=== pc_seq ===
pc_seq, congestion heat map:
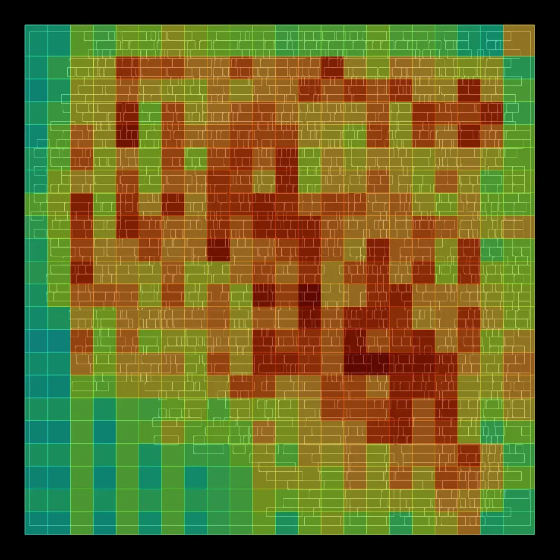

**src/rtl/pc_seq_pkg.sv**
```systemverilog
// pc_seq shared types: sequencer states and control-op encoding.
// The op picker resolves overlapping control requests by priority.
package pc_seq_pkg;

  typedef enum logic [1:0] {
    ST_IDLE  = 2'd0,
    ST_RUN   = 2'd1,
    ST_DONE  = 2'd2,
    ST_FAULT = 2'd3
  } state_e;

  typedef enum logic [2:0] {
    OP_SEQ  = 3'd0,
    OP_REL  = 3'd1,
    OP_BR   = 3'd2,
    OP_CALL = 3'd3,
    OP_RET  = 3'd4
  } op_e;

  function automatic op_e pick_op(
    input logic ret_en,
    input logic call_en,
    input logic br_en,
    input logic br_cond,
    input logic rel_en
  );
    op_e op;
    priority case (1'b1)
      ret_en:            op = OP_RET;
      call_en:           op = OP_CALL;
      (br_en & br_cond): op = OP_BR;
      rel_en:            op = OP_REL;
      default:           op = OP_SEQ;
    endcase
    return op;
  endfunction

endpackage

```
**src/rtl/pc_ret_stack.sv**
```systemverilog
// Return-address stack for pc_seq.
// Overflow/underflow are refused here; the caller faults on full/empty.
module pc_ret_stack #(
  parameter int D  = 12,
  parameter int SD = 4
) (
  input  logic         clk,
  input  logic         push,
  input  logic         pop,
  input  logic         clr,
  input  logic [D-1:0] din,
  output logic [D-1:0] top,
  output logic         full,
  output logic         empty
);

  localparam int PW = $clog2(SD + 1);
  localparam int AW = (SD > 1) ? $clog2(SD) : 1;

  logic [PW-1:0] sp_q, sp_d;
  logic [D-1:0]  mem_q [SD];
  logic [D-1:0]  mem_d [SD];
  logic [AW-1:0] wr_ix;
  logic [AW-1:0] rd_ix;

  assign full  = (sp_q == PW'(SD));
  assign empty = (sp_q == '0);
  assign wr_ix = AW'(sp_q);
  assign rd_ix = AW'(sp_q - 1'b1);
  assign top   = empty ? '0 : mem_q[rd_ix];

  always_comb begin
    sp_d  = sp_q;
    mem_d = mem_q;
    if (clr) begin
      sp_d = '0;
    end else if (push && !full) begin
      mem_d[wr_ix] = din;
      sp_d         = sp_q + 1'b1;
    end else if (pop && !empty) begin
      sp_d = sp_q - 1'b1;
    end
  end

  // Entries need no reset: sp gates every read.
  always_ff @(posedge clk) begin
    sp_q  <= sp_d;
    mem_q <= mem_d;
  end

endmodule

```
**src/rtl/pc_seq.sv**
```systemverilog
// Program sequencer: run handshake, branch LUT, call/return stack.
// Halt address takes precedence over stall and control inputs.
module pc_seq
  import pc_seq_pkg::*;
#(
  parameter int D         = 12,
  parameter int LW        = 4,
  parameter int SD        = 4,
  parameter int HALT_ADDR = 15
) (
  input  logic          clk,
  input  logic          reset,
  input  logic          req,
  input  logic [D-1:0]  start_addr,
  input  logic          stall,
  input  logic          br_en,
  input  logic          br_cond,
  input  logic [LW-1:0] br_idx,
  input  logic          rel_en,
  input  logic [D-1:0]  rel_off,
  input  logic          call_en,
  input  logic          ret_en,
  input  logic          lut_wr_en,
  input  logic [LW-1:0] lut_wr_idx,
  input  logic [D-1:0]  lut_wr_dat,
  output logic [D-1:0]  prog_ctr,
  output logic          running,
  output logic          done,
  output logic          stk_err
);

  localparam int          NL   = 1 << LW;
  localparam logic [D-1:0] HALT = D'(HALT_ADDR);

  state_e       state_q, state_d;
  logic [D-1:0] pc_q, pc_d;
  logic [D-1:0] lut_q [NL];
  logic [D-1:0] lut_d [NL];

  op_e          op;
  logic         req_acc;
  logic         run_go;
  logic [D-1:0] pc_inc;
  logic [D-1:0] lut_tgt;
  logic         stk_push;
  logic         stk_pop;
  logic         stk_clr;
  logic [D-1:0] stk_top;
  logic         stk_full;
  logic         stk_empty;

  assign op      = pick_op(ret_en, call_en, br_en, br_cond, rel_en);
  assign req_acc = req && (state_q != ST_RUN);
  assign run_go  = (state_q == ST_RUN) && (pc_q != HALT) && !stall;
  assign pc_inc  = pc_q + 1'b1;
  assign lut_tgt = lut_q[br_idx];

  assign stk_push = run_go && (op == OP_CALL) && !stk_full;
  assign stk_pop  = run_go && (op == OP_RET) && !stk_empty;
  assign stk_clr  = !reset || req_acc;

  pc_ret_stack #(
    .D  (D),
    .SD (SD)
  ) u_stk (
    .clk   (clk),
    .push  (stk_push),
    .pop   (stk_pop),
    .clr   (stk_clr),
    .din   (pc_inc),
    .top   (stk_top),
    .full  (stk_full),
    .empty (stk_empty)
  );

  always_comb begin
    state_d = state_q;
    pc_d    = pc_q;
    unique case (state_q)
      ST_RUN: begin
        if (pc_q == HALT) begin
          state_d = ST_DONE;
        end else if (!stall) begin
          unique case (op)
            OP_RET: begin
              if (stk_empty) state_d = ST_FAULT;
              else           pc_d    = stk_top;
            end
            OP_CALL: begin
              if (stk_full) state_d = ST_FAULT;
              else          pc_d    = lut_tgt;
            end
            OP_BR:   pc_d = lut_tgt;
            OP_REL:  pc_d = pc_q + rel_off;
            default: pc_d = pc_inc;
          endcase
        end
      end
      default: begin
        if (req) begin
          pc_d    = start_addr;
          state_d = ST_RUN;
        end
      end
    endcase
  end

  // LUT reads above see lut_q, so a same-cycle write is not forwarded.
  always_comb begin
    lut_d = lut_q;
    if (lut_wr_en) lut_d[lut_wr_idx] = lut_wr_dat;
  end

  always_ff @(posedge clk) begin
    if (!reset) begin
      state_q <= ST_IDLE;
      pc_q    <= '0;
      lut_q   <= '{default: '0};
    end else begin
      state_q <= state_d;
      pc_q    <= pc_d;
      lut_q   <= lut_d;
    end
  end

  assign prog_ctr = pc_q;
  assign running  = (state_q == ST_RUN);
  assign done     = (state_q == ST_DONE);
  assign stk_err  = (state_q == ST_FAULT);

endmodule
```
**config.mk**
```make
export PLATFORM = sky130hd
export DESIGN_NAME = pc_seq
export DESIGN_NICKNAME = d
export VERILOG_FILES = /design/src/rtl/pc_seq_pkg.sv /design/src/rtl/pc_ret_stack.sv /design/src/rtl/pc_seq.sv
export SDC_FILE = /design/constraint.sdc
export NUM_CORES = 1
export LEC_CHECK = 0
export CORE_MARGIN = 1
export CORE_UTILIZATION = 54
export CTS_CLUSTER_SIZE = 25
export DETAILED_ROUTE_END_ITERATION = 7
export HOLD_SLACK_MARGIN = 0.15
export PLACE_DENSITY = 0.8
export SYNTH_ARGS = -nofsm -noshare
export SYNTH_HDL_FRONTEND = slang
export SYNTH_SLANG_ARGS = --single-unit
```
**constraint.sdc**
```tcl
create_clock -name clk -period 2.5 [get_ports clk]
set_input_delay 0.5 -clock clk [delete_from_list [all_inputs] [get_ports clk]]
set_output_delay 0.5 -clock clk [all_outputs]
set_load 0.1 [all_outputs]
```
=== unified_mem_arbiter ===
<file path="config.mk">
export PLATFORM = sky130hd
export DESIGN_NAME = unified_mem_arbiter
export DESIGN_NICKNAME = d
export VERILOG_FILES = /design/src/rtl/unified_mem_arbiter.sv
export SDC_FILE = /design/constraint.sdc
export NUM_CORES = 1
export LEC_CHECK = 0
export ABC_CLOCK_PERIOD_IN_PS = 1800
export CAP_MARGIN = 20
export CORE_AREA = 2 2 109 111
export CTS_BUF_LIST = sky130_fd_sc_hd__clkbuf_8 sky130_fd_sc_hd__clkbuf_16
export DETAILED_ROUTE_END_ITERATION = 7
export DIE_AREA = 0 0 111 113
export GPL_TIMING_DRIVEN = 1
export MAX_ROUTING_LAYER = met4
export PLACE_DENSITY = 0.57
export SLEW_MARGIN = 20
export SYNTH_ARGS = -nofsm -noshare
export SYNTH_HDL_FRONTEND = slang
export SYNTH_SLANG_ARGS = --single-unit
export TNS_END_PERCENT = 100
</file>
<file path="constraint.sdc">
create_clock -name clk -period 1.8 [get_ports clk]
set_input_delay 0.18 -clock clk [delete_from_list [all_inputs] [get_ports clk]]
set_output_delay 0.18 -clock clk [all_outputs]
set_load 0.01 [all_outputs]
</file>
<file path="src/rtl/unified_mem_arbiter.sv">
`default_nettype none
// ============================================================================
// Module   : unified_mem_arbiter
// Purpose  : Shares one single-port unified memory between the instruction
//            fetch port (i_*) and the load/store port (d_*). At most one
//            transaction is outstanding. Data wins over fetch unless data has
//            been granted STARVE_MAX times in a row while a fetch was waiting.
// Ports    : clk, n_rst        - clock, asynchronous active-low reset
//            i_req/i_addr      - fetch request in; i_gnt/i_rvalid/i_rdata out
//            d_req/d_we/d_be/d_addr/d_wdata - load/store request in;
//            d_gnt/d_rvalid/d_rdata out
//            m_req/m_we/m_be/m_addr/m_wdata - memory request out;
//            m_ready/m_rvalid/m_rdata in
//            proto_err         - sticky: response seen with nothing outstanding
// Revision : 1.0 - initial release
// ============================================================================
module unified_mem_arbiter #(
    parameter int ADDR_W     = 32,
    parameter int DATA_W     = 32,
    parameter int STARVE_MAX = 4
) (
    input  logic                  clk,
    input  logic                  n_rst,
    // fetch port
    input  logic                  i_req,
    input  logic [ADDR_W-1:0]     i_addr,
    output logic                  i_gnt,
    output logic                  i_rvalid,
    output logic [DATA_W-1:0]     i_rdata,
    // load/store port
    input  logic                  d_req,
    input  logic                  d_we,
    input  logic [DATA_W/8-1:0]   d_be,
    input  logic [ADDR_W-1:0]     d_addr,
    input  logic [DATA_W-1:0]     d_wdata,
    output logic                  d_gnt,
    output logic                  d_rvalid,
    output logic [DATA_W-1:0]     d_rdata,
    // memory port
    output logic                  m_req,
    output logic                  m_we,
    output logic [DATA_W/8-1:0]   m_be,
    output logic [ADDR_W-1:0]     m_addr,
    output logic [DATA_W-1:0]     m_wdata,
    input  logic                  m_ready,
    input  logic                  m_rvalid,
    input  logic [DATA_W-1:0]     m_rdata,
    output logic                  proto_err
);

    localparam logic [1:0] c_IDLE   = 2'd0;
    localparam logic [1:0] c_WAIT_I = 2'd1;
    localparam logic [1:0] c_WAIT_D = 2'd2;

    localparam logic [3:0] c_STARVE_MAX = 4'(STARVE_MAX);

    logic [1:0] r_state;
    logic [1:0] w_stateNext;
    logic [3:0] r_streak;
    logic       r_protoErr;

    logic w_idle;
    logic w_waitI;
    logic w_waitD;
    logic w_selD;
    logic w_selI;

    // Every output is qualified by n_rst so the whole interface reads zero
    // while reset is held, even though request inputs may still be active.
    assign w_idle  = n_rst & (r_state == c_IDLE);
    assign w_waitI = n_rst & (r_state == c_WAIT_I);
    assign w_waitD = n_rst & (r_state == c_WAIT_D);

    // Data has priority unless the fetch side has been starved long enough.
    assign w_selD = w_idle & d_req & (~i_req | (r_streak < c_STARVE_MAX));
    assign w_selI = w_idle & i_req & ~w_selD;

    assign m_req = w_selD | w_selI;
    assign d_gnt = w_selD & m_ready;
    assign i_gnt = w_selI & m_ready;

    assign i_rvalid = w_waitI & m_rvalid;
    assign d_rvalid = w_waitD & m_rvalid;
    assign i_rdata  = i_rvalid ? m_rdata : '0;
    assign d_rdata  = d_rvalid ? m_rdata : '0;

    assign proto_err = r_protoErr;

    // Memory-side request mux; fetches are always full-word reads.
    always_comb begin
        m_we    = 1'b0;
        m_be    = '0;
        m_addr  = '0;
        m_wdata = '0;
        if (w_selD) begin
            m_we    = d_we;
            m_be    = d_be;
            m_addr  = d_addr;
            m_wdata = d_wdata;
        end else if (w_selI) begin
            m_be    = '1;
            m_addr  = i_addr;
        end
    end

    always_comb begin
        w_stateNext = r_state;
        case (r_state)
            c_IDLE: begin
                if (d_gnt) begin
                    w_stateNext = c_WAIT_D;
                end else if (i_gnt) begin
                    w_stateNext = c_WAIT_I;
                end
            end
            c_WAIT_I,
            c_WAIT_D: begin
                if (m_rvalid) begin
                    w_stateNext = c_IDLE;
                end
            end
            default: w_stateNext = c_IDLE;
        endcase
    end

    always_ff @(posedge clk or negedge n_rst) begin
        if (!n_rst) begin
            r_state <= c_IDLE;
        end else begin
            r_state <= w_stateNext;
        end
    end

    // Consecutive data grants taken while a fetch was waiting. Any fetch
    // grant, or any cycle without a pending fetch, ends the streak.
    always_ff @(posedge clk or negedge n_rst) begin
        if (!n_rst) begin
            r_streak <= 4'd0;
        end else if (!i_req || i_gnt) begin
            r_streak <= 4'd0;
        end else if (d_gnt && (r_streak < c_STARVE_MAX)) begin
            r_streak <= r_streak + 4'd1;
        end
    end

    // A response with nothing outstanding (e.g. a late reply to a
    // transaction killed by reset) is dropped and flagged until reset.
    always_ff @(posedge clk or negedge n_rst) begin
        if (!n_rst) begin
            r_protoErr <= 1'b0;
        end else if ((r_state == c_IDLE) && m_rvalid) begin
            r_protoErr <= 1'b1;
        end
    end

endmodule
`default_nettype wire
</file>
=== fifo_rd_stream ===
===== config.mk =====
export PLATFORM = sky130hd
export DESIGN_NAME = fifo_rd_stream
export DESIGN_NICKNAME = d
export VERILOG_FILES = /design/src/rtl/fifo_rd_stream.sv
export SDC_FILE = /design/constraint.sdc
export NUM_CORES = 1
export LEC_CHECK = 0
export ABC_AREA = 1
export CORE_MARGIN = 1.5
export CORE_UTILIZATION = 35
export CTS_CLUSTER_DIAMETER = 40
export DETAILED_ROUTE_END_ITERATION = 12
export GPL_TIMING_DRIVEN = 0
export HOLD_SLACK_MARGIN = 0.15
export MAX_ROUTING_LAYER = met4
export PLACE_DENSITY = 0.53
export SLEW_MARGIN = 15
export SYNTH_ARGS = -nofsm -noshare
export SYNTH_HDL_FRONTEND = slang
export SYNTH_SLANG_ARGS = --single-unit

===== constraint.sdc =====
create_clock -name clk -period 2.7 [get_ports clk]
set_clock_uncertainty 0.15 [all_clocks]
set_input_delay 0.81 -clock clk [delete_from_list [all_inputs] [get_ports clk]]
set_output_delay 0.81 -clock clk [all_outputs]
set_load 0.05 [all_outputs]

===== src/rtl/fifo_rd_stream.sv =====
// Read-side adapter that drains a synchronous FIFO into a valid/ready stream through a 3-entry buffer.
// The optional pop counter is built only when FIFO_RD_STATS_EN is defined.
module fifo_rd_stream #(
    parameter int WIDTH = 8
) (
    input  logic             clk,
    input  logic             rst,
    input  logic             empty,
    output logic             rd_en,
    input  logic [WIDTH-1:0] data_out,
    input  logic             read_error,
    output logic             m_valid,
    input  logic             m_ready,
    output logic [WIDTH-1:0] m_data,
    output logic             err_sticky,
    input  logic             err_clr
`ifdef FIFO_RD_STATS_EN
    ,
    output logic [15:0]      pop_count
`endif
);

    logic [WIDTH-1:0] r_buf [3];
    logic [1:0]       r_head;
    logic [1:0]       r_tail;
    logic [1:0]       r_occ;
    logic             r_inflight;
    logic             r_errSticky;

    logic [2:0]       w_pending;
    logic             w_push;
    logic             w_pop;

    function automatic logic [1:0] nextPtr(input logic [1:0] p);
        return (p == 2'd2) ? 2'd0 : p + 2'd1;
    endfunction

    // Reserve a slot for the word already requested, so the buffer can never overflow.
    assign w_pending = {1'b0, r_occ} + {2'b00, r_inflight};
    assign rd_en     = !rst && !empty && (w_pending < 3'd3);

    assign w_push  = r_inflight && !read_error;
    assign m_valid = (r_occ != 2'd0);
    assign m_data  = r_buf[r_head];
    assign w_pop   = m_valid && m_ready;

    assign err_sticky = r_errSticky;

    always_ff @(posedge clk) begin
        if (rst) begin
            for (int i = 0; i < 3; i++) begin
                r_buf[i] <= '0;
            end
            r_head      <= 2'd0;
            r_tail      <= 2'd0;
            r_occ       <= 2'd0;
            r_inflight  <= 1'b0;
            r_errSticky <= 1'b0;
        end else begin
            if (w_push) begin
                r_buf[r_tail] <= data_out;
                r_tail        <= nextPtr(r_tail);
            end
            if (w_pop) begin
                r_head <= nextPtr(r_head);
            end
            r_occ      <= r_occ + 2'(w_push) - 2'(w_pop);
            r_inflight <= rd_en;
            // A new error outranks a clear in the same cycle.
            if (read_error) begin
                r_errSticky <= 1'b1;
            end else if (err_clr) begin
                r_errSticky <= 1'b0;
            end
        end
    end

`ifdef FIFO_RD_STATS_EN
    logic [15:0] r_popCount;

    always_ff @(posedge clk) begin
        if (rst) begin
            r_popCount <= 16'd0;
        end else if (w_pop) begin
            r_popCount <= r_popCount + 16'd1;
        end
    end

    assign pop_count = r_popCount;
`endif

endmodule

=== packet_disassembler ===
`src/rtl/packet_disassembler.sv`:
```
// Splits one wide message into a run of narrow chunks, most-significant chunk first.
// ostream_val stays high for the whole message and drops for at least one cycle between messages.
module packet_disassembler #(
  parameter  int nbits_in  = 64,
  parameter  int nbits_out = 32,
  localparam int nchunks   = (nbits_in + nbits_out - 1) / nbits_out,
  localparam int cnt_nbits = (nchunks > 1) ? $clog2(nchunks) : 1
) (
  input  logic                 clk,
  input  logic                 reset,
  input  logic                 istream_val,
  output logic                 istream_rdy,
  input  logic [nbits_in-1:0]  istream_msg,
  output logic                 ostream_val,
  input  logic                 ostream_rdy,
  output logic [nbits_out-1:0] ostream_msg,
  output logic                 ostream_last,
  output logic                 busy
);

  localparam int buf_nbits = nchunks * nbits_out;

  typedef enum logic {
    IDLE = 1'b0,
    SEND = 1'b1
  } state_t;

  state_t               state, state_next;
  logic [cnt_nbits-1:0] cnt, cnt_next;
  logic [buf_nbits-1:0] msg_buf, msg_buf_next;
  logic                 is_last;

  always_ff @(posedge clk) begin
    if (reset) begin
      state   <= IDLE;
      cnt     <= '0;
      msg_buf <= '0;
    end else begin
      state   <= state_next;
      cnt     <= cnt_next;
      msg_buf <= msg_buf_next;
    end
  end

  // istream_rdy is only raised in IDLE, so the last chunk can never bypass into a new load.
  always_comb begin
    state_next   = state;
    cnt_next     = cnt;
    msg_buf_next = msg_buf;
    istream_rdy  = 1'b0;
    ostream_val  = 1'b0;
    ostream_last = 1'b0;
    busy         = 1'b0;
    is_last      = (cnt == cnt_nbits'(nchunks - 1));
    case (state)
      IDLE: begin
        istream_rdy = 1'b1;
        if (istream_val) begin
          msg_buf_next = buf_nbits'(istream_msg);
          cnt_next     = '0;
          state_next   = SEND;
        end
      end
      SEND: begin
        ostream_val  = 1'b1;
        busy         = 1'b1;
        ostream_last = is_last;
        if (ostream_rdy) begin
          if (is_last) begin
            state_next = IDLE;
            cnt_next   = '0;
          end else begin
            cnt_next = cnt + cnt_nbits'(1);
          end
        end
      end
    endcase
  end

  // Chunk 0 is the top slice of the zero-padded buffer, so any padding leads.
  always_comb begin
    ostream_msg = '0;
    for (int i = 0; i < nchunks; i++) begin
      if (cnt == cnt_nbits'(i)) begin
        ostream_msg = msg_buf[(nchunks-1-i)*nbits_out +: nbits_out];
      end
    end
  end

endmodule

```
`config.mk`:
```
export PLATFORM = sky130hd
export DESIGN_NAME = packet_disassembler
export DESIGN_NICKNAME = d
export VERILOG_FILES = /design/src/rtl/packet_disassembler.sv
export SDC_FILE = /design/constraint.sdc
export NUM_CORES = 1
export LEC_CHECK = 0
export ABC_CLOCK_PERIOD_IN_PS = 1500
export CORE_MARGIN = 5
export CORE_UTILIZATION = 40
export CTS_BUF_LIST = sky130_fd_sc_hd__clkbuf_4 sky130_fd_sc_hd__clkbuf_8
export CTS_CLUSTER_SIZE = 10
export DETAILED_ROUTE_END_ITERATION = 10
export PLACE_DENSITY = 0.83
export SYNTH_ARGS = -nofsm -noshare
export SYNTH_HDL_FRONTEND = slang
export SYNTH_SLANG_ARGS = --single-unit
```
`constraint.sdc`:
```
create_clock -name clk -period 1.5 [get_ports clk]
set_input_delay 0.225 -clock clk [delete_from_list [all_inputs] [get_ports clk]]
set_output_delay 0.225 -clock clk [all_outputs]
set_load 0.02 [all_outputs]
```
fifo_rd_stream, placed cells, one color a class:
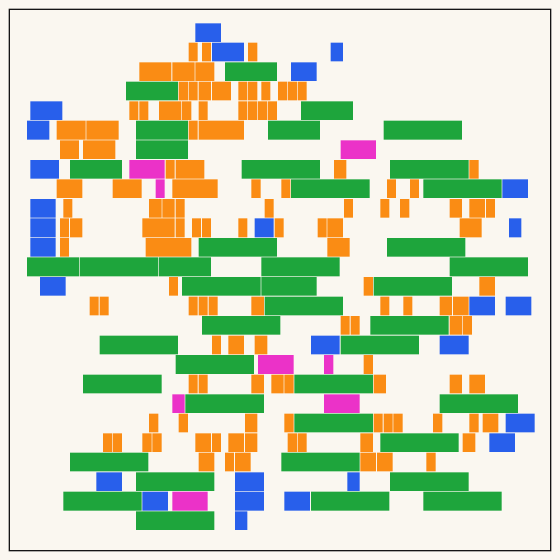
Green shows registers, cells 42, share of their area 54%. Blue shows remaining buffers and delay cells, cells 27, share of their area 12%. Orange shows remaining logic cells, cells 124, share of their area 30%. Magenta shows clock drivers and dummy loads, cells 8, share of their area 3.8%.

==> changes_impl.md, fifo_rd_stream <==
## Flow update

- Status: completed
- Minimum clock period: 2.625 ns
- Worst slew pin tran: 0.7750 ns
- CP cell instances: dlygate4sd2_1 -> nor3_2 -> a21boi_2 -> buf_6
- ANT nets after route: 0
- Count leader, synth: nor2_1
- Syn Area/Cell: 10.87 sq um
- Hold-fix buffers at CTS: 0
- # Cells Yosys: 168
- Yosys warning count: 0
- Final Power: approximately 2 mW
- Largest type area fraction: 0.5264
- Count of port buffers added during placement: 24
- Yosys stat chip area: 1826 sq um
- Adder share: 0.02056
- Storage cell area: ~1200 sq um
- Ao+oa area frac: 0.1001
- # Max-Cap Violations: 0
- Layout Cells excl Fill: 271
- CP Capture Type: output port
- Max Buffers Root-to-Sink: 2
- MUX area fraction: 0
- TritonCTS clock tree: done
- Inverters excl. clock: 19
- Multi-input combinational area share: 0.2606
- DR DRC count: 0
- Ant diodes: 0
- Signal buffers: 27
- Initial antenna violation count: 0
- Syn Inst Count: about 170
- Log Warnings: 27
- Pins over their slew limit: 0
- Number of clock buffers in the layout: 6
- Flops after synth: approximately 42
- Clock buf/inv share: 0.03619
- Number of global-route vias before repair: 1,314
- Total clock buffers created by CTS: 5
- And+or+nand+nor area frac: 0.1823
- Fp_density: 0.3597
- Clock transition at the registers of the reported paths: 0.07 ns
- Via count: ~1,300
- DP Area: 2171 sq um
-- fifo_rd_stream: path summary, 6_finish.rpt --
check	startpoint	end	slack (ns)	cells after the start
worst min-delay path	err_sticky$_SDFFE_PP0P_	err_sticky$_SDFFE_PP0P_	0.32	2
worst max-delay path	rst	rd_en	0.08	4
worst min register to register	err_sticky$_SDFFE_PP0P_	err_sticky$_SDFFE_PP0P_	0.32	2
worst max register to register	r_tail[0]$_SDFFE_PP0P_	r_buf[3][1]$_DFFE_PP_	0.75	3
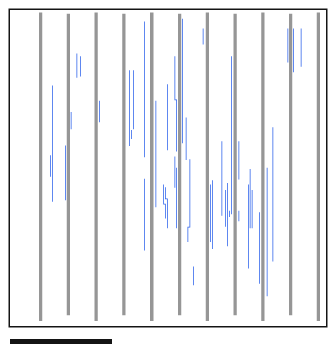
pc_seq: metal 4
Scale bar: 50 um. Supply wires on this layer in gray.
The longest straight run is 76.8 um. The layer carries 1,210 um of wire. The layer holds 3.5% of the routed length. 34 nets have wire on it.

Notes on 'congestion heat map' of pc_seq above:
total track usage: 0.2932
Final Core Density: 0.6614
global routing met3 resource utilization: 0.04875
GRT met1 Usage: 0.3877
routing usage on met2: 0.4825

==> changes_impl.md, pc_seq <==
## Flow update

- Status: completed
- Logic area: 6492 sq um
- Largest type area fraction: 0.3338
- TritonCTS clock tree: done
- Synthesized Nets: around 1,300
- Switching part of the total: 0.2601
- Yosys warning count: 0
- Slowest library cell on the worst path: a2111oi_0
- Dpl cells: 1,586
- R2r endpoint: prog_ctr[6]$_SDFFE_PN0P_
- Flops after synth: 257
- Max-area cell class: combinational gates
- GPL Wtd Cong: roughly 0.95
- Worst-path maximum fanout: 5
- DR vias/cell: 6.026
pc_seq: cell usage after synthesis (all sizes together), types with 4 or more instances:
cell	instances
mux2i	124
a22o	6
clkbuf	62
nand3	27
a311oi	6
nand2	189
o211ai	7
inv	6
a221oi	7
o221ai	4
or3	7
a211oi	7
a21boi	88
xnor2	10
or2	5
a21oi	30
xor2	11
and2	5
dfxtp	209
buf	28
o22ai	9
nor3b	6
ha	17
nor2b	114
a31oi	9
nand3b	4
mux4	54
nor3	11
edfxtp	48
o21ai	18
nor2	41
nand2b	11
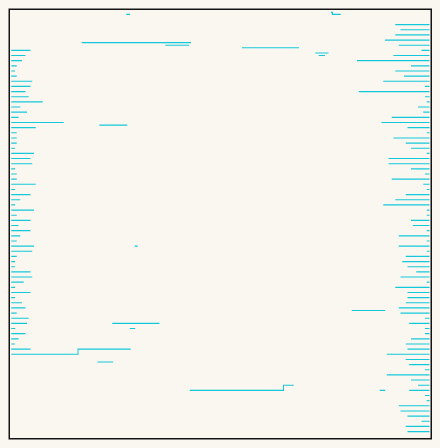
unified_mem_arbiter: M3 wires
The longest straight run is 28.5 um. The wires run mostly horizontal.

==> changes_impl.md, unified_mem_arbiter <==
## Flow update

- Status: complete, but fails checks
- Failing checks: negative setup slack
- Worst setup path startpoint: r_state[1]$_DFFE_PN0P_
- Setup crit end: m_addr[17]
- H-tree depth: 1
- Adder share: 0.03376
- Dpl cells: 627
- PD cells: 631.3 nW/um^2
- Leak pwr: 2.507 nW
- Largest net degree at the start of global routing: 34
- Max incr delay on CP: between 0.3 and 0.4 ns
- Power Combinational: 2.59 mW
- Final instance area: 5016 sq um
- Worst-path maximum fanout: 6
- Final setup margin: -0.1906 ns
- MUX area fraction: 0
- Via count: 2,819
- Clk network pwr share: 0.118
- Setup-failing EPs final: approximately 100
- Hold-fix buffers at CTS: 0
- WP buf/inv: 4
- Clock latency at the later pin of the worst-skew pair: 0.23 ns
- Syn Inst Count: 203
- ANT nets after route: 0
- Synthesized Nets: 346
- Iteration-0 DRC Markers: 80
- Ant diodes: 0
- XORs/XNORs by Area: 0
- Seq group: 199 uW
- MI comb cells: 171
- Registers: 7
- Multi-input combinational area share: 0.2729
- Fp_density: 0.1315
- Min-Delay Path Class: input port to asynchronous set/reset pin
- Setup TNS: -7.464 ns
- Most used logic cell in the final layout: clkdlybuf4s50_1
- Top Layout Cells: clkdlybuf4s50_1, buf_2, buf_6
- Layout Nets: ~660
- Layout Cells excl Fill: 662
- Max Buffers Root-to-Sink: 2
- Critical Path Stages: 8
- Peak supply drop: 0.3265 mV
[unified_mem_arbiter: worst reg2reg max path: stages (launching register included)]
cell and delay (ns):
dfrtp_1 0.36, inv_2 0.06, ha_4 0.17, and3_4 0.18, buf_6 0.14, buf_12 0.13, buf_16 0.13, a41oi_1 0.20
nor2_1 0.06
[unified_mem_arbiter: logic make-up (layout without fill, tap and decap cells)]
logic type,count (synthesis),count (layout)
buffers and inverters,25,341
flip-flops,7,7
AND/OR/NAND/NOR,119,119
adder cells (fa/ha/maj),4,4
AND-OR/OR-AND,48,48
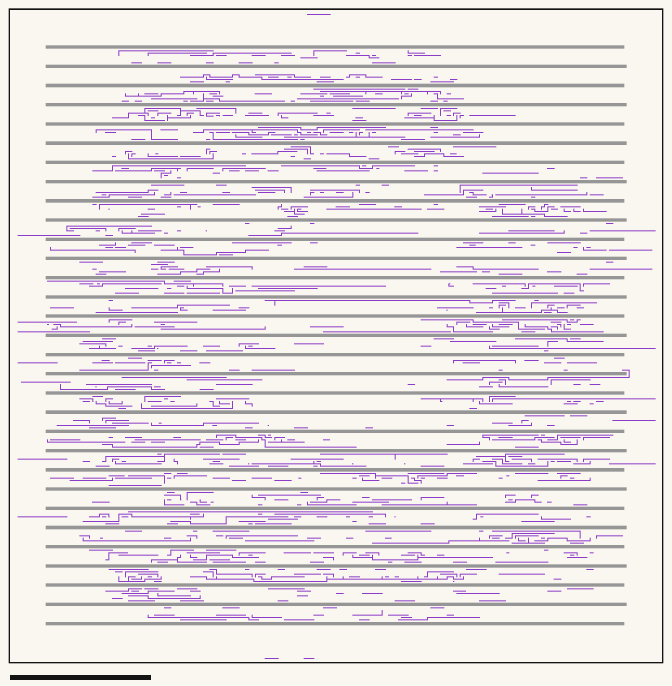
packet_disassembler: signal wires on met1
Scale bar: 20 um. Supply wires on this layer in gray.
451 nets have wire on it. The wires run mostly horizontal. The longest straight run is 34.5 um.

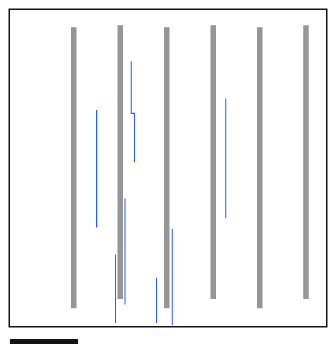
packet_disassembler: metal 4
Scale bar: 20 um. Supply wires on this layer in gray.
The layer carries 190 um of wire. The layer holds 2.5% of the routed length. 6 nets have wire on it.

==> changes_impl.md, packet_disassembler <==
## Flow update

- Hold-fix buffers at CTS: 0
- Final Power: between 4 and 5 mW
- Setup-failing EPs final: 32
- Max Used Layer: met4
- Path depth of the worst reg2reg path: 5
- DRT Wirelength: 7.642 mm
- Final Core Density: 0.6302
- Met3 WL post-DR: 434 um
- Worst slew pin tran: 0.3545 ns
- Setup TNS: -3.874 ns
- Final worst clock skew: 0.007414 ns
- Worst slack, placed: -0.2130 ns
- Max FFs per register: ~64
- ANT nets after route: 0
- Failing checks: negative setup slack
- Top cell family by delay on the critical path: flip-flops
- HP Start: reset
- Flops after synth: 66
- Cell type with the largest total area: dfxtp_1
- Power Combinational: about 860 uW
- Setup crit end: ostream_msg[5]
- Worst Hold Depth: 2
- CP Capture Type: output port
- Fmax: 602.5 MHz
- WP buf/inv: 3
- CP Data Required Time: around 1.3 ns
- Main power group: sequential cells
- Core area: about 6700 sq um
- # Max-Cap Violations: 0
- Int Power: 3.174 mW
- Critical Path Stages: 4
- R2r endpoint: msg_buf[12]$_SDFFE_PP0P_
- Yosys stat chip area: approximately 2700 sq um
- Status: complete, but fails checks
- Most used cell, CP: buf_6
- Syn Inst Count: approximately 330
- Top Layout Cells: nand2_1, a21oi_1, clkdlybuf4s50_1
- Slowest library cell on the worst path: dfxtp_4
- GRT met1 Usage: 0.2127
- TritonCTS clock tree: done
- Startpoint types: register
- Most instantiated cells after synthesis: nand2_1, a21oi_1, dfxtp_1
- MUX area fraction: 0.1330
- Clk network pwr share: 0.345
- Minimum clock period: between 1.5 and 2 ns
- Layout Nets: between 500 and 600
- Final setup margin: -0.1597 ns
- Count leader, synth: nand2_1
- DIE HEIGHT: 92.29 um
- Top Registers: msg_buf (64), cnt (1), state (1)
- Largest net degree at the start of global routing: 37
- PD cells: slightly above 1000 nW/um^2
-- packet_disassembler: cell type report --
| class | count | area, sq um | share of cell area |
|---|---|---|---|
| flip-flops and latches | 66 | 1325 | 0.3147 |
| multi-input cells | 232 | 1297 | 0.3082 |
| repair buffers | 122 | 1287 | 0.3058 |
| clock buffers | 12 | 152.6 | 0.03626 |
| well taps | 80 | 100.1 | 0.02377 |
| clock inverters | 3 | 40.04 | 0.009510 |
| inverters | 2 | 7.507 | 0.001783 |
-- packet_disassembler: timing repair --
action                                  4_1_cts  5_1_grt
endpoints found under the setup margin       36       34
gates resized                               162       45
setup buffers                                 4        0
cloned                                        1        2

=== mux_rr_arbiter ===
mux_rr_arbiter, congestion heat map:
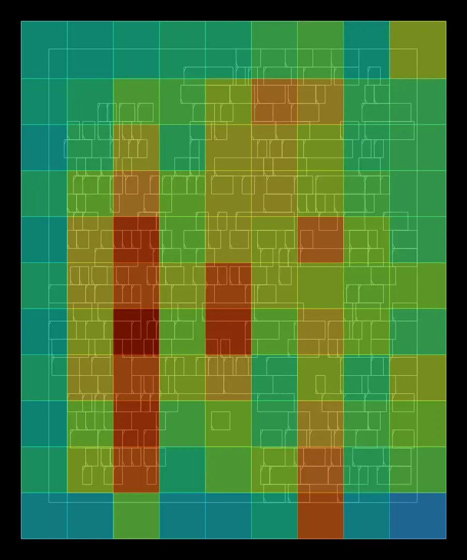

### src/rtl/mux_rr_arbiter.sv
// Round-robin arbiter sharing a 4:1 data mux between four requesters.
// Grants are bounded by a last flag, a beat limit, or requester withdrawal.
module mux_rr_arbiter #(
    parameter int WIDTH     = 4,
    parameter int MAX_BURST = 4
) (
    input  logic             clk,
    input  logic             reset,
    input  logic [3:0]       req,
    input  logic [WIDTH-1:0] in0,
    input  logic [WIDTH-1:0] in1,
    input  logic [WIDTH-1:0] in2,
    input  logic [WIDTH-1:0] in3,
    input  logic [3:0]       last,
    input  logic             out_ready,
    output logic             out_valid,
    output logic [WIDTH-1:0] out_data,
    output logic [1:0]       select,
    output logic [3:0]       grant,
    output logic [3:0]       ack,
    output logic             busy
);

    typedef enum logic {IDLE, BUSY} state_t;

    localparam logic [3:0] LIMIT = 4'(MAX_BURST - 1);

    state_t     state, state_n;
    logic [1:0] ptr, ptr_n;
    logic [1:0] select_n;
    logic [3:0] grant_n;
    logic [3:0] count, count_n;

    logic [1:0] win;
    logic [1:0] idx;
    logic       found;
    logic       accepted;
    logic       burst_end;

    always_ff @(posedge clk) begin
        if (reset) begin
            state  <= IDLE;
            ptr    <= 2'd0;
            select <= 2'd0;
            grant  <= 4'd0;
            count  <= 4'd0;
        end else begin
            state  <= state_n;
            ptr    <= ptr_n;
            select <= select_n;
            grant  <= grant_n;
            count  <= count_n;
        end
    end

    // First requester at or after ptr, wrapping modulo 4.
    always_comb begin
        win   = ptr;
        idx   = ptr;
        found = 1'b0;
        for (int k = 0; k < 4; k++) begin
            idx = ptr + 2'(k);
            if (!found && req[idx]) begin
                win   = idx;
                found = 1'b1;
            end
        end
    end

    always_comb begin
        busy      = (state == BUSY);
        out_valid = busy & req[select];
        accepted  = out_valid & out_ready;
        ack       = accepted ? grant : 4'd0;
        out_data  = '0;
        if (busy) begin
            unique case (select)
                2'd0: out_data = in0;
                2'd1: out_data = in1;
                2'd2: out_data = in2;
                2'd3: out_data = in3;
                default: out_data = '0;
            endcase
        end
        burst_end = (busy & ~req[select])
                  | (accepted & (last[select] | (count == LIMIT)));
    end

    always_comb begin
        state_n  = state;
        ptr_n    = ptr;
        select_n = select;
        grant_n  = grant;
        count_n  = count;
        unique case (state)
            IDLE: begin
                grant_n = 4'd0;
                if (|req) begin
                    state_n  = BUSY;
                    select_n = win;
                    grant_n  = 4'b0001 << win;
                    count_n  = 4'd0;
                end
            end
            BUSY: begin
                if (burst_end) begin
                    state_n = IDLE;
                    grant_n = 4'd0;
                    count_n = 4'd0;
                    ptr_n   = select + 2'd1;
                end else if (accepted) begin
                    count_n = count + 4'd1;
                end
            end
            default: state_n = IDLE;
        endcase
    end

endmodule

### config.mk
export PLATFORM = sky130hd
export DESIGN_NAME = mux_rr_arbiter
export DESIGN_NICKNAME = d
export VERILOG_FILES = /design/src/rtl/mux_rr_arbiter.sv
export SDC_FILE = /design/constraint.sdc
export NUM_CORES = 1
export LEC_CHECK = 0
export ABC_AREA = 1
export ABC_CLOCK_PERIOD_IN_PS = 2700
export CAP_MARGIN = 10
export CELL_PAD_IN_SITES_DETAIL_PLACEMENT = 0
export CELL_PAD_IN_SITES_GLOBAL_PLACEMENT = 1
export CORE_ASPECT_RATIO = 1.25
export CORE_MARGIN = 4
export CORE_UTILIZATION = 32
export DETAILED_ROUTE_END_ITERATION = 8
export PLACE_DENSITY_LB_ADDON = 0.1
export SETUP_SLACK_MARGIN = 0.3
export SLEW_MARGIN = 20
export SYNTH_ARGS = -nofsm -noshare
export SYNTH_HDL_FRONTEND = slang
export SYNTH_SLANG_ARGS = --single-unit
### constraint.sdc
create_clock -name clk -period 2.7 [get_ports clk]
set_input_delay 0.81 -clock clk [delete_from_list [all_inputs] [get_ports clk]]
set_output_delay 0.81 -clock clk [all_outputs]
set_load 0.03 [all_outputs]
=== debouncer_bank ===
### src/rtl/debounce_pkg.sv
// Shared constants and helpers for the button debouncer bank.
// Latency: n/a (package only).
// Backpressure: n/a (package only).
package debounce_pkg;

  localparam int DEB_PRESS_CNT_DFLT   = 4095;
  localparam int DEB_RELEASE_CNT_DFLT = 4095;

  // Counter width able to hold max(press,release)-1; never narrower than 1 bit.
  function automatic int deb_cnt_width(input int press_cnt, input int release_cnt);
    int m;
    int w;
    m = (press_cnt > release_cnt) ? press_cnt : release_cnt;
    w = 1;
    while ((1 << w) < m) begin
      w = w + 1;
    end
    return w;
  endfunction

endpackage

### src/rtl/debounce_ch.sv
// One debounce channel: 2-flop synchronizer, qualification counter, level and edge pulses.
// Latency: level follows a clean edge THRESH ticks after the synchronized value differs (2+THRESH clk edges incl. the sampling edge).
// Backpressure: none; tick_en only gates counter progress, pulses never wait.
module debounce_ch
  import debounce_pkg::*;
#(
  parameter int PRESS_CNT   = DEB_PRESS_CNT_DFLT,
  parameter int RELEASE_CNT = DEB_RELEASE_CNT_DFLT,
  parameter int CW          = deb_cnt_width(PRESS_CNT, RELEASE_CNT)
) (
  input  logic clk,
  input  logic rst_n,
  input  logic tick_en,
  input  logic btn,
  output logic level,
  output logic rise,
  output logic fall,
  output logic chg_nxt
);

  localparam logic [CW-1:0] PRESS_M1   = CW'(PRESS_CNT - 1);
  localparam logic [CW-1:0] RELEASE_M1 = CW'(RELEASE_CNT - 1);

  logic          meta;
  logic          sync;
  logic [CW-1:0] cnt;
  logic [CW-1:0] thresh_m1;
  logic          differ;

  // Threshold depends on the direction of the pending change.
  always_comb begin
    thresh_m1 = level ? RELEASE_M1 : PRESS_M1;
    differ    = tick_en && (sync != level);
    chg_nxt   = differ && (cnt >= thresh_m1);
  end

  // Two-stage synchronizer for the asynchronous button input.
  always_ff @(posedge clk or negedge rst_n) begin
    if (!rst_n) begin
      meta <= 1'b0;
      sync <= 1'b0;
    end else begin
      meta <= btn;
      sync <= meta;
    end
  end

  // Count consecutive disagreeing ticks; any agreeing tick discards progress.
  always_ff @(posedge clk or negedge rst_n) begin
    if (!rst_n) begin
      cnt   <= '0;
      level <= 1'b0;
      rise  <= 1'b0;
      fall  <= 1'b0;
    end else begin
      rise <= 1'b0;
      fall <= 1'b0;
      if (tick_en) begin
        if (!differ) begin
          cnt <= '0;
        end else if (!chg_nxt) begin
          cnt <= cnt + 1'b1;
        end else begin
          cnt   <= '0;
          level <= ~level;
          rise  <= ~level;
          fall  <= level;
        end
      end
    end
  end

endmodule

### src/rtl/debouncer_bank.sv
// Bank of NUM_CH independent button debouncers with a combined change strobe.
// Latency: per channel 2+THRESH clk edges from sampling edge to level/pulse; any_change aligned with pulses.
// Backpressure: none; tick_en gates sampling progress for every channel alike.
module debouncer_bank
  import debounce_pkg::*;
#(
  parameter int NUM_CH      = 4,
  parameter int PRESS_CNT   = DEB_PRESS_CNT_DFLT,
  parameter int RELEASE_CNT = DEB_RELEASE_CNT_DFLT
) (
  input  logic              clk,
  input  logic              rst_n,
  input  logic              tick_en,
  input  logic [NUM_CH-1:0] btn,
  output logic [NUM_CH-1:0] level,
  output logic [NUM_CH-1:0] rise,
  output logic [NUM_CH-1:0] fall,
  output logic              any_change
);

  localparam int CW = deb_cnt_width(PRESS_CNT, RELEASE_CNT);

  logic [NUM_CH-1:0] chg_nxt;

  for (genvar g = 0; g < NUM_CH; g++) begin : g_ch
    debounce_ch #(
      .PRESS_CNT  (PRESS_CNT),
      .RELEASE_CNT(RELEASE_CNT),
      .CW         (CW)
    ) u_ch (
      .clk    (clk),
      .rst_n  (rst_n),
      .tick_en(tick_en),
      .btn    (btn[g]),
      .level  (level[g]),
      .rise   (rise[g]),
      .fall   (fall[g]),
      .chg_nxt(chg_nxt[g])
    );
  end

  // Register the OR of next-cycle pulses so any_change lines up with rise/fall.
  always_ff @(posedge clk or negedge rst_n) begin
    if (!rst_n) begin
      any_change <= 1'b0;
    end else begin
      any_change <= |chg_nxt;
    end
  end

endmodule

### config.mk
export PLATFORM = sky130hd
export DESIGN_NAME = debouncer_bank
export DESIGN_NICKNAME = d
export VERILOG_FILES = /design/src/rtl/debounce_pkg.sv /design/src/rtl/debounce_ch.sv /design/src/rtl/debouncer_bank.sv
export SDC_FILE = /design/constraint.sdc
export NUM_CORES = 1
export LEC_CHECK = 0
export CAP_MARGIN = 0
export CORE_MARGIN = 10
export CORE_UTILIZATION = 25
export CTS_BUF_LIST = sky130_fd_sc_hd__clkbuf_4 sky130_fd_sc_hd__clkbuf_8
export DETAILED_ROUTE_END_ITERATION = 8
export MAX_ROUTING_LAYER = met4
export PLACE_DENSITY = 0.51
export SYNTH_ARGS = -nofsm -noshare
export SYNTH_HDL_FRONTEND = slang
export SYNTH_HIERARCHICAL = 1
export SYNTH_SLANG_ARGS = --single-unit
### constraint.sdc
create_clock -name clk -period 3.2 [get_ports clk]
set_clock_uncertainty 0.1 [all_clocks]
set_input_delay 0.32 -clock clk [delete_from_list [all_inputs] [get_ports clk]]
set_output_delay 0.32 -clock clk [all_outputs]
set_load 0.01 [all_outputs]
=== pipe_hazard_ctrl_flat ===
==> config.mk <==
export PLATFORM = sky130hd
export DESIGN_NAME = pipe_hazard_ctrl_flat
export DESIGN_NICKNAME = d
export VERILOG_FILES = /design/src/rtl/pipe_pkg.sv /design/src/rtl/pipe_hazard_ctrl_if.sv /design/src/rtl/pipe_hazard_ctrl_hazard_decode.sv /design/src/rtl/pipe_hazard_ctrl.sv /design/src/flat_wrapper.sv
export SDC_FILE = /design/constraint.sdc
export NUM_CORES = 1
export LEC_CHECK = 0
export ABC_AREA = 1
export CAP_MARGIN = 5
export CORE_MARGIN = 2
export CORE_UTILIZATION = 53
export DETAILED_ROUTE_END_ITERATION = 10
export PLACE_DENSITY = 0.86
export SLEW_MARGIN = 20
export SYNTH_ARGS = -nofsm -noshare
export SYNTH_HDL_FRONTEND = slang
export SYNTH_SLANG_ARGS = --single-unit
==> constraint.sdc <==
create_clock -name clk -period 4.95 [get_ports clk]
set_input_delay 0.99 -clock clk [delete_from_list [all_inputs] [get_ports clk]]
set_output_delay 0.99 -clock clk [all_outputs]
set_load 0.01 [all_outputs]
==> src/rtl/pipe_pkg.sv <==
// Shared decode constants and FSM state encoding for the pipeline hazard controller.
package pipe_pkg;

   localparam logic [5:0] OP_RTYPE = 6'h00;
   localparam logic [5:0] OP_BEQ   = 6'h04;
   localparam logic [5:0] OP_BNE   = 6'h05;
   localparam logic [5:0] OP_SW    = 6'h2B;

   localparam logic [5:0] FN_MFHI  = 6'h10;
   localparam logic [5:0] FN_MTHI  = 6'h11;
   localparam logic [5:0] FN_MFLO  = 6'h12;
   localparam logic [5:0] FN_MTLO  = 6'h13;
   localparam logic [5:0] FN_MULT  = 6'h18;
   localparam logic [5:0] FN_MULTU = 6'h19;
   localparam logic [5:0] FN_DIV   = 6'h1A;
   localparam logic [5:0] FN_DIVU  = 6'h1B;

   localparam logic [0:0] ST_RUN     = 1'b0;
   localparam logic [0:0] ST_MD_BUSY = 1'b1;

endpackage

==> src/rtl/pipe_hazard_ctrl_if.sv <==
// ID/EX decode and status inputs plus pipeline control outputs of the hazard controller.
interface pipe_hazard_ctrl_if;
   logic [5:0]  id_opcode;
   logic [5:0]  id_funct;
   logic [4:0]  id_rs;
   logic [4:0]  id_rt;
   logic        ex_memread;
   logic [4:0]  ex_rt;
   logic        ex_md_start;
   logic        ex_branch_taken;
   logic        id_jump;
   logic        pc_write;
   logic        if_id_write;
   logic        if_flush;
   logic        id_ex_bubble;
   logic        md_busy;
   logic [31:0] stall_cycles;

   modport master (
      output id_opcode, id_funct, id_rs, id_rt, ex_memread, ex_rt,
             ex_md_start, ex_branch_taken, id_jump,
      input  pc_write, if_id_write, if_flush, id_ex_bubble, md_busy, stall_cycles
   );

   modport slave (
      input  id_opcode, id_funct, id_rs, id_rt, ex_memread, ex_rt,
             ex_md_start, ex_branch_taken, id_jump,
      output pc_write, if_id_write, if_flush, id_ex_bubble, md_busy, stall_cycles
   );
endinterface

==> src/rtl/pipe_hazard_ctrl_hazard_decode.sv <==
// Combinational ID-stage classification and load-use dependency detection.
module hazard_decode
   import pipe_pkg::*;
(
   input  logic [5:0] opcode,
   input  logic [5:0] funct,
   input  logic [4:0] rs,
   input  logic [4:0] rt,
   input  logic       ex_memread,
   input  logic [4:0] ex_rt,
   output logic       uses_rt,
   output logic       is_md,
   output logic       is_hilo,
   output logic       load_use
);

   always_comb begin
      uses_rt  = (opcode == OP_RTYPE) || (opcode == OP_BEQ) ||
                 (opcode == OP_BNE)   || (opcode == OP_SW);
      is_md    = (opcode == OP_RTYPE) &&
                 (funct inside {FN_MULT, FN_MULTU, FN_DIV, FN_DIVU});
      is_hilo  = (opcode == OP_RTYPE) &&
                 (funct inside {FN_MFHI, FN_MTHI, FN_MFLO, FN_MTLO});
      // $zero is never a real producer, so a load into r0 cannot cause a stall
      load_use = ex_memread && (ex_rt != 5'd0) &&
                 ((ex_rt == rs) || (uses_rt && (ex_rt == rt)));
   end

endmodule

==> src/rtl/pipe_hazard_ctrl.sv <==
// Hazard/sequencing controller: stall, flush and bubble generation plus mult/div occupancy.
//  state      | meaning
//  ST_RUN     | mult/div unit idle, only load-use/branch/jump hazards apply
//  ST_MD_BUSY | mult/div occupying EX; md_cnt counts remaining busy cycles
module pipe_hazard_ctrl
   import pipe_pkg::*;
#(
   parameter int MD_CYCLES = 32,
   parameter int CNT_W     = 6
) (
   input  logic                  clk,
   input  logic                  rst,
   pipe_hazard_ctrl_if.slave     hz
);

   localparam logic [CNT_W-1:0] MD_RELOAD = CNT_W'(MD_CYCLES - 2);

   logic [0:0]       state;
   logic [CNT_W-1:0] md_cnt;
   logic [31:0]      stall_cnt;
   logic             uses_rt;
   logic             is_md;
   logic             is_hilo;
   logic             load_use;
   logic             md_hazard;

   hazard_decode u_decode (
      .opcode     (hz.id_opcode),
      .funct      (hz.id_funct),
      .rs         (hz.id_rs),
      .rt         (hz.id_rt),
      .ex_memread (hz.ex_memread),
      .ex_rt      (hz.ex_rt),
      .uses_rt    (uses_rt),
      .is_md      (is_md),
      .is_hilo    (is_hilo),
      .load_use   (load_use)
   );

   assign md_hazard = (state == ST_MD_BUSY) && (is_md || is_hilo);

   always_comb begin
      hz.pc_write     = 1'b1;
      hz.if_id_write  = 1'b1;
      hz.if_flush     = 1'b0;
      hz.id_ex_bubble = 1'b0;
      hz.md_busy      = (state == ST_MD_BUSY) && !rst;
      if (rst) begin
         hz.pc_write     = 1'b0;
         hz.if_id_write  = 1'b0;
         hz.id_ex_bubble = 1'b1;
      end else if (hz.ex_branch_taken) begin
         // ID holds a wrong-path instruction, so any stall it raised is moot
         hz.if_flush     = 1'b1;
         hz.id_ex_bubble = 1'b1;
      end else if (load_use || md_hazard) begin
         hz.pc_write     = 1'b0;
         hz.if_id_write  = 1'b0;
         hz.id_ex_bubble = 1'b1;
      end else if (hz.id_jump) begin
         hz.if_flush     = 1'b1;
      end
   end

   always_ff @(posedge clk) begin
      if (rst) begin
         state  <= ST_RUN;
         md_cnt <= '0;
      end else begin
         case (state)
            ST_RUN: begin
               if (hz.ex_md_start) begin
                  state  <= ST_MD_BUSY;
                  md_cnt <= MD_RELOAD;
               end
            end
            ST_MD_BUSY: begin
               // a restart here is a protocol error; reloading keeps occupancy safe
               if (hz.ex_md_start)
                  md_cnt <= MD_RELOAD;
               else if (md_cnt == '0)
                  state <= ST_RUN;
               else
                  md_cnt <= md_cnt - 1'b1;
            end
            default: begin
               state  <= ST_RUN;
               md_cnt <= '0;
            end
         endcase
      end
   end

   always_ff @(posedge clk) begin
      if (rst)
         stall_cnt <= '0;
      else if (!hz.if_id_write)
         stall_cnt <= stall_cnt + 32'd1;
   end

   assign hz.stall_cycles = stall_cnt;

endmodule

==> src/flat_wrapper.sv <==
// flat-port wrapper written by rule: the top's interface ports become plain ports
module pipe_hazard_ctrl_flat import pipe_pkg::*;
#(
   parameter int MD_CYCLES = 32,
   parameter int CNT_W     = 6
)
  (clk, rst, hz_id_opcode, hz_id_funct, hz_id_rs, hz_id_rt, hz_ex_memread, hz_ex_rt, hz_ex_md_start, hz_ex_branch_taken, hz_id_jump, hz_pc_write, hz_if_id_write, hz_if_flush, hz_id_ex_bubble, hz_md_busy, hz_stall_cycles);
  pipe_hazard_ctrl_if hz_i ();
  input  logic clk;
  input  logic rst;
  input wire logic [$bits(hz_i.id_opcode)-1:0] hz_id_opcode;
  input wire logic [$bits(hz_i.id_funct)-1:0] hz_id_funct;
  input wire logic [$bits(hz_i.id_rs)-1:0] hz_id_rs;
  input wire logic [$bits(hz_i.id_rt)-1:0] hz_id_rt;
  input wire logic [$bits(hz_i.ex_memread)-1:0] hz_ex_memread;
  input wire logic [$bits(hz_i.ex_rt)-1:0] hz_ex_rt;
  input wire logic [$bits(hz_i.ex_md_start)-1:0] hz_ex_md_start;
  input wire logic [$bits(hz_i.ex_branch_taken)-1:0] hz_ex_branch_taken;
  input wire logic [$bits(hz_i.id_jump)-1:0] hz_id_jump;
  output wire logic [$bits(hz_i.pc_write)-1:0] hz_pc_write;
  output wire logic [$bits(hz_i.if_id_write)-1:0] hz_if_id_write;
  output wire logic [$bits(hz_i.if_flush)-1:0] hz_if_flush;
  output wire logic [$bits(hz_i.id_ex_bubble)-1:0] hz_id_ex_bubble;
  output wire logic [$bits(hz_i.md_busy)-1:0] hz_md_busy;
  output wire logic [$bits(hz_i.stall_cycles)-1:0] hz_stall_cycles;
  assign hz_i.id_opcode = hz_id_opcode;
  assign hz_i.id_funct = hz_id_funct;
  assign hz_i.id_rs = hz_id_rs;
  assign hz_i.id_rt = hz_id_rt;
  assign hz_i.ex_memread = hz_ex_memread;
  assign hz_i.ex_rt = hz_ex_rt;
  assign hz_i.ex_md_start = hz_ex_md_start;
  assign hz_i.ex_branch_taken = hz_ex_branch_taken;
  assign hz_i.id_jump = hz_id_jump;
  assign hz_pc_write = hz_i.pc_write;
  assign hz_if_id_write = hz_i.if_id_write;
  assign hz_if_flush = hz_i.if_flush;
  assign hz_id_ex_bubble = hz_i.id_ex_bubble;
  assign hz_md_busy = hz_i.md_busy;
  assign hz_stall_cycles = hz_i.stall_cycles;
  pipe_hazard_ctrl #(.MD_CYCLES(MD_CYCLES), .CNT_W(CNT_W)) u_core (.clk(clk), .rst(rst), .hz(hz_i));
endmodule
=== program_loader_flat ===
--- config.mk ---
export PLATFORM = sky130hd
export DESIGN_NAME = program_loader_flat
export DESIGN_NICKNAME = d
export VERILOG_FILES = /design/src/rtl/program_loader_if.sv /design/src/rtl/program_loader.sv /design/src/flat_wrapper.sv
export SDC_FILE = /design/constraint.sdc
export NUM_CORES = 1
export LEC_CHECK = 0
export CAP_MARGIN = 20
export CORE_UTILIZATION = 48
export DETAILED_ROUTE_END_ITERATION = 8
export PLACE_DENSITY = 0.85
export SYNTH_ARGS = -nofsm -noshare
export SYNTH_HDL_FRONTEND = slang
export SYNTH_SLANG_ARGS = --single-unit
--- constraint.sdc ---
create_clock -name clk -period 2.86 [get_ports clk]
set_input_delay 0.572 -clock clk [delete_from_list [all_inputs] [get_ports clk]]
set_output_delay 0.572 -clock clk [all_outputs]
set_load 0.01 [all_outputs]
--- src/rtl/program_loader_if.sv ---
// Stream-in, memory write and run-control signals between the external loader,
// program_loader and the processor. The loader block sits on the slave side.
interface program_loader_if #(
    parameter int IMEM_DEPTH = 64,
    parameter int DMEM_DEPTH = 64,
    parameter int WORD_W     = 32
);
    localparam int IA = $clog2(IMEM_DEPTH);
    localparam int DA = $clog2(DMEM_DEPTH);

    logic              in_valid;
    logic              in_ready;
    logic [WORD_W-1:0] in_word;
    logic              in_last;
    logic              imem_we;
    logic [IA-1:0]     imem_addr;
    logic [WORD_W-1:0] imem_wdata;
    logic              dmem_we;
    logic [DA-1:0]     dmem_addr;
    logic [WORD_W-1:0] dmem_wdata;
    logic              start_signal;
    logic              end_signal;

    modport slave (
        input  in_valid, in_word, in_last, end_signal,
        output in_ready, imem_we, imem_addr, imem_wdata,
        output dmem_we, dmem_addr, dmem_wdata, start_signal
    );

    modport master (
        output in_valid, in_word, in_last, end_signal,
        input  in_ready, imem_we, imem_addr, imem_wdata,
        input  dmem_we, dmem_addr, dmem_wdata, start_signal
    );
endinterface

--- src/rtl/program_loader.sv ---
// Load-then-run sequencer: streams the instruction segment into imem, the data
// segment into dmem, then holds start_signal until the processor reports end.
module program_loader #(
    parameter int IMEM_DEPTH = 64,
    parameter int DMEM_DEPTH = 64,
    parameter int WORD_W     = 32,
    localparam int IA = $clog2(IMEM_DEPTH),
    localparam int DA = $clog2(DMEM_DEPTH)
) (
    input  logic              clk,
    input  logic              reset,
    program_loader_if.slave   bus,
    output logic [IA:0]       instr_count,
    output logic [DA:0]       data_count,
    output logic              overflow_err,
    output logic              done
);
    localparam logic [1:0] S_LOAD_I = 2'd0;
    localparam logic [1:0] S_LOAD_D = 2'd1;
    localparam logic [1:0] S_RUN    = 2'd2;
    localparam logic [1:0] S_DONE   = 2'd3;

    localparam logic [IA:0] I_FULL = (IA+1)'(IMEM_DEPTH);
    localparam logic [DA:0] D_FULL = (DA+1)'(DMEM_DEPTH);

    logic [1:0]        state_reg, state_next;
    logic [IA:0]       instr_count_reg;
    logic [DA:0]       data_count_reg;
    logic              overflow_reg;
    logic              imem_we_reg, dmem_we_reg;
    logic [IA-1:0]     imem_addr_reg;
    logic [DA-1:0]     dmem_addr_reg;
    logic [WORD_W-1:0] imem_wdata_reg, dmem_wdata_reg;
    logic              transfer;
    logic              imem_full, dmem_full;

    assign bus.in_ready     = (state_reg == S_LOAD_I) || (state_reg == S_LOAD_D);
    assign transfer         = bus.in_valid && bus.in_ready;
    assign imem_full        = (instr_count_reg == I_FULL);
    assign dmem_full        = (data_count_reg == D_FULL);

    assign bus.start_signal = (state_reg == S_RUN);
    assign done             = (state_reg == S_DONE);
    assign instr_count      = instr_count_reg;
    assign data_count       = data_count_reg;
    assign overflow_err     = overflow_reg;

    assign bus.imem_we      = imem_we_reg;
    assign bus.imem_addr    = imem_addr_reg;
    assign bus.imem_wdata   = imem_wdata_reg;
    assign bus.dmem_we      = dmem_we_reg;
    assign bus.dmem_addr    = dmem_addr_reg;
    assign bus.dmem_wdata   = dmem_wdata_reg;

    // in_last advances the segment even when the word itself is dropped as overflow.
    always_comb begin
        state_next = state_reg;
        case (state_reg)
            S_LOAD_I: if (transfer && bus.in_last) state_next = S_LOAD_D;
            S_LOAD_D: if (transfer && bus.in_last) state_next = S_RUN;
            S_RUN:    if (bus.end_signal)          state_next = S_DONE;
            default:  state_next = S_DONE;
        endcase
    end

    always_ff @(posedge clk) begin
        if (reset) begin
            state_reg       <= S_LOAD_I;
            instr_count_reg <= '0;
            data_count_reg  <= '0;
            overflow_reg    <= 1'b0;
            imem_we_reg     <= 1'b0;
            dmem_we_reg     <= 1'b0;
            imem_addr_reg   <= '0;
            dmem_addr_reg   <= '0;
            imem_wdata_reg  <= '0;
            dmem_wdata_reg  <= '0;
        end else begin
            state_reg   <= state_next;
            imem_we_reg <= 1'b0;
            dmem_we_reg <= 1'b0;
            // The write address is the pre-increment count, so words land at 0,1,2...
            if (transfer && state_reg == S_LOAD_I) begin
                if (imem_full) begin
                    overflow_reg <= 1'b1;
                end else begin
                    imem_we_reg     <= 1'b1;
                    imem_addr_reg   <= instr_count_reg[IA-1:0];
                    imem_wdata_reg  <= bus.in_word;
                    instr_count_reg <= instr_count_reg + 1'b1;
                end
            end
            if (transfer && state_reg == S_LOAD_D) begin
                if (dmem_full) begin
                    overflow_reg <= 1'b1;
                end else begin
                    dmem_we_reg    <= 1'b1;
                    dmem_addr_reg  <= data_count_reg[DA-1:0];
                    dmem_wdata_reg <= bus.in_word;
                    data_count_reg <= data_count_reg + 1'b1;
                end
            end
        end
    end
endmodule
--- src/flat_wrapper.sv ---
// flat-port wrapper written by rule: the top's interface ports become plain ports
module program_loader_flat 
#(
    parameter int IMEM_DEPTH = 64,
    parameter int DMEM_DEPTH = 64,
    parameter int WORD_W     = 32,
    localparam int IA = $clog2(IMEM_DEPTH),
    localparam int DA = $clog2(DMEM_DEPTH)
)
  (clk, reset, instr_count, data_count, overflow_err, done, bus_in_valid, bus_in_word, bus_in_last, bus_end_signal, bus_in_ready, bus_imem_we, bus_imem_addr, bus_imem_wdata, bus_dmem_we, bus_dmem_addr, bus_dmem_wdata, bus_start_signal);
  program_loader_if #(.IMEM_DEPTH(IMEM_DEPTH), .DMEM_DEPTH(DMEM_DEPTH), .WORD_W(WORD_W)) bus_i ();
  input  logic clk;
  input  logic reset;
  output logic [IA:0] instr_count;
  output logic [DA:0] data_count;
  output logic overflow_err;
  output logic done;
  input wire logic [$bits(bus_i.in_valid)-1:0] bus_in_valid;
  input wire logic [$bits(bus_i.in_word)-1:0] bus_in_word;
  input wire logic [$bits(bus_i.in_last)-1:0] bus_in_last;
  input wire logic [$bits(bus_i.end_signal)-1:0] bus_end_signal;
  output wire logic [$bits(bus_i.in_ready)-1:0] bus_in_ready;
  output wire logic [$bits(bus_i.imem_we)-1:0] bus_imem_we;
  output wire logic [$bits(bus_i.imem_addr)-1:0] bus_imem_addr;
  output wire logic [$bits(bus_i.imem_wdata)-1:0] bus_imem_wdata;
  output wire logic [$bits(bus_i.dmem_we)-1:0] bus_dmem_we;
  output wire logic [$bits(bus_i.dmem_addr)-1:0] bus_dmem_addr;
  output wire logic [$bits(bus_i.dmem_wdata)-1:0] bus_dmem_wdata;
  output wire logic [$bits(bus_i.start_signal)-1:0] bus_start_signal;
  assign bus_i.in_valid = bus_in_valid;
  assign bus_i.in_word = bus_in_word;
  assign bus_i.in_last = bus_in_last;
  assign bus_i.end_signal = bus_end_signal;
  assign bus_in_ready = bus_i.in_ready;
  assign bus_imem_we = bus_i.imem_we;
  assign bus_imem_addr = bus_i.imem_addr;
  assign bus_imem_wdata = bus_i.imem_wdata;
  assign bus_dmem_we = bus_i.dmem_we;
  assign bus_dmem_addr = bus_i.dmem_addr;
  assign bus_dmem_wdata = bus_i.dmem_wdata;
  assign bus_start_signal = bus_i.start_signal;
  program_loader #(.IMEM_DEPTH(IMEM_DEPTH), .DMEM_DEPTH(DMEM_DEPTH), .WORD_W(WORD_W)) u_core (.clk(clk), .reset(reset), .bus(bus_i), .instr_count(instr_count), .data_count(data_count), .overflow_err(overflow_err), .done(done));
endmodule
program_loader_flat, the metal 2 layer:
Cells faint in the background.
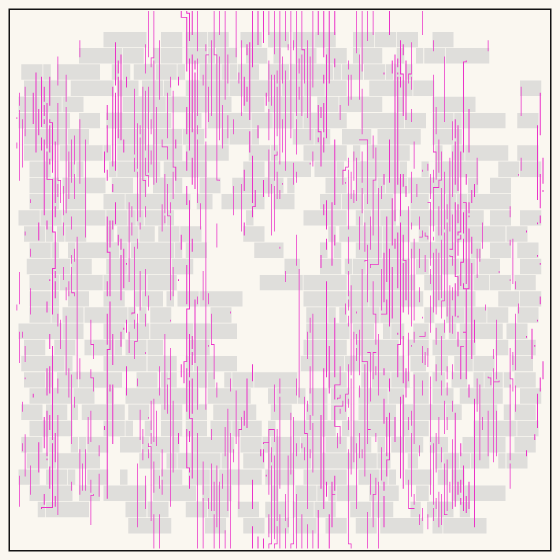
The longest straight run is 44.9 um. 501 nets have wire on it. The layer carries 4,230 um of wire.

==> changes_impl.md, program_loader_flat <==
## Flow update

- Clock buf/inv share: 0.03479
- Yosys warning count: 0
- CP Data Required Time: approximately 3.1 ns
- Layout cells sized above 1: 0.06705
- Logic area: 1713 sq um
- DIE HEIGHT: 90.65 um
- First-pass iteration count of the detailed router: 4
- Count leader, synth: nand2_1
- Post-CTS setup buffers: 0
- Mapped cell area: 3772 sq um
- Hold Vio Cnt, Final: 0
- Via count: 3,177
- R2r endpoint: u_core.bus.dmem_wdata[16]$_SDFFE_PP0P_
- Main power group: sequential cells
- Final worst clock skew: 0.007806 ns
- Max Buffers Root-to-Sink: 2
- Sequential Power Share: 0.524
- Multi-input combinational area share: 0.3196
- Worst Hold Depth: 2
- Layout Nets: about 560
- PD cells: 511.9 nW/um^2
- HP Start: u_core.bus.imem_wdata[19]$_SDFFE_PP0P_
- Power Combinational: roughly 460 uW
- Worst slew pin tran: 0.8018 ns
- # Max-Cap Violations: 0
- Slew headroom: 0.4579
- Storage cell area: 1902 sq um
- Top Layout Cells: clkdlybuf4s50_1, nand2_1, dfxtp_1
- Iteration-0 DRC Markers: 111
- Flops after synth: 95
- Clock latency at the later pin of the worst-skew pair: 0.35 ns
- GRT met1 Usage: 0.2536
- Worst-path maximum fanout: 18
- Global-route wire length before repair: between 10 and 15 mm
- Setup TNS: 0 ns
- Status: completed
- Switching part of the total: 0.2569
- Seq share, synth: 0.5041
- Wire per inst: 14.44 um
- GR peak layer: met2
- Syn Inst Count: 394
- Count of port buffers added during placement: roughly 130
- Number of global-route vias before repair: around 3,100
- Routing usage on met2: 0.3542
- XORs/XNORs by Area: 0.002322
- Most instantiated cells after synthesis: nand2_1, dfxtp_1, mux2i_1
- Total clock buffers created by CTS: 9
- Logic gate share of total power: 0.169
- Fmax: approximately 440 MHz
- MUX area fraction: 0.2017
- Slowest library cell on the worst path: nor4b_1
- Worst setup path startpoint: u_core.data_count[2]$_SDFFE_PP0P_
- Seq/total area: 0.3549
- Site row count: 31
- Initial antenna violation count: 0
- Root Buffer: clkbuf_8
- EDFF count, synth: 0
- CP cell instances: nor4b_1 -> a21o_2 -> buf_4 -> mux2i_1
- DIE AREA: around 8200 sq um
- Yosys stat chip area: 3772 sq um
- Syn Area/Cell: 9.575 sq um
- ANT nets after route: 0
- Setup-failing EPs final: 0
- Int Power: 2.039 mW
- Max-area cell class: flip-flops and latches
-- program_loader_flat: through the flow --
step           power [mW]  std cells  instance area (sq um)  worst slack (ns)  hold slack [ns]
2_1_floorplan       1.700        394                   3772             1.103           0.4790
3_3_place_gp        1.920        606                   5172            0.4341           0.4410
3_5_place_dp        1.933        606                   5172            0.3726           0.4525
4_1_cts             2.763        621                   5359            0.5455           0.4641
5_1_grt             2.858        621                   5359            0.3844           0.4826
6_report            2.743        621                   5359            0.5743           0.4616
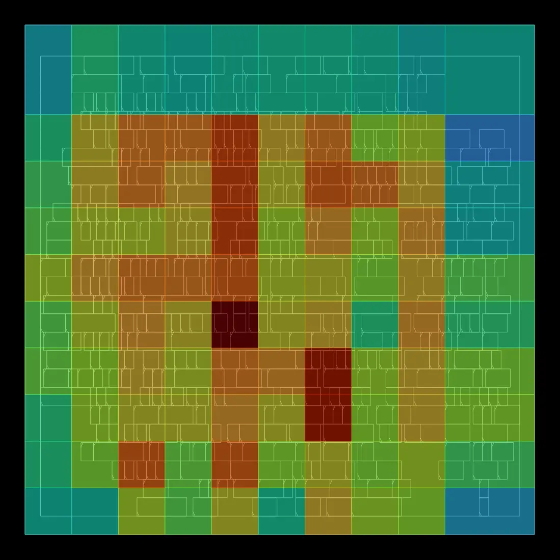
pipe_hazard_ctrl_flat: congestion heat map
routing usage on met2: 0.4251
GR peak layer: met2
global routing met3 resource utilization: 0.05820
total track usage: 0.2366

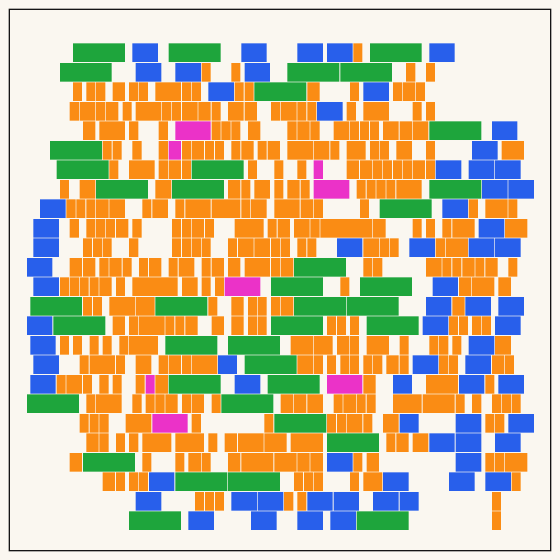
pipe_hazard_ctrl_flat: placed cells, one color a class
Orange shows remaining logic cells, cells 367, share of their area 54%. Magenta shows clock drivers and dummy loads, cells 8, share of their area 2.4%. Blue shows remaining buffers and delay cells, cells 70, share of their area 20%. Green shows registers, cells 39, share of their area 23%.

==> changes_impl.md, pipe_hazard_ctrl_flat <==
## Flow update

- Setup slack, reg-to-reg: 2.98 ns
- Hold-fix buffers at CTS: 0
- Layout cells sized above 1: 0.1116
- # Cells Yosys: 419
- Top cells, area: dfxtp_1, nand2_1, inv_1, nor2_1, nand3_1
- R2r endpoint: u_core.hz.stall_cycles[14]$_SDFFE_PP0N_
- DIE HEIGHT: 75.33 um
- Fraction of registers with async set/reset: 0
- Final Power: 616.2 uW
- NonClk Buf Share: 0.1998
- Min-Delay Path Class: register to register
- Most instantiated cells after synthesis: nand2_1, inv_1, nor2_1
- Iteration-0 DRC Markers: between 150 and 200
- Via count: 2,812
- Ant diodes: 0
- Storage cell area: between 700 and 800 sq um
- Hold Vio Cnt, Final: 0
- Post-CTS Resized: 0
- Worst-path maximum fanout: 24
- Status: completed
- Cell type with the largest total area: dfxtp_1
- Root Buffer: clkbuf_8
- Layout Cells excl Fill: around 550
- CP Data Required Time: 3.96 ns
- Final worst clock skew: slightly above 0.008 ns
- Startpoint types: input port
- Worst slew pin tran: 0.6822 ns
- DR DRC count: 0
- XORs/XNORs by Area: 0.03248
- Seq/total area: 0.2258
- # Max-Cap Violations: 0
- Path depth of the worst reg2reg path: 8
- Num tapcells: 67
- Dpl cells: roughly 540
- Most used logic cell in the final layout: nand2_1
- Top Layout Cells: nand2_1, inv_1, clkdlybuf4s50_1
- Final HPWL DP: 4.822 mm
- Logic area: 1523 sq um
- TritonCTS clock tree: done
- And+or+nand+nor area frac: 0.4673
- Max Buffers Root-to-Sink: 2
- Final Core Density: 0.7177
- Yosys stat chip area: 2696 sq um
- Setup TNS: 0 ns
- Mapped cell area: 2696 sq um
- Worst R2R Start: u_core.state$_SDFF_PP0_
- Critical path class: input port to output port
- First-pass iteration count of the detailed router: 5
- PD cells: 178.3 nW/um^2
- Worst setup path startpoint: rst
- GPL Wtd Cong: 0.8519
- Setup crit end: hz_if_flush
- Worst Hold Depth: 2
- Signal buffers: ~70
- Multi-input combinational area share: 0.4405
- Worst EP arrival: 3.00 ns
- Top cell family by delay on the critical path: buffers and inverters
- Synth Flop Type: dfxtp_1
- Sink Count: 39
- Synth unique cells: 40
- Registers: 39
- Leak pwr: 1.416 nW
- Max-area cell class: combinational gates
## pipe_hazard_ctrl_flat: layer usage
layer / up-vias / wire, um
li1: 1436 / -
met1: 1272 / 2713
met2: 92 / 3135
met3: 12 / 583
met4: 0 / 108
met5: - / 0
## pipe_hazard_ctrl_flat: power by group
part           internal, mW  switching [mW]
Clock                0.0989           0.111
Combinational        0.0414          0.0431
Sequential            0.318         0.00379
## pipe_hazard_ctrl_flat: registers in the layout (all words and copies together), names as in the netlist
signal / count
u_core.md_cnt: 6
u_core.hz.stall_cycles: 32
u_core.state: 1
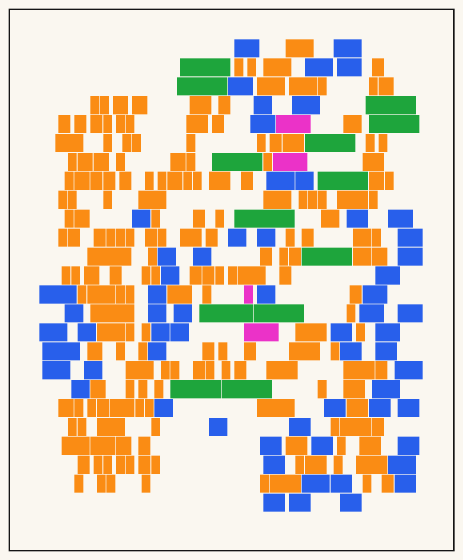
mux_rr_arbiter: placed cells, one color a class
Blue shows remaining buffers and delay cells, cells 62, share of their area 29%. Orange shows remaining logic cells, cells 186, share of their area 55%. Magenta shows clock drivers and dummy loads, cells 4, share of their area 2.3%. Green shows registers, cells 13, share of their area 14%.

## Picture notes: 'congestion heat map' of mux_rr_arbiter
global routing met3 resource utilization: 0.02605
routing usage on met2: 0.2968
GR peak layer: met2
total track usage: 0.1588

==> changes_impl.md, mux_rr_arbiter <==
## Flow update

- Num tapcells: 40
- Final Core Density: 0.5347
- Core area: 3754 sq um
- Slew headroom: 0.6319
- Final setup margin: slightly below 0.3 ns
- CP cell instances: buf_8 -> nand2_4 -> nand3_4 -> nand2_4 -> nor2_4 -> nand2_4 -> nor2_4 -> buf_6
- IO Count: 43
- ANT nets after route: 0
- # Max-Cap Violations: 0
- Most used logic cell in the final layout: nand2_1
- Clock buf/inv share: 0.02244
- Pins over their slew limit: 0
- GRT met1 Usage: 0.1837
- Setup-failing EPs final: 0
- Multi-input combinational area share: 0.4994
- DIE HEIGHT: 77.60 um
- EDFF count, synth: 0
- Iteration-0 DRC Markers: 38
- NonClk Buf Share: 0.2837
- Post-CTS setup buffers: 9
- Global-route wire length before repair: 6.403 mm
- Log Warnings: 31
- Site row count: 25
- Setup slack, reg-to-reg: 0.49 ns
- Worst setup path startpoint: req[2]
- Number of global-route vias before repair: 1,409
- Status: completed
- Top Layout Cells: nand2_1, buf_4, nand3_1
- PD cells: 566.8 nW/um^2
- Clock transition at the registers of the reported paths: 0.05 ns
- Worst R2R Start: select[0]$_SDFFE_PP0P_
- Ant diodes: 0
## mux_rr_arbiter: power breakdown
| group | switching, mW | total (mW) | internal (mW) |
|---|---|---|---|
| Sequential | 0.0381 | 0.257 | 0.219 |
| Combinational | 0.420 | 0.707 | 0.287 |
| Clock | 0.0694 | 0.174 | 0.104 |
| Total | 0.527 | 1.14 | 0.610 |
## mux_rr_arbiter: cell families after synthesis
logic type,synth area share
adder cells (fa/ha/maj),0.05045
AND/OR/NAND/NOR,0.4823
XOR/XNOR,0.007065
buffers and inverters,0.09384
AND-OR/OR-AND,0.1564
flip-flops,0.2099
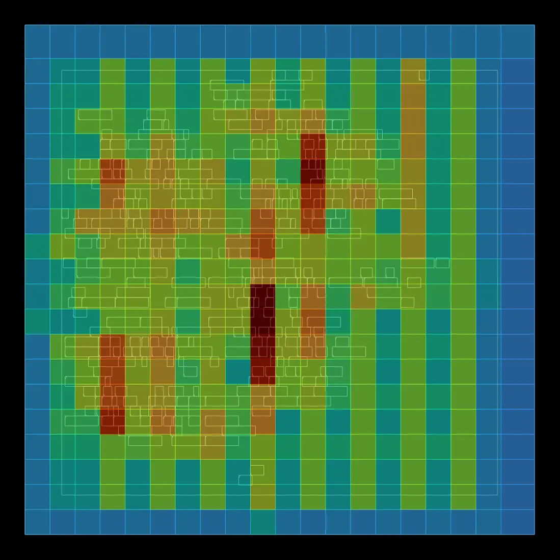
debouncer_bank: congestion heat map
total track usage: 0.08287
global routing met3 resource utilization: 0.01859

==> changes_impl.md, debouncer_bank <==
## Flow update

- Largest type area fraction: 0.4770
- Layout Nets: 356
- Adder share: 0.02765
- DR vias/cell: 5.114
- EDFF count, synth: 0
- Inverters excl. clock: 12
- Count leader, synth: dfrtp_1
- Syn Area/Cell: 11.10 sq um
- Seq share, synth: 0.4770
- Final period util: 0.6151
- Worst slew pin tran: approximately 0.9 ns
- Met1 wire length: 3.769 mm
- Cell type with the largest total area: dfrtp_1
- # Cells Yosys: 326
- Global-route wire length before repair: between 10 and 15 mm
- CP Data Required Time: approximately 3.3 ns
- PD cells: 419.4 nW/um^2
- Worst setup path startpoint: g_ch[0].u_ch/cnt[0]$_DFFE_PN0P_
- Sink Count: between 60 and 70
- XORs/XNORs by Area: 0.02765
- Yosys warning count: 6
- Comb area leader: simple AND/OR/NAND/NOR gates
- Number of clock buffers in the layout: 14
- Startpoint types: register
- Top cell family by delay on the critical path: simple AND/OR/NAND/NOR gates
- Failing checks: negative hold slack
- Fin Hold WS: -0.03816 ns
- Metal2 WL: 3.384 mm
- # Max-Cap Violations: 0
- Yosys stat chip area: 3620 sq um
- MI comb cells: around 230
- Core area: 14,040 sq um
- Layout area overhead: 13.14%
- Worst R2R Start: g_ch[0].u_ch/cnt[0]$_DFFE_PN0P_
- Final Core Density: 0.2916
- Most instantiated cells after synthesis: dfrtp_1, a21o_1, nand2_1, nor4b_1, o31ai_1
- Root Buffer: clkbuf_8
- Registers: 69
- Site row count: 43
- Status: complete, but fails checks
- GR peak layer: met2
- Ao+oa area frac: 0.1784
- NonClk Buf Share: 0.04644
- GRT overflow: 0
- Hold Vio Cnt, Final: about 40
- Largest net degree at the start of global routing: 70
- ANT nets after route: 0
- Flops after synth: 69
- WP buf/inv: 1
- Fmax: 508.0 MHz
- Via count: 2,685
- Setup-failing EPs final: 0
- First-pass iteration count of the detailed router: 5
[debouncer_bank: state kept, by name, indices dropped and copies added, names as in the netlist]
| name | count |
|---|---|
| g_ch.u_ch/cnt | 48 |
| g_ch.u_ch/fall | 4 |
| g_ch.u_ch/level | 4 |
| g_ch.u_ch/meta | 4 |
| g_ch.u_ch/rise | 4 |
| g_ch.u_ch/sync | 4 |
| any_change | 1 |
[debouncer_bank: where the power goes]
| group | switching (mW) | internal [mW] |
|---|---|---|
| Combinational | 0.0696 | 0.0400 |
| Sequential | 0.0284 | 0.892 |
| Clock | 0.330 | 0.357 |


==> screenshots <==
Congestion heat map.
Plate I
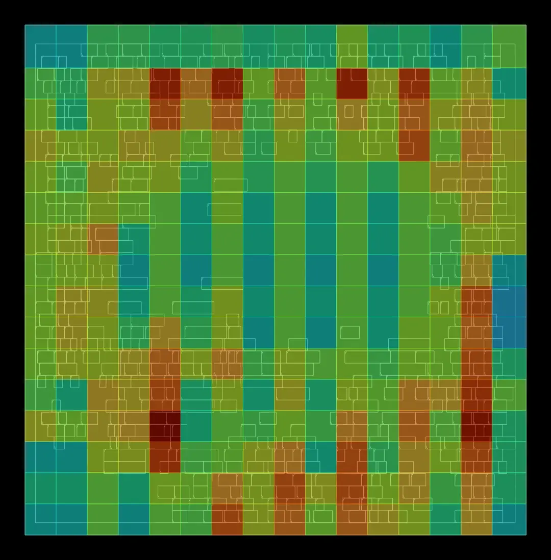
Plate II
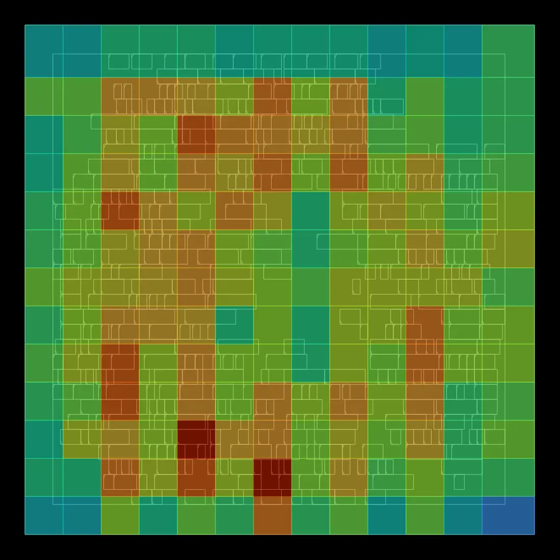
Plate III
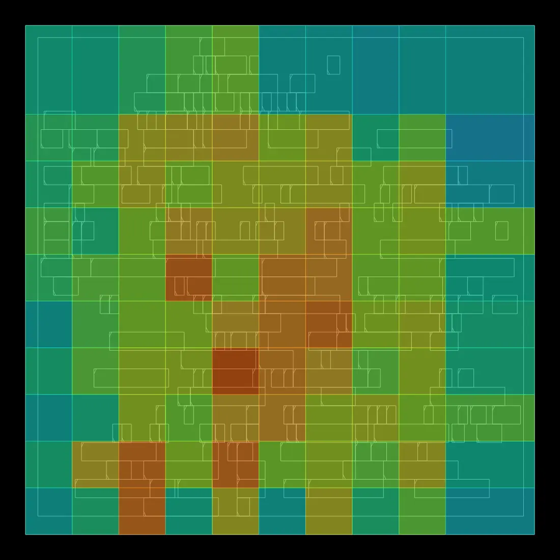
Plate IV
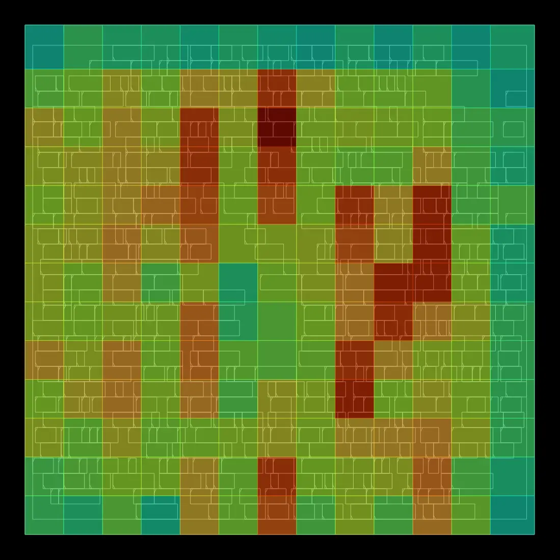
program_loader_flat is Plate IV.
fifo_rd_stream is Plate III.
packet_disassembler is Plate II.
unified_mem_arbiter is Plate I.
Of these, highest track usage: Plate IV


## Gallery

M3 wires.
picture 1
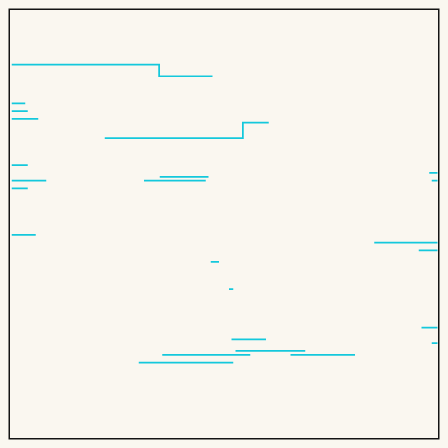
picture 2
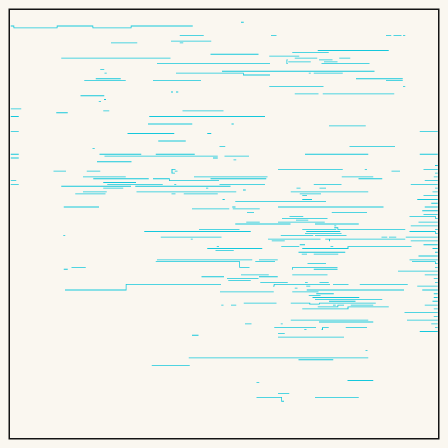
picture 3
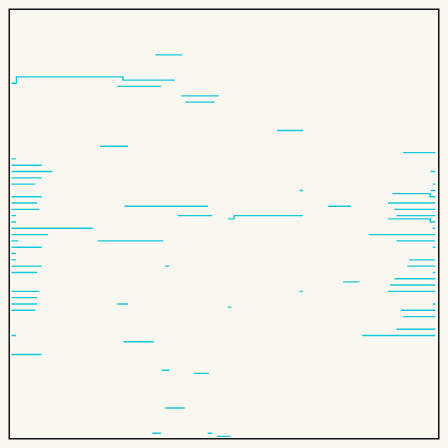
picture 4
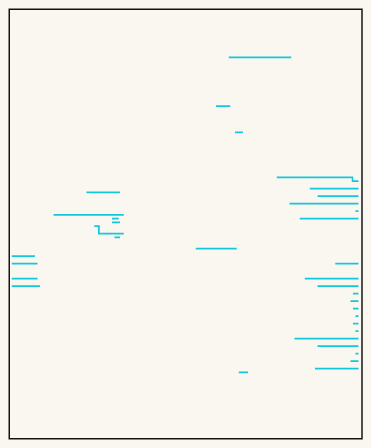
picture 5
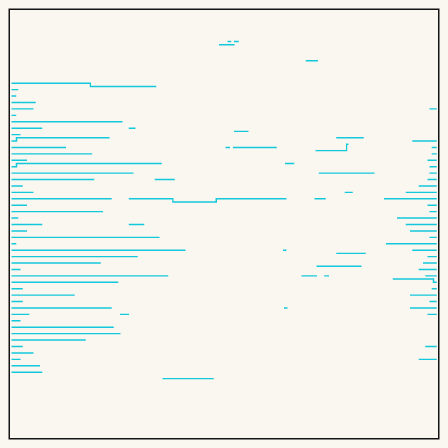
picture 6
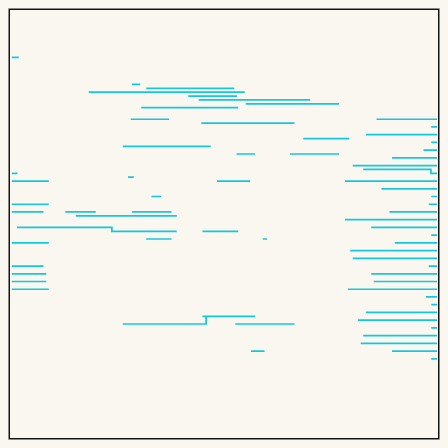
picture 4: mux_rr_arbiter
picture 5: program_loader_flat
picture 3: packet_disassembler
picture 1: fifo_rd_stream
picture 2: pc_seq
picture 6: pipe_hazard_ctrl_flat

Key to picture 5:
90 nets have wire on it. The layer carries 790 um of wire.

No activity file was given, so power comes from the tool's default toggle rates.
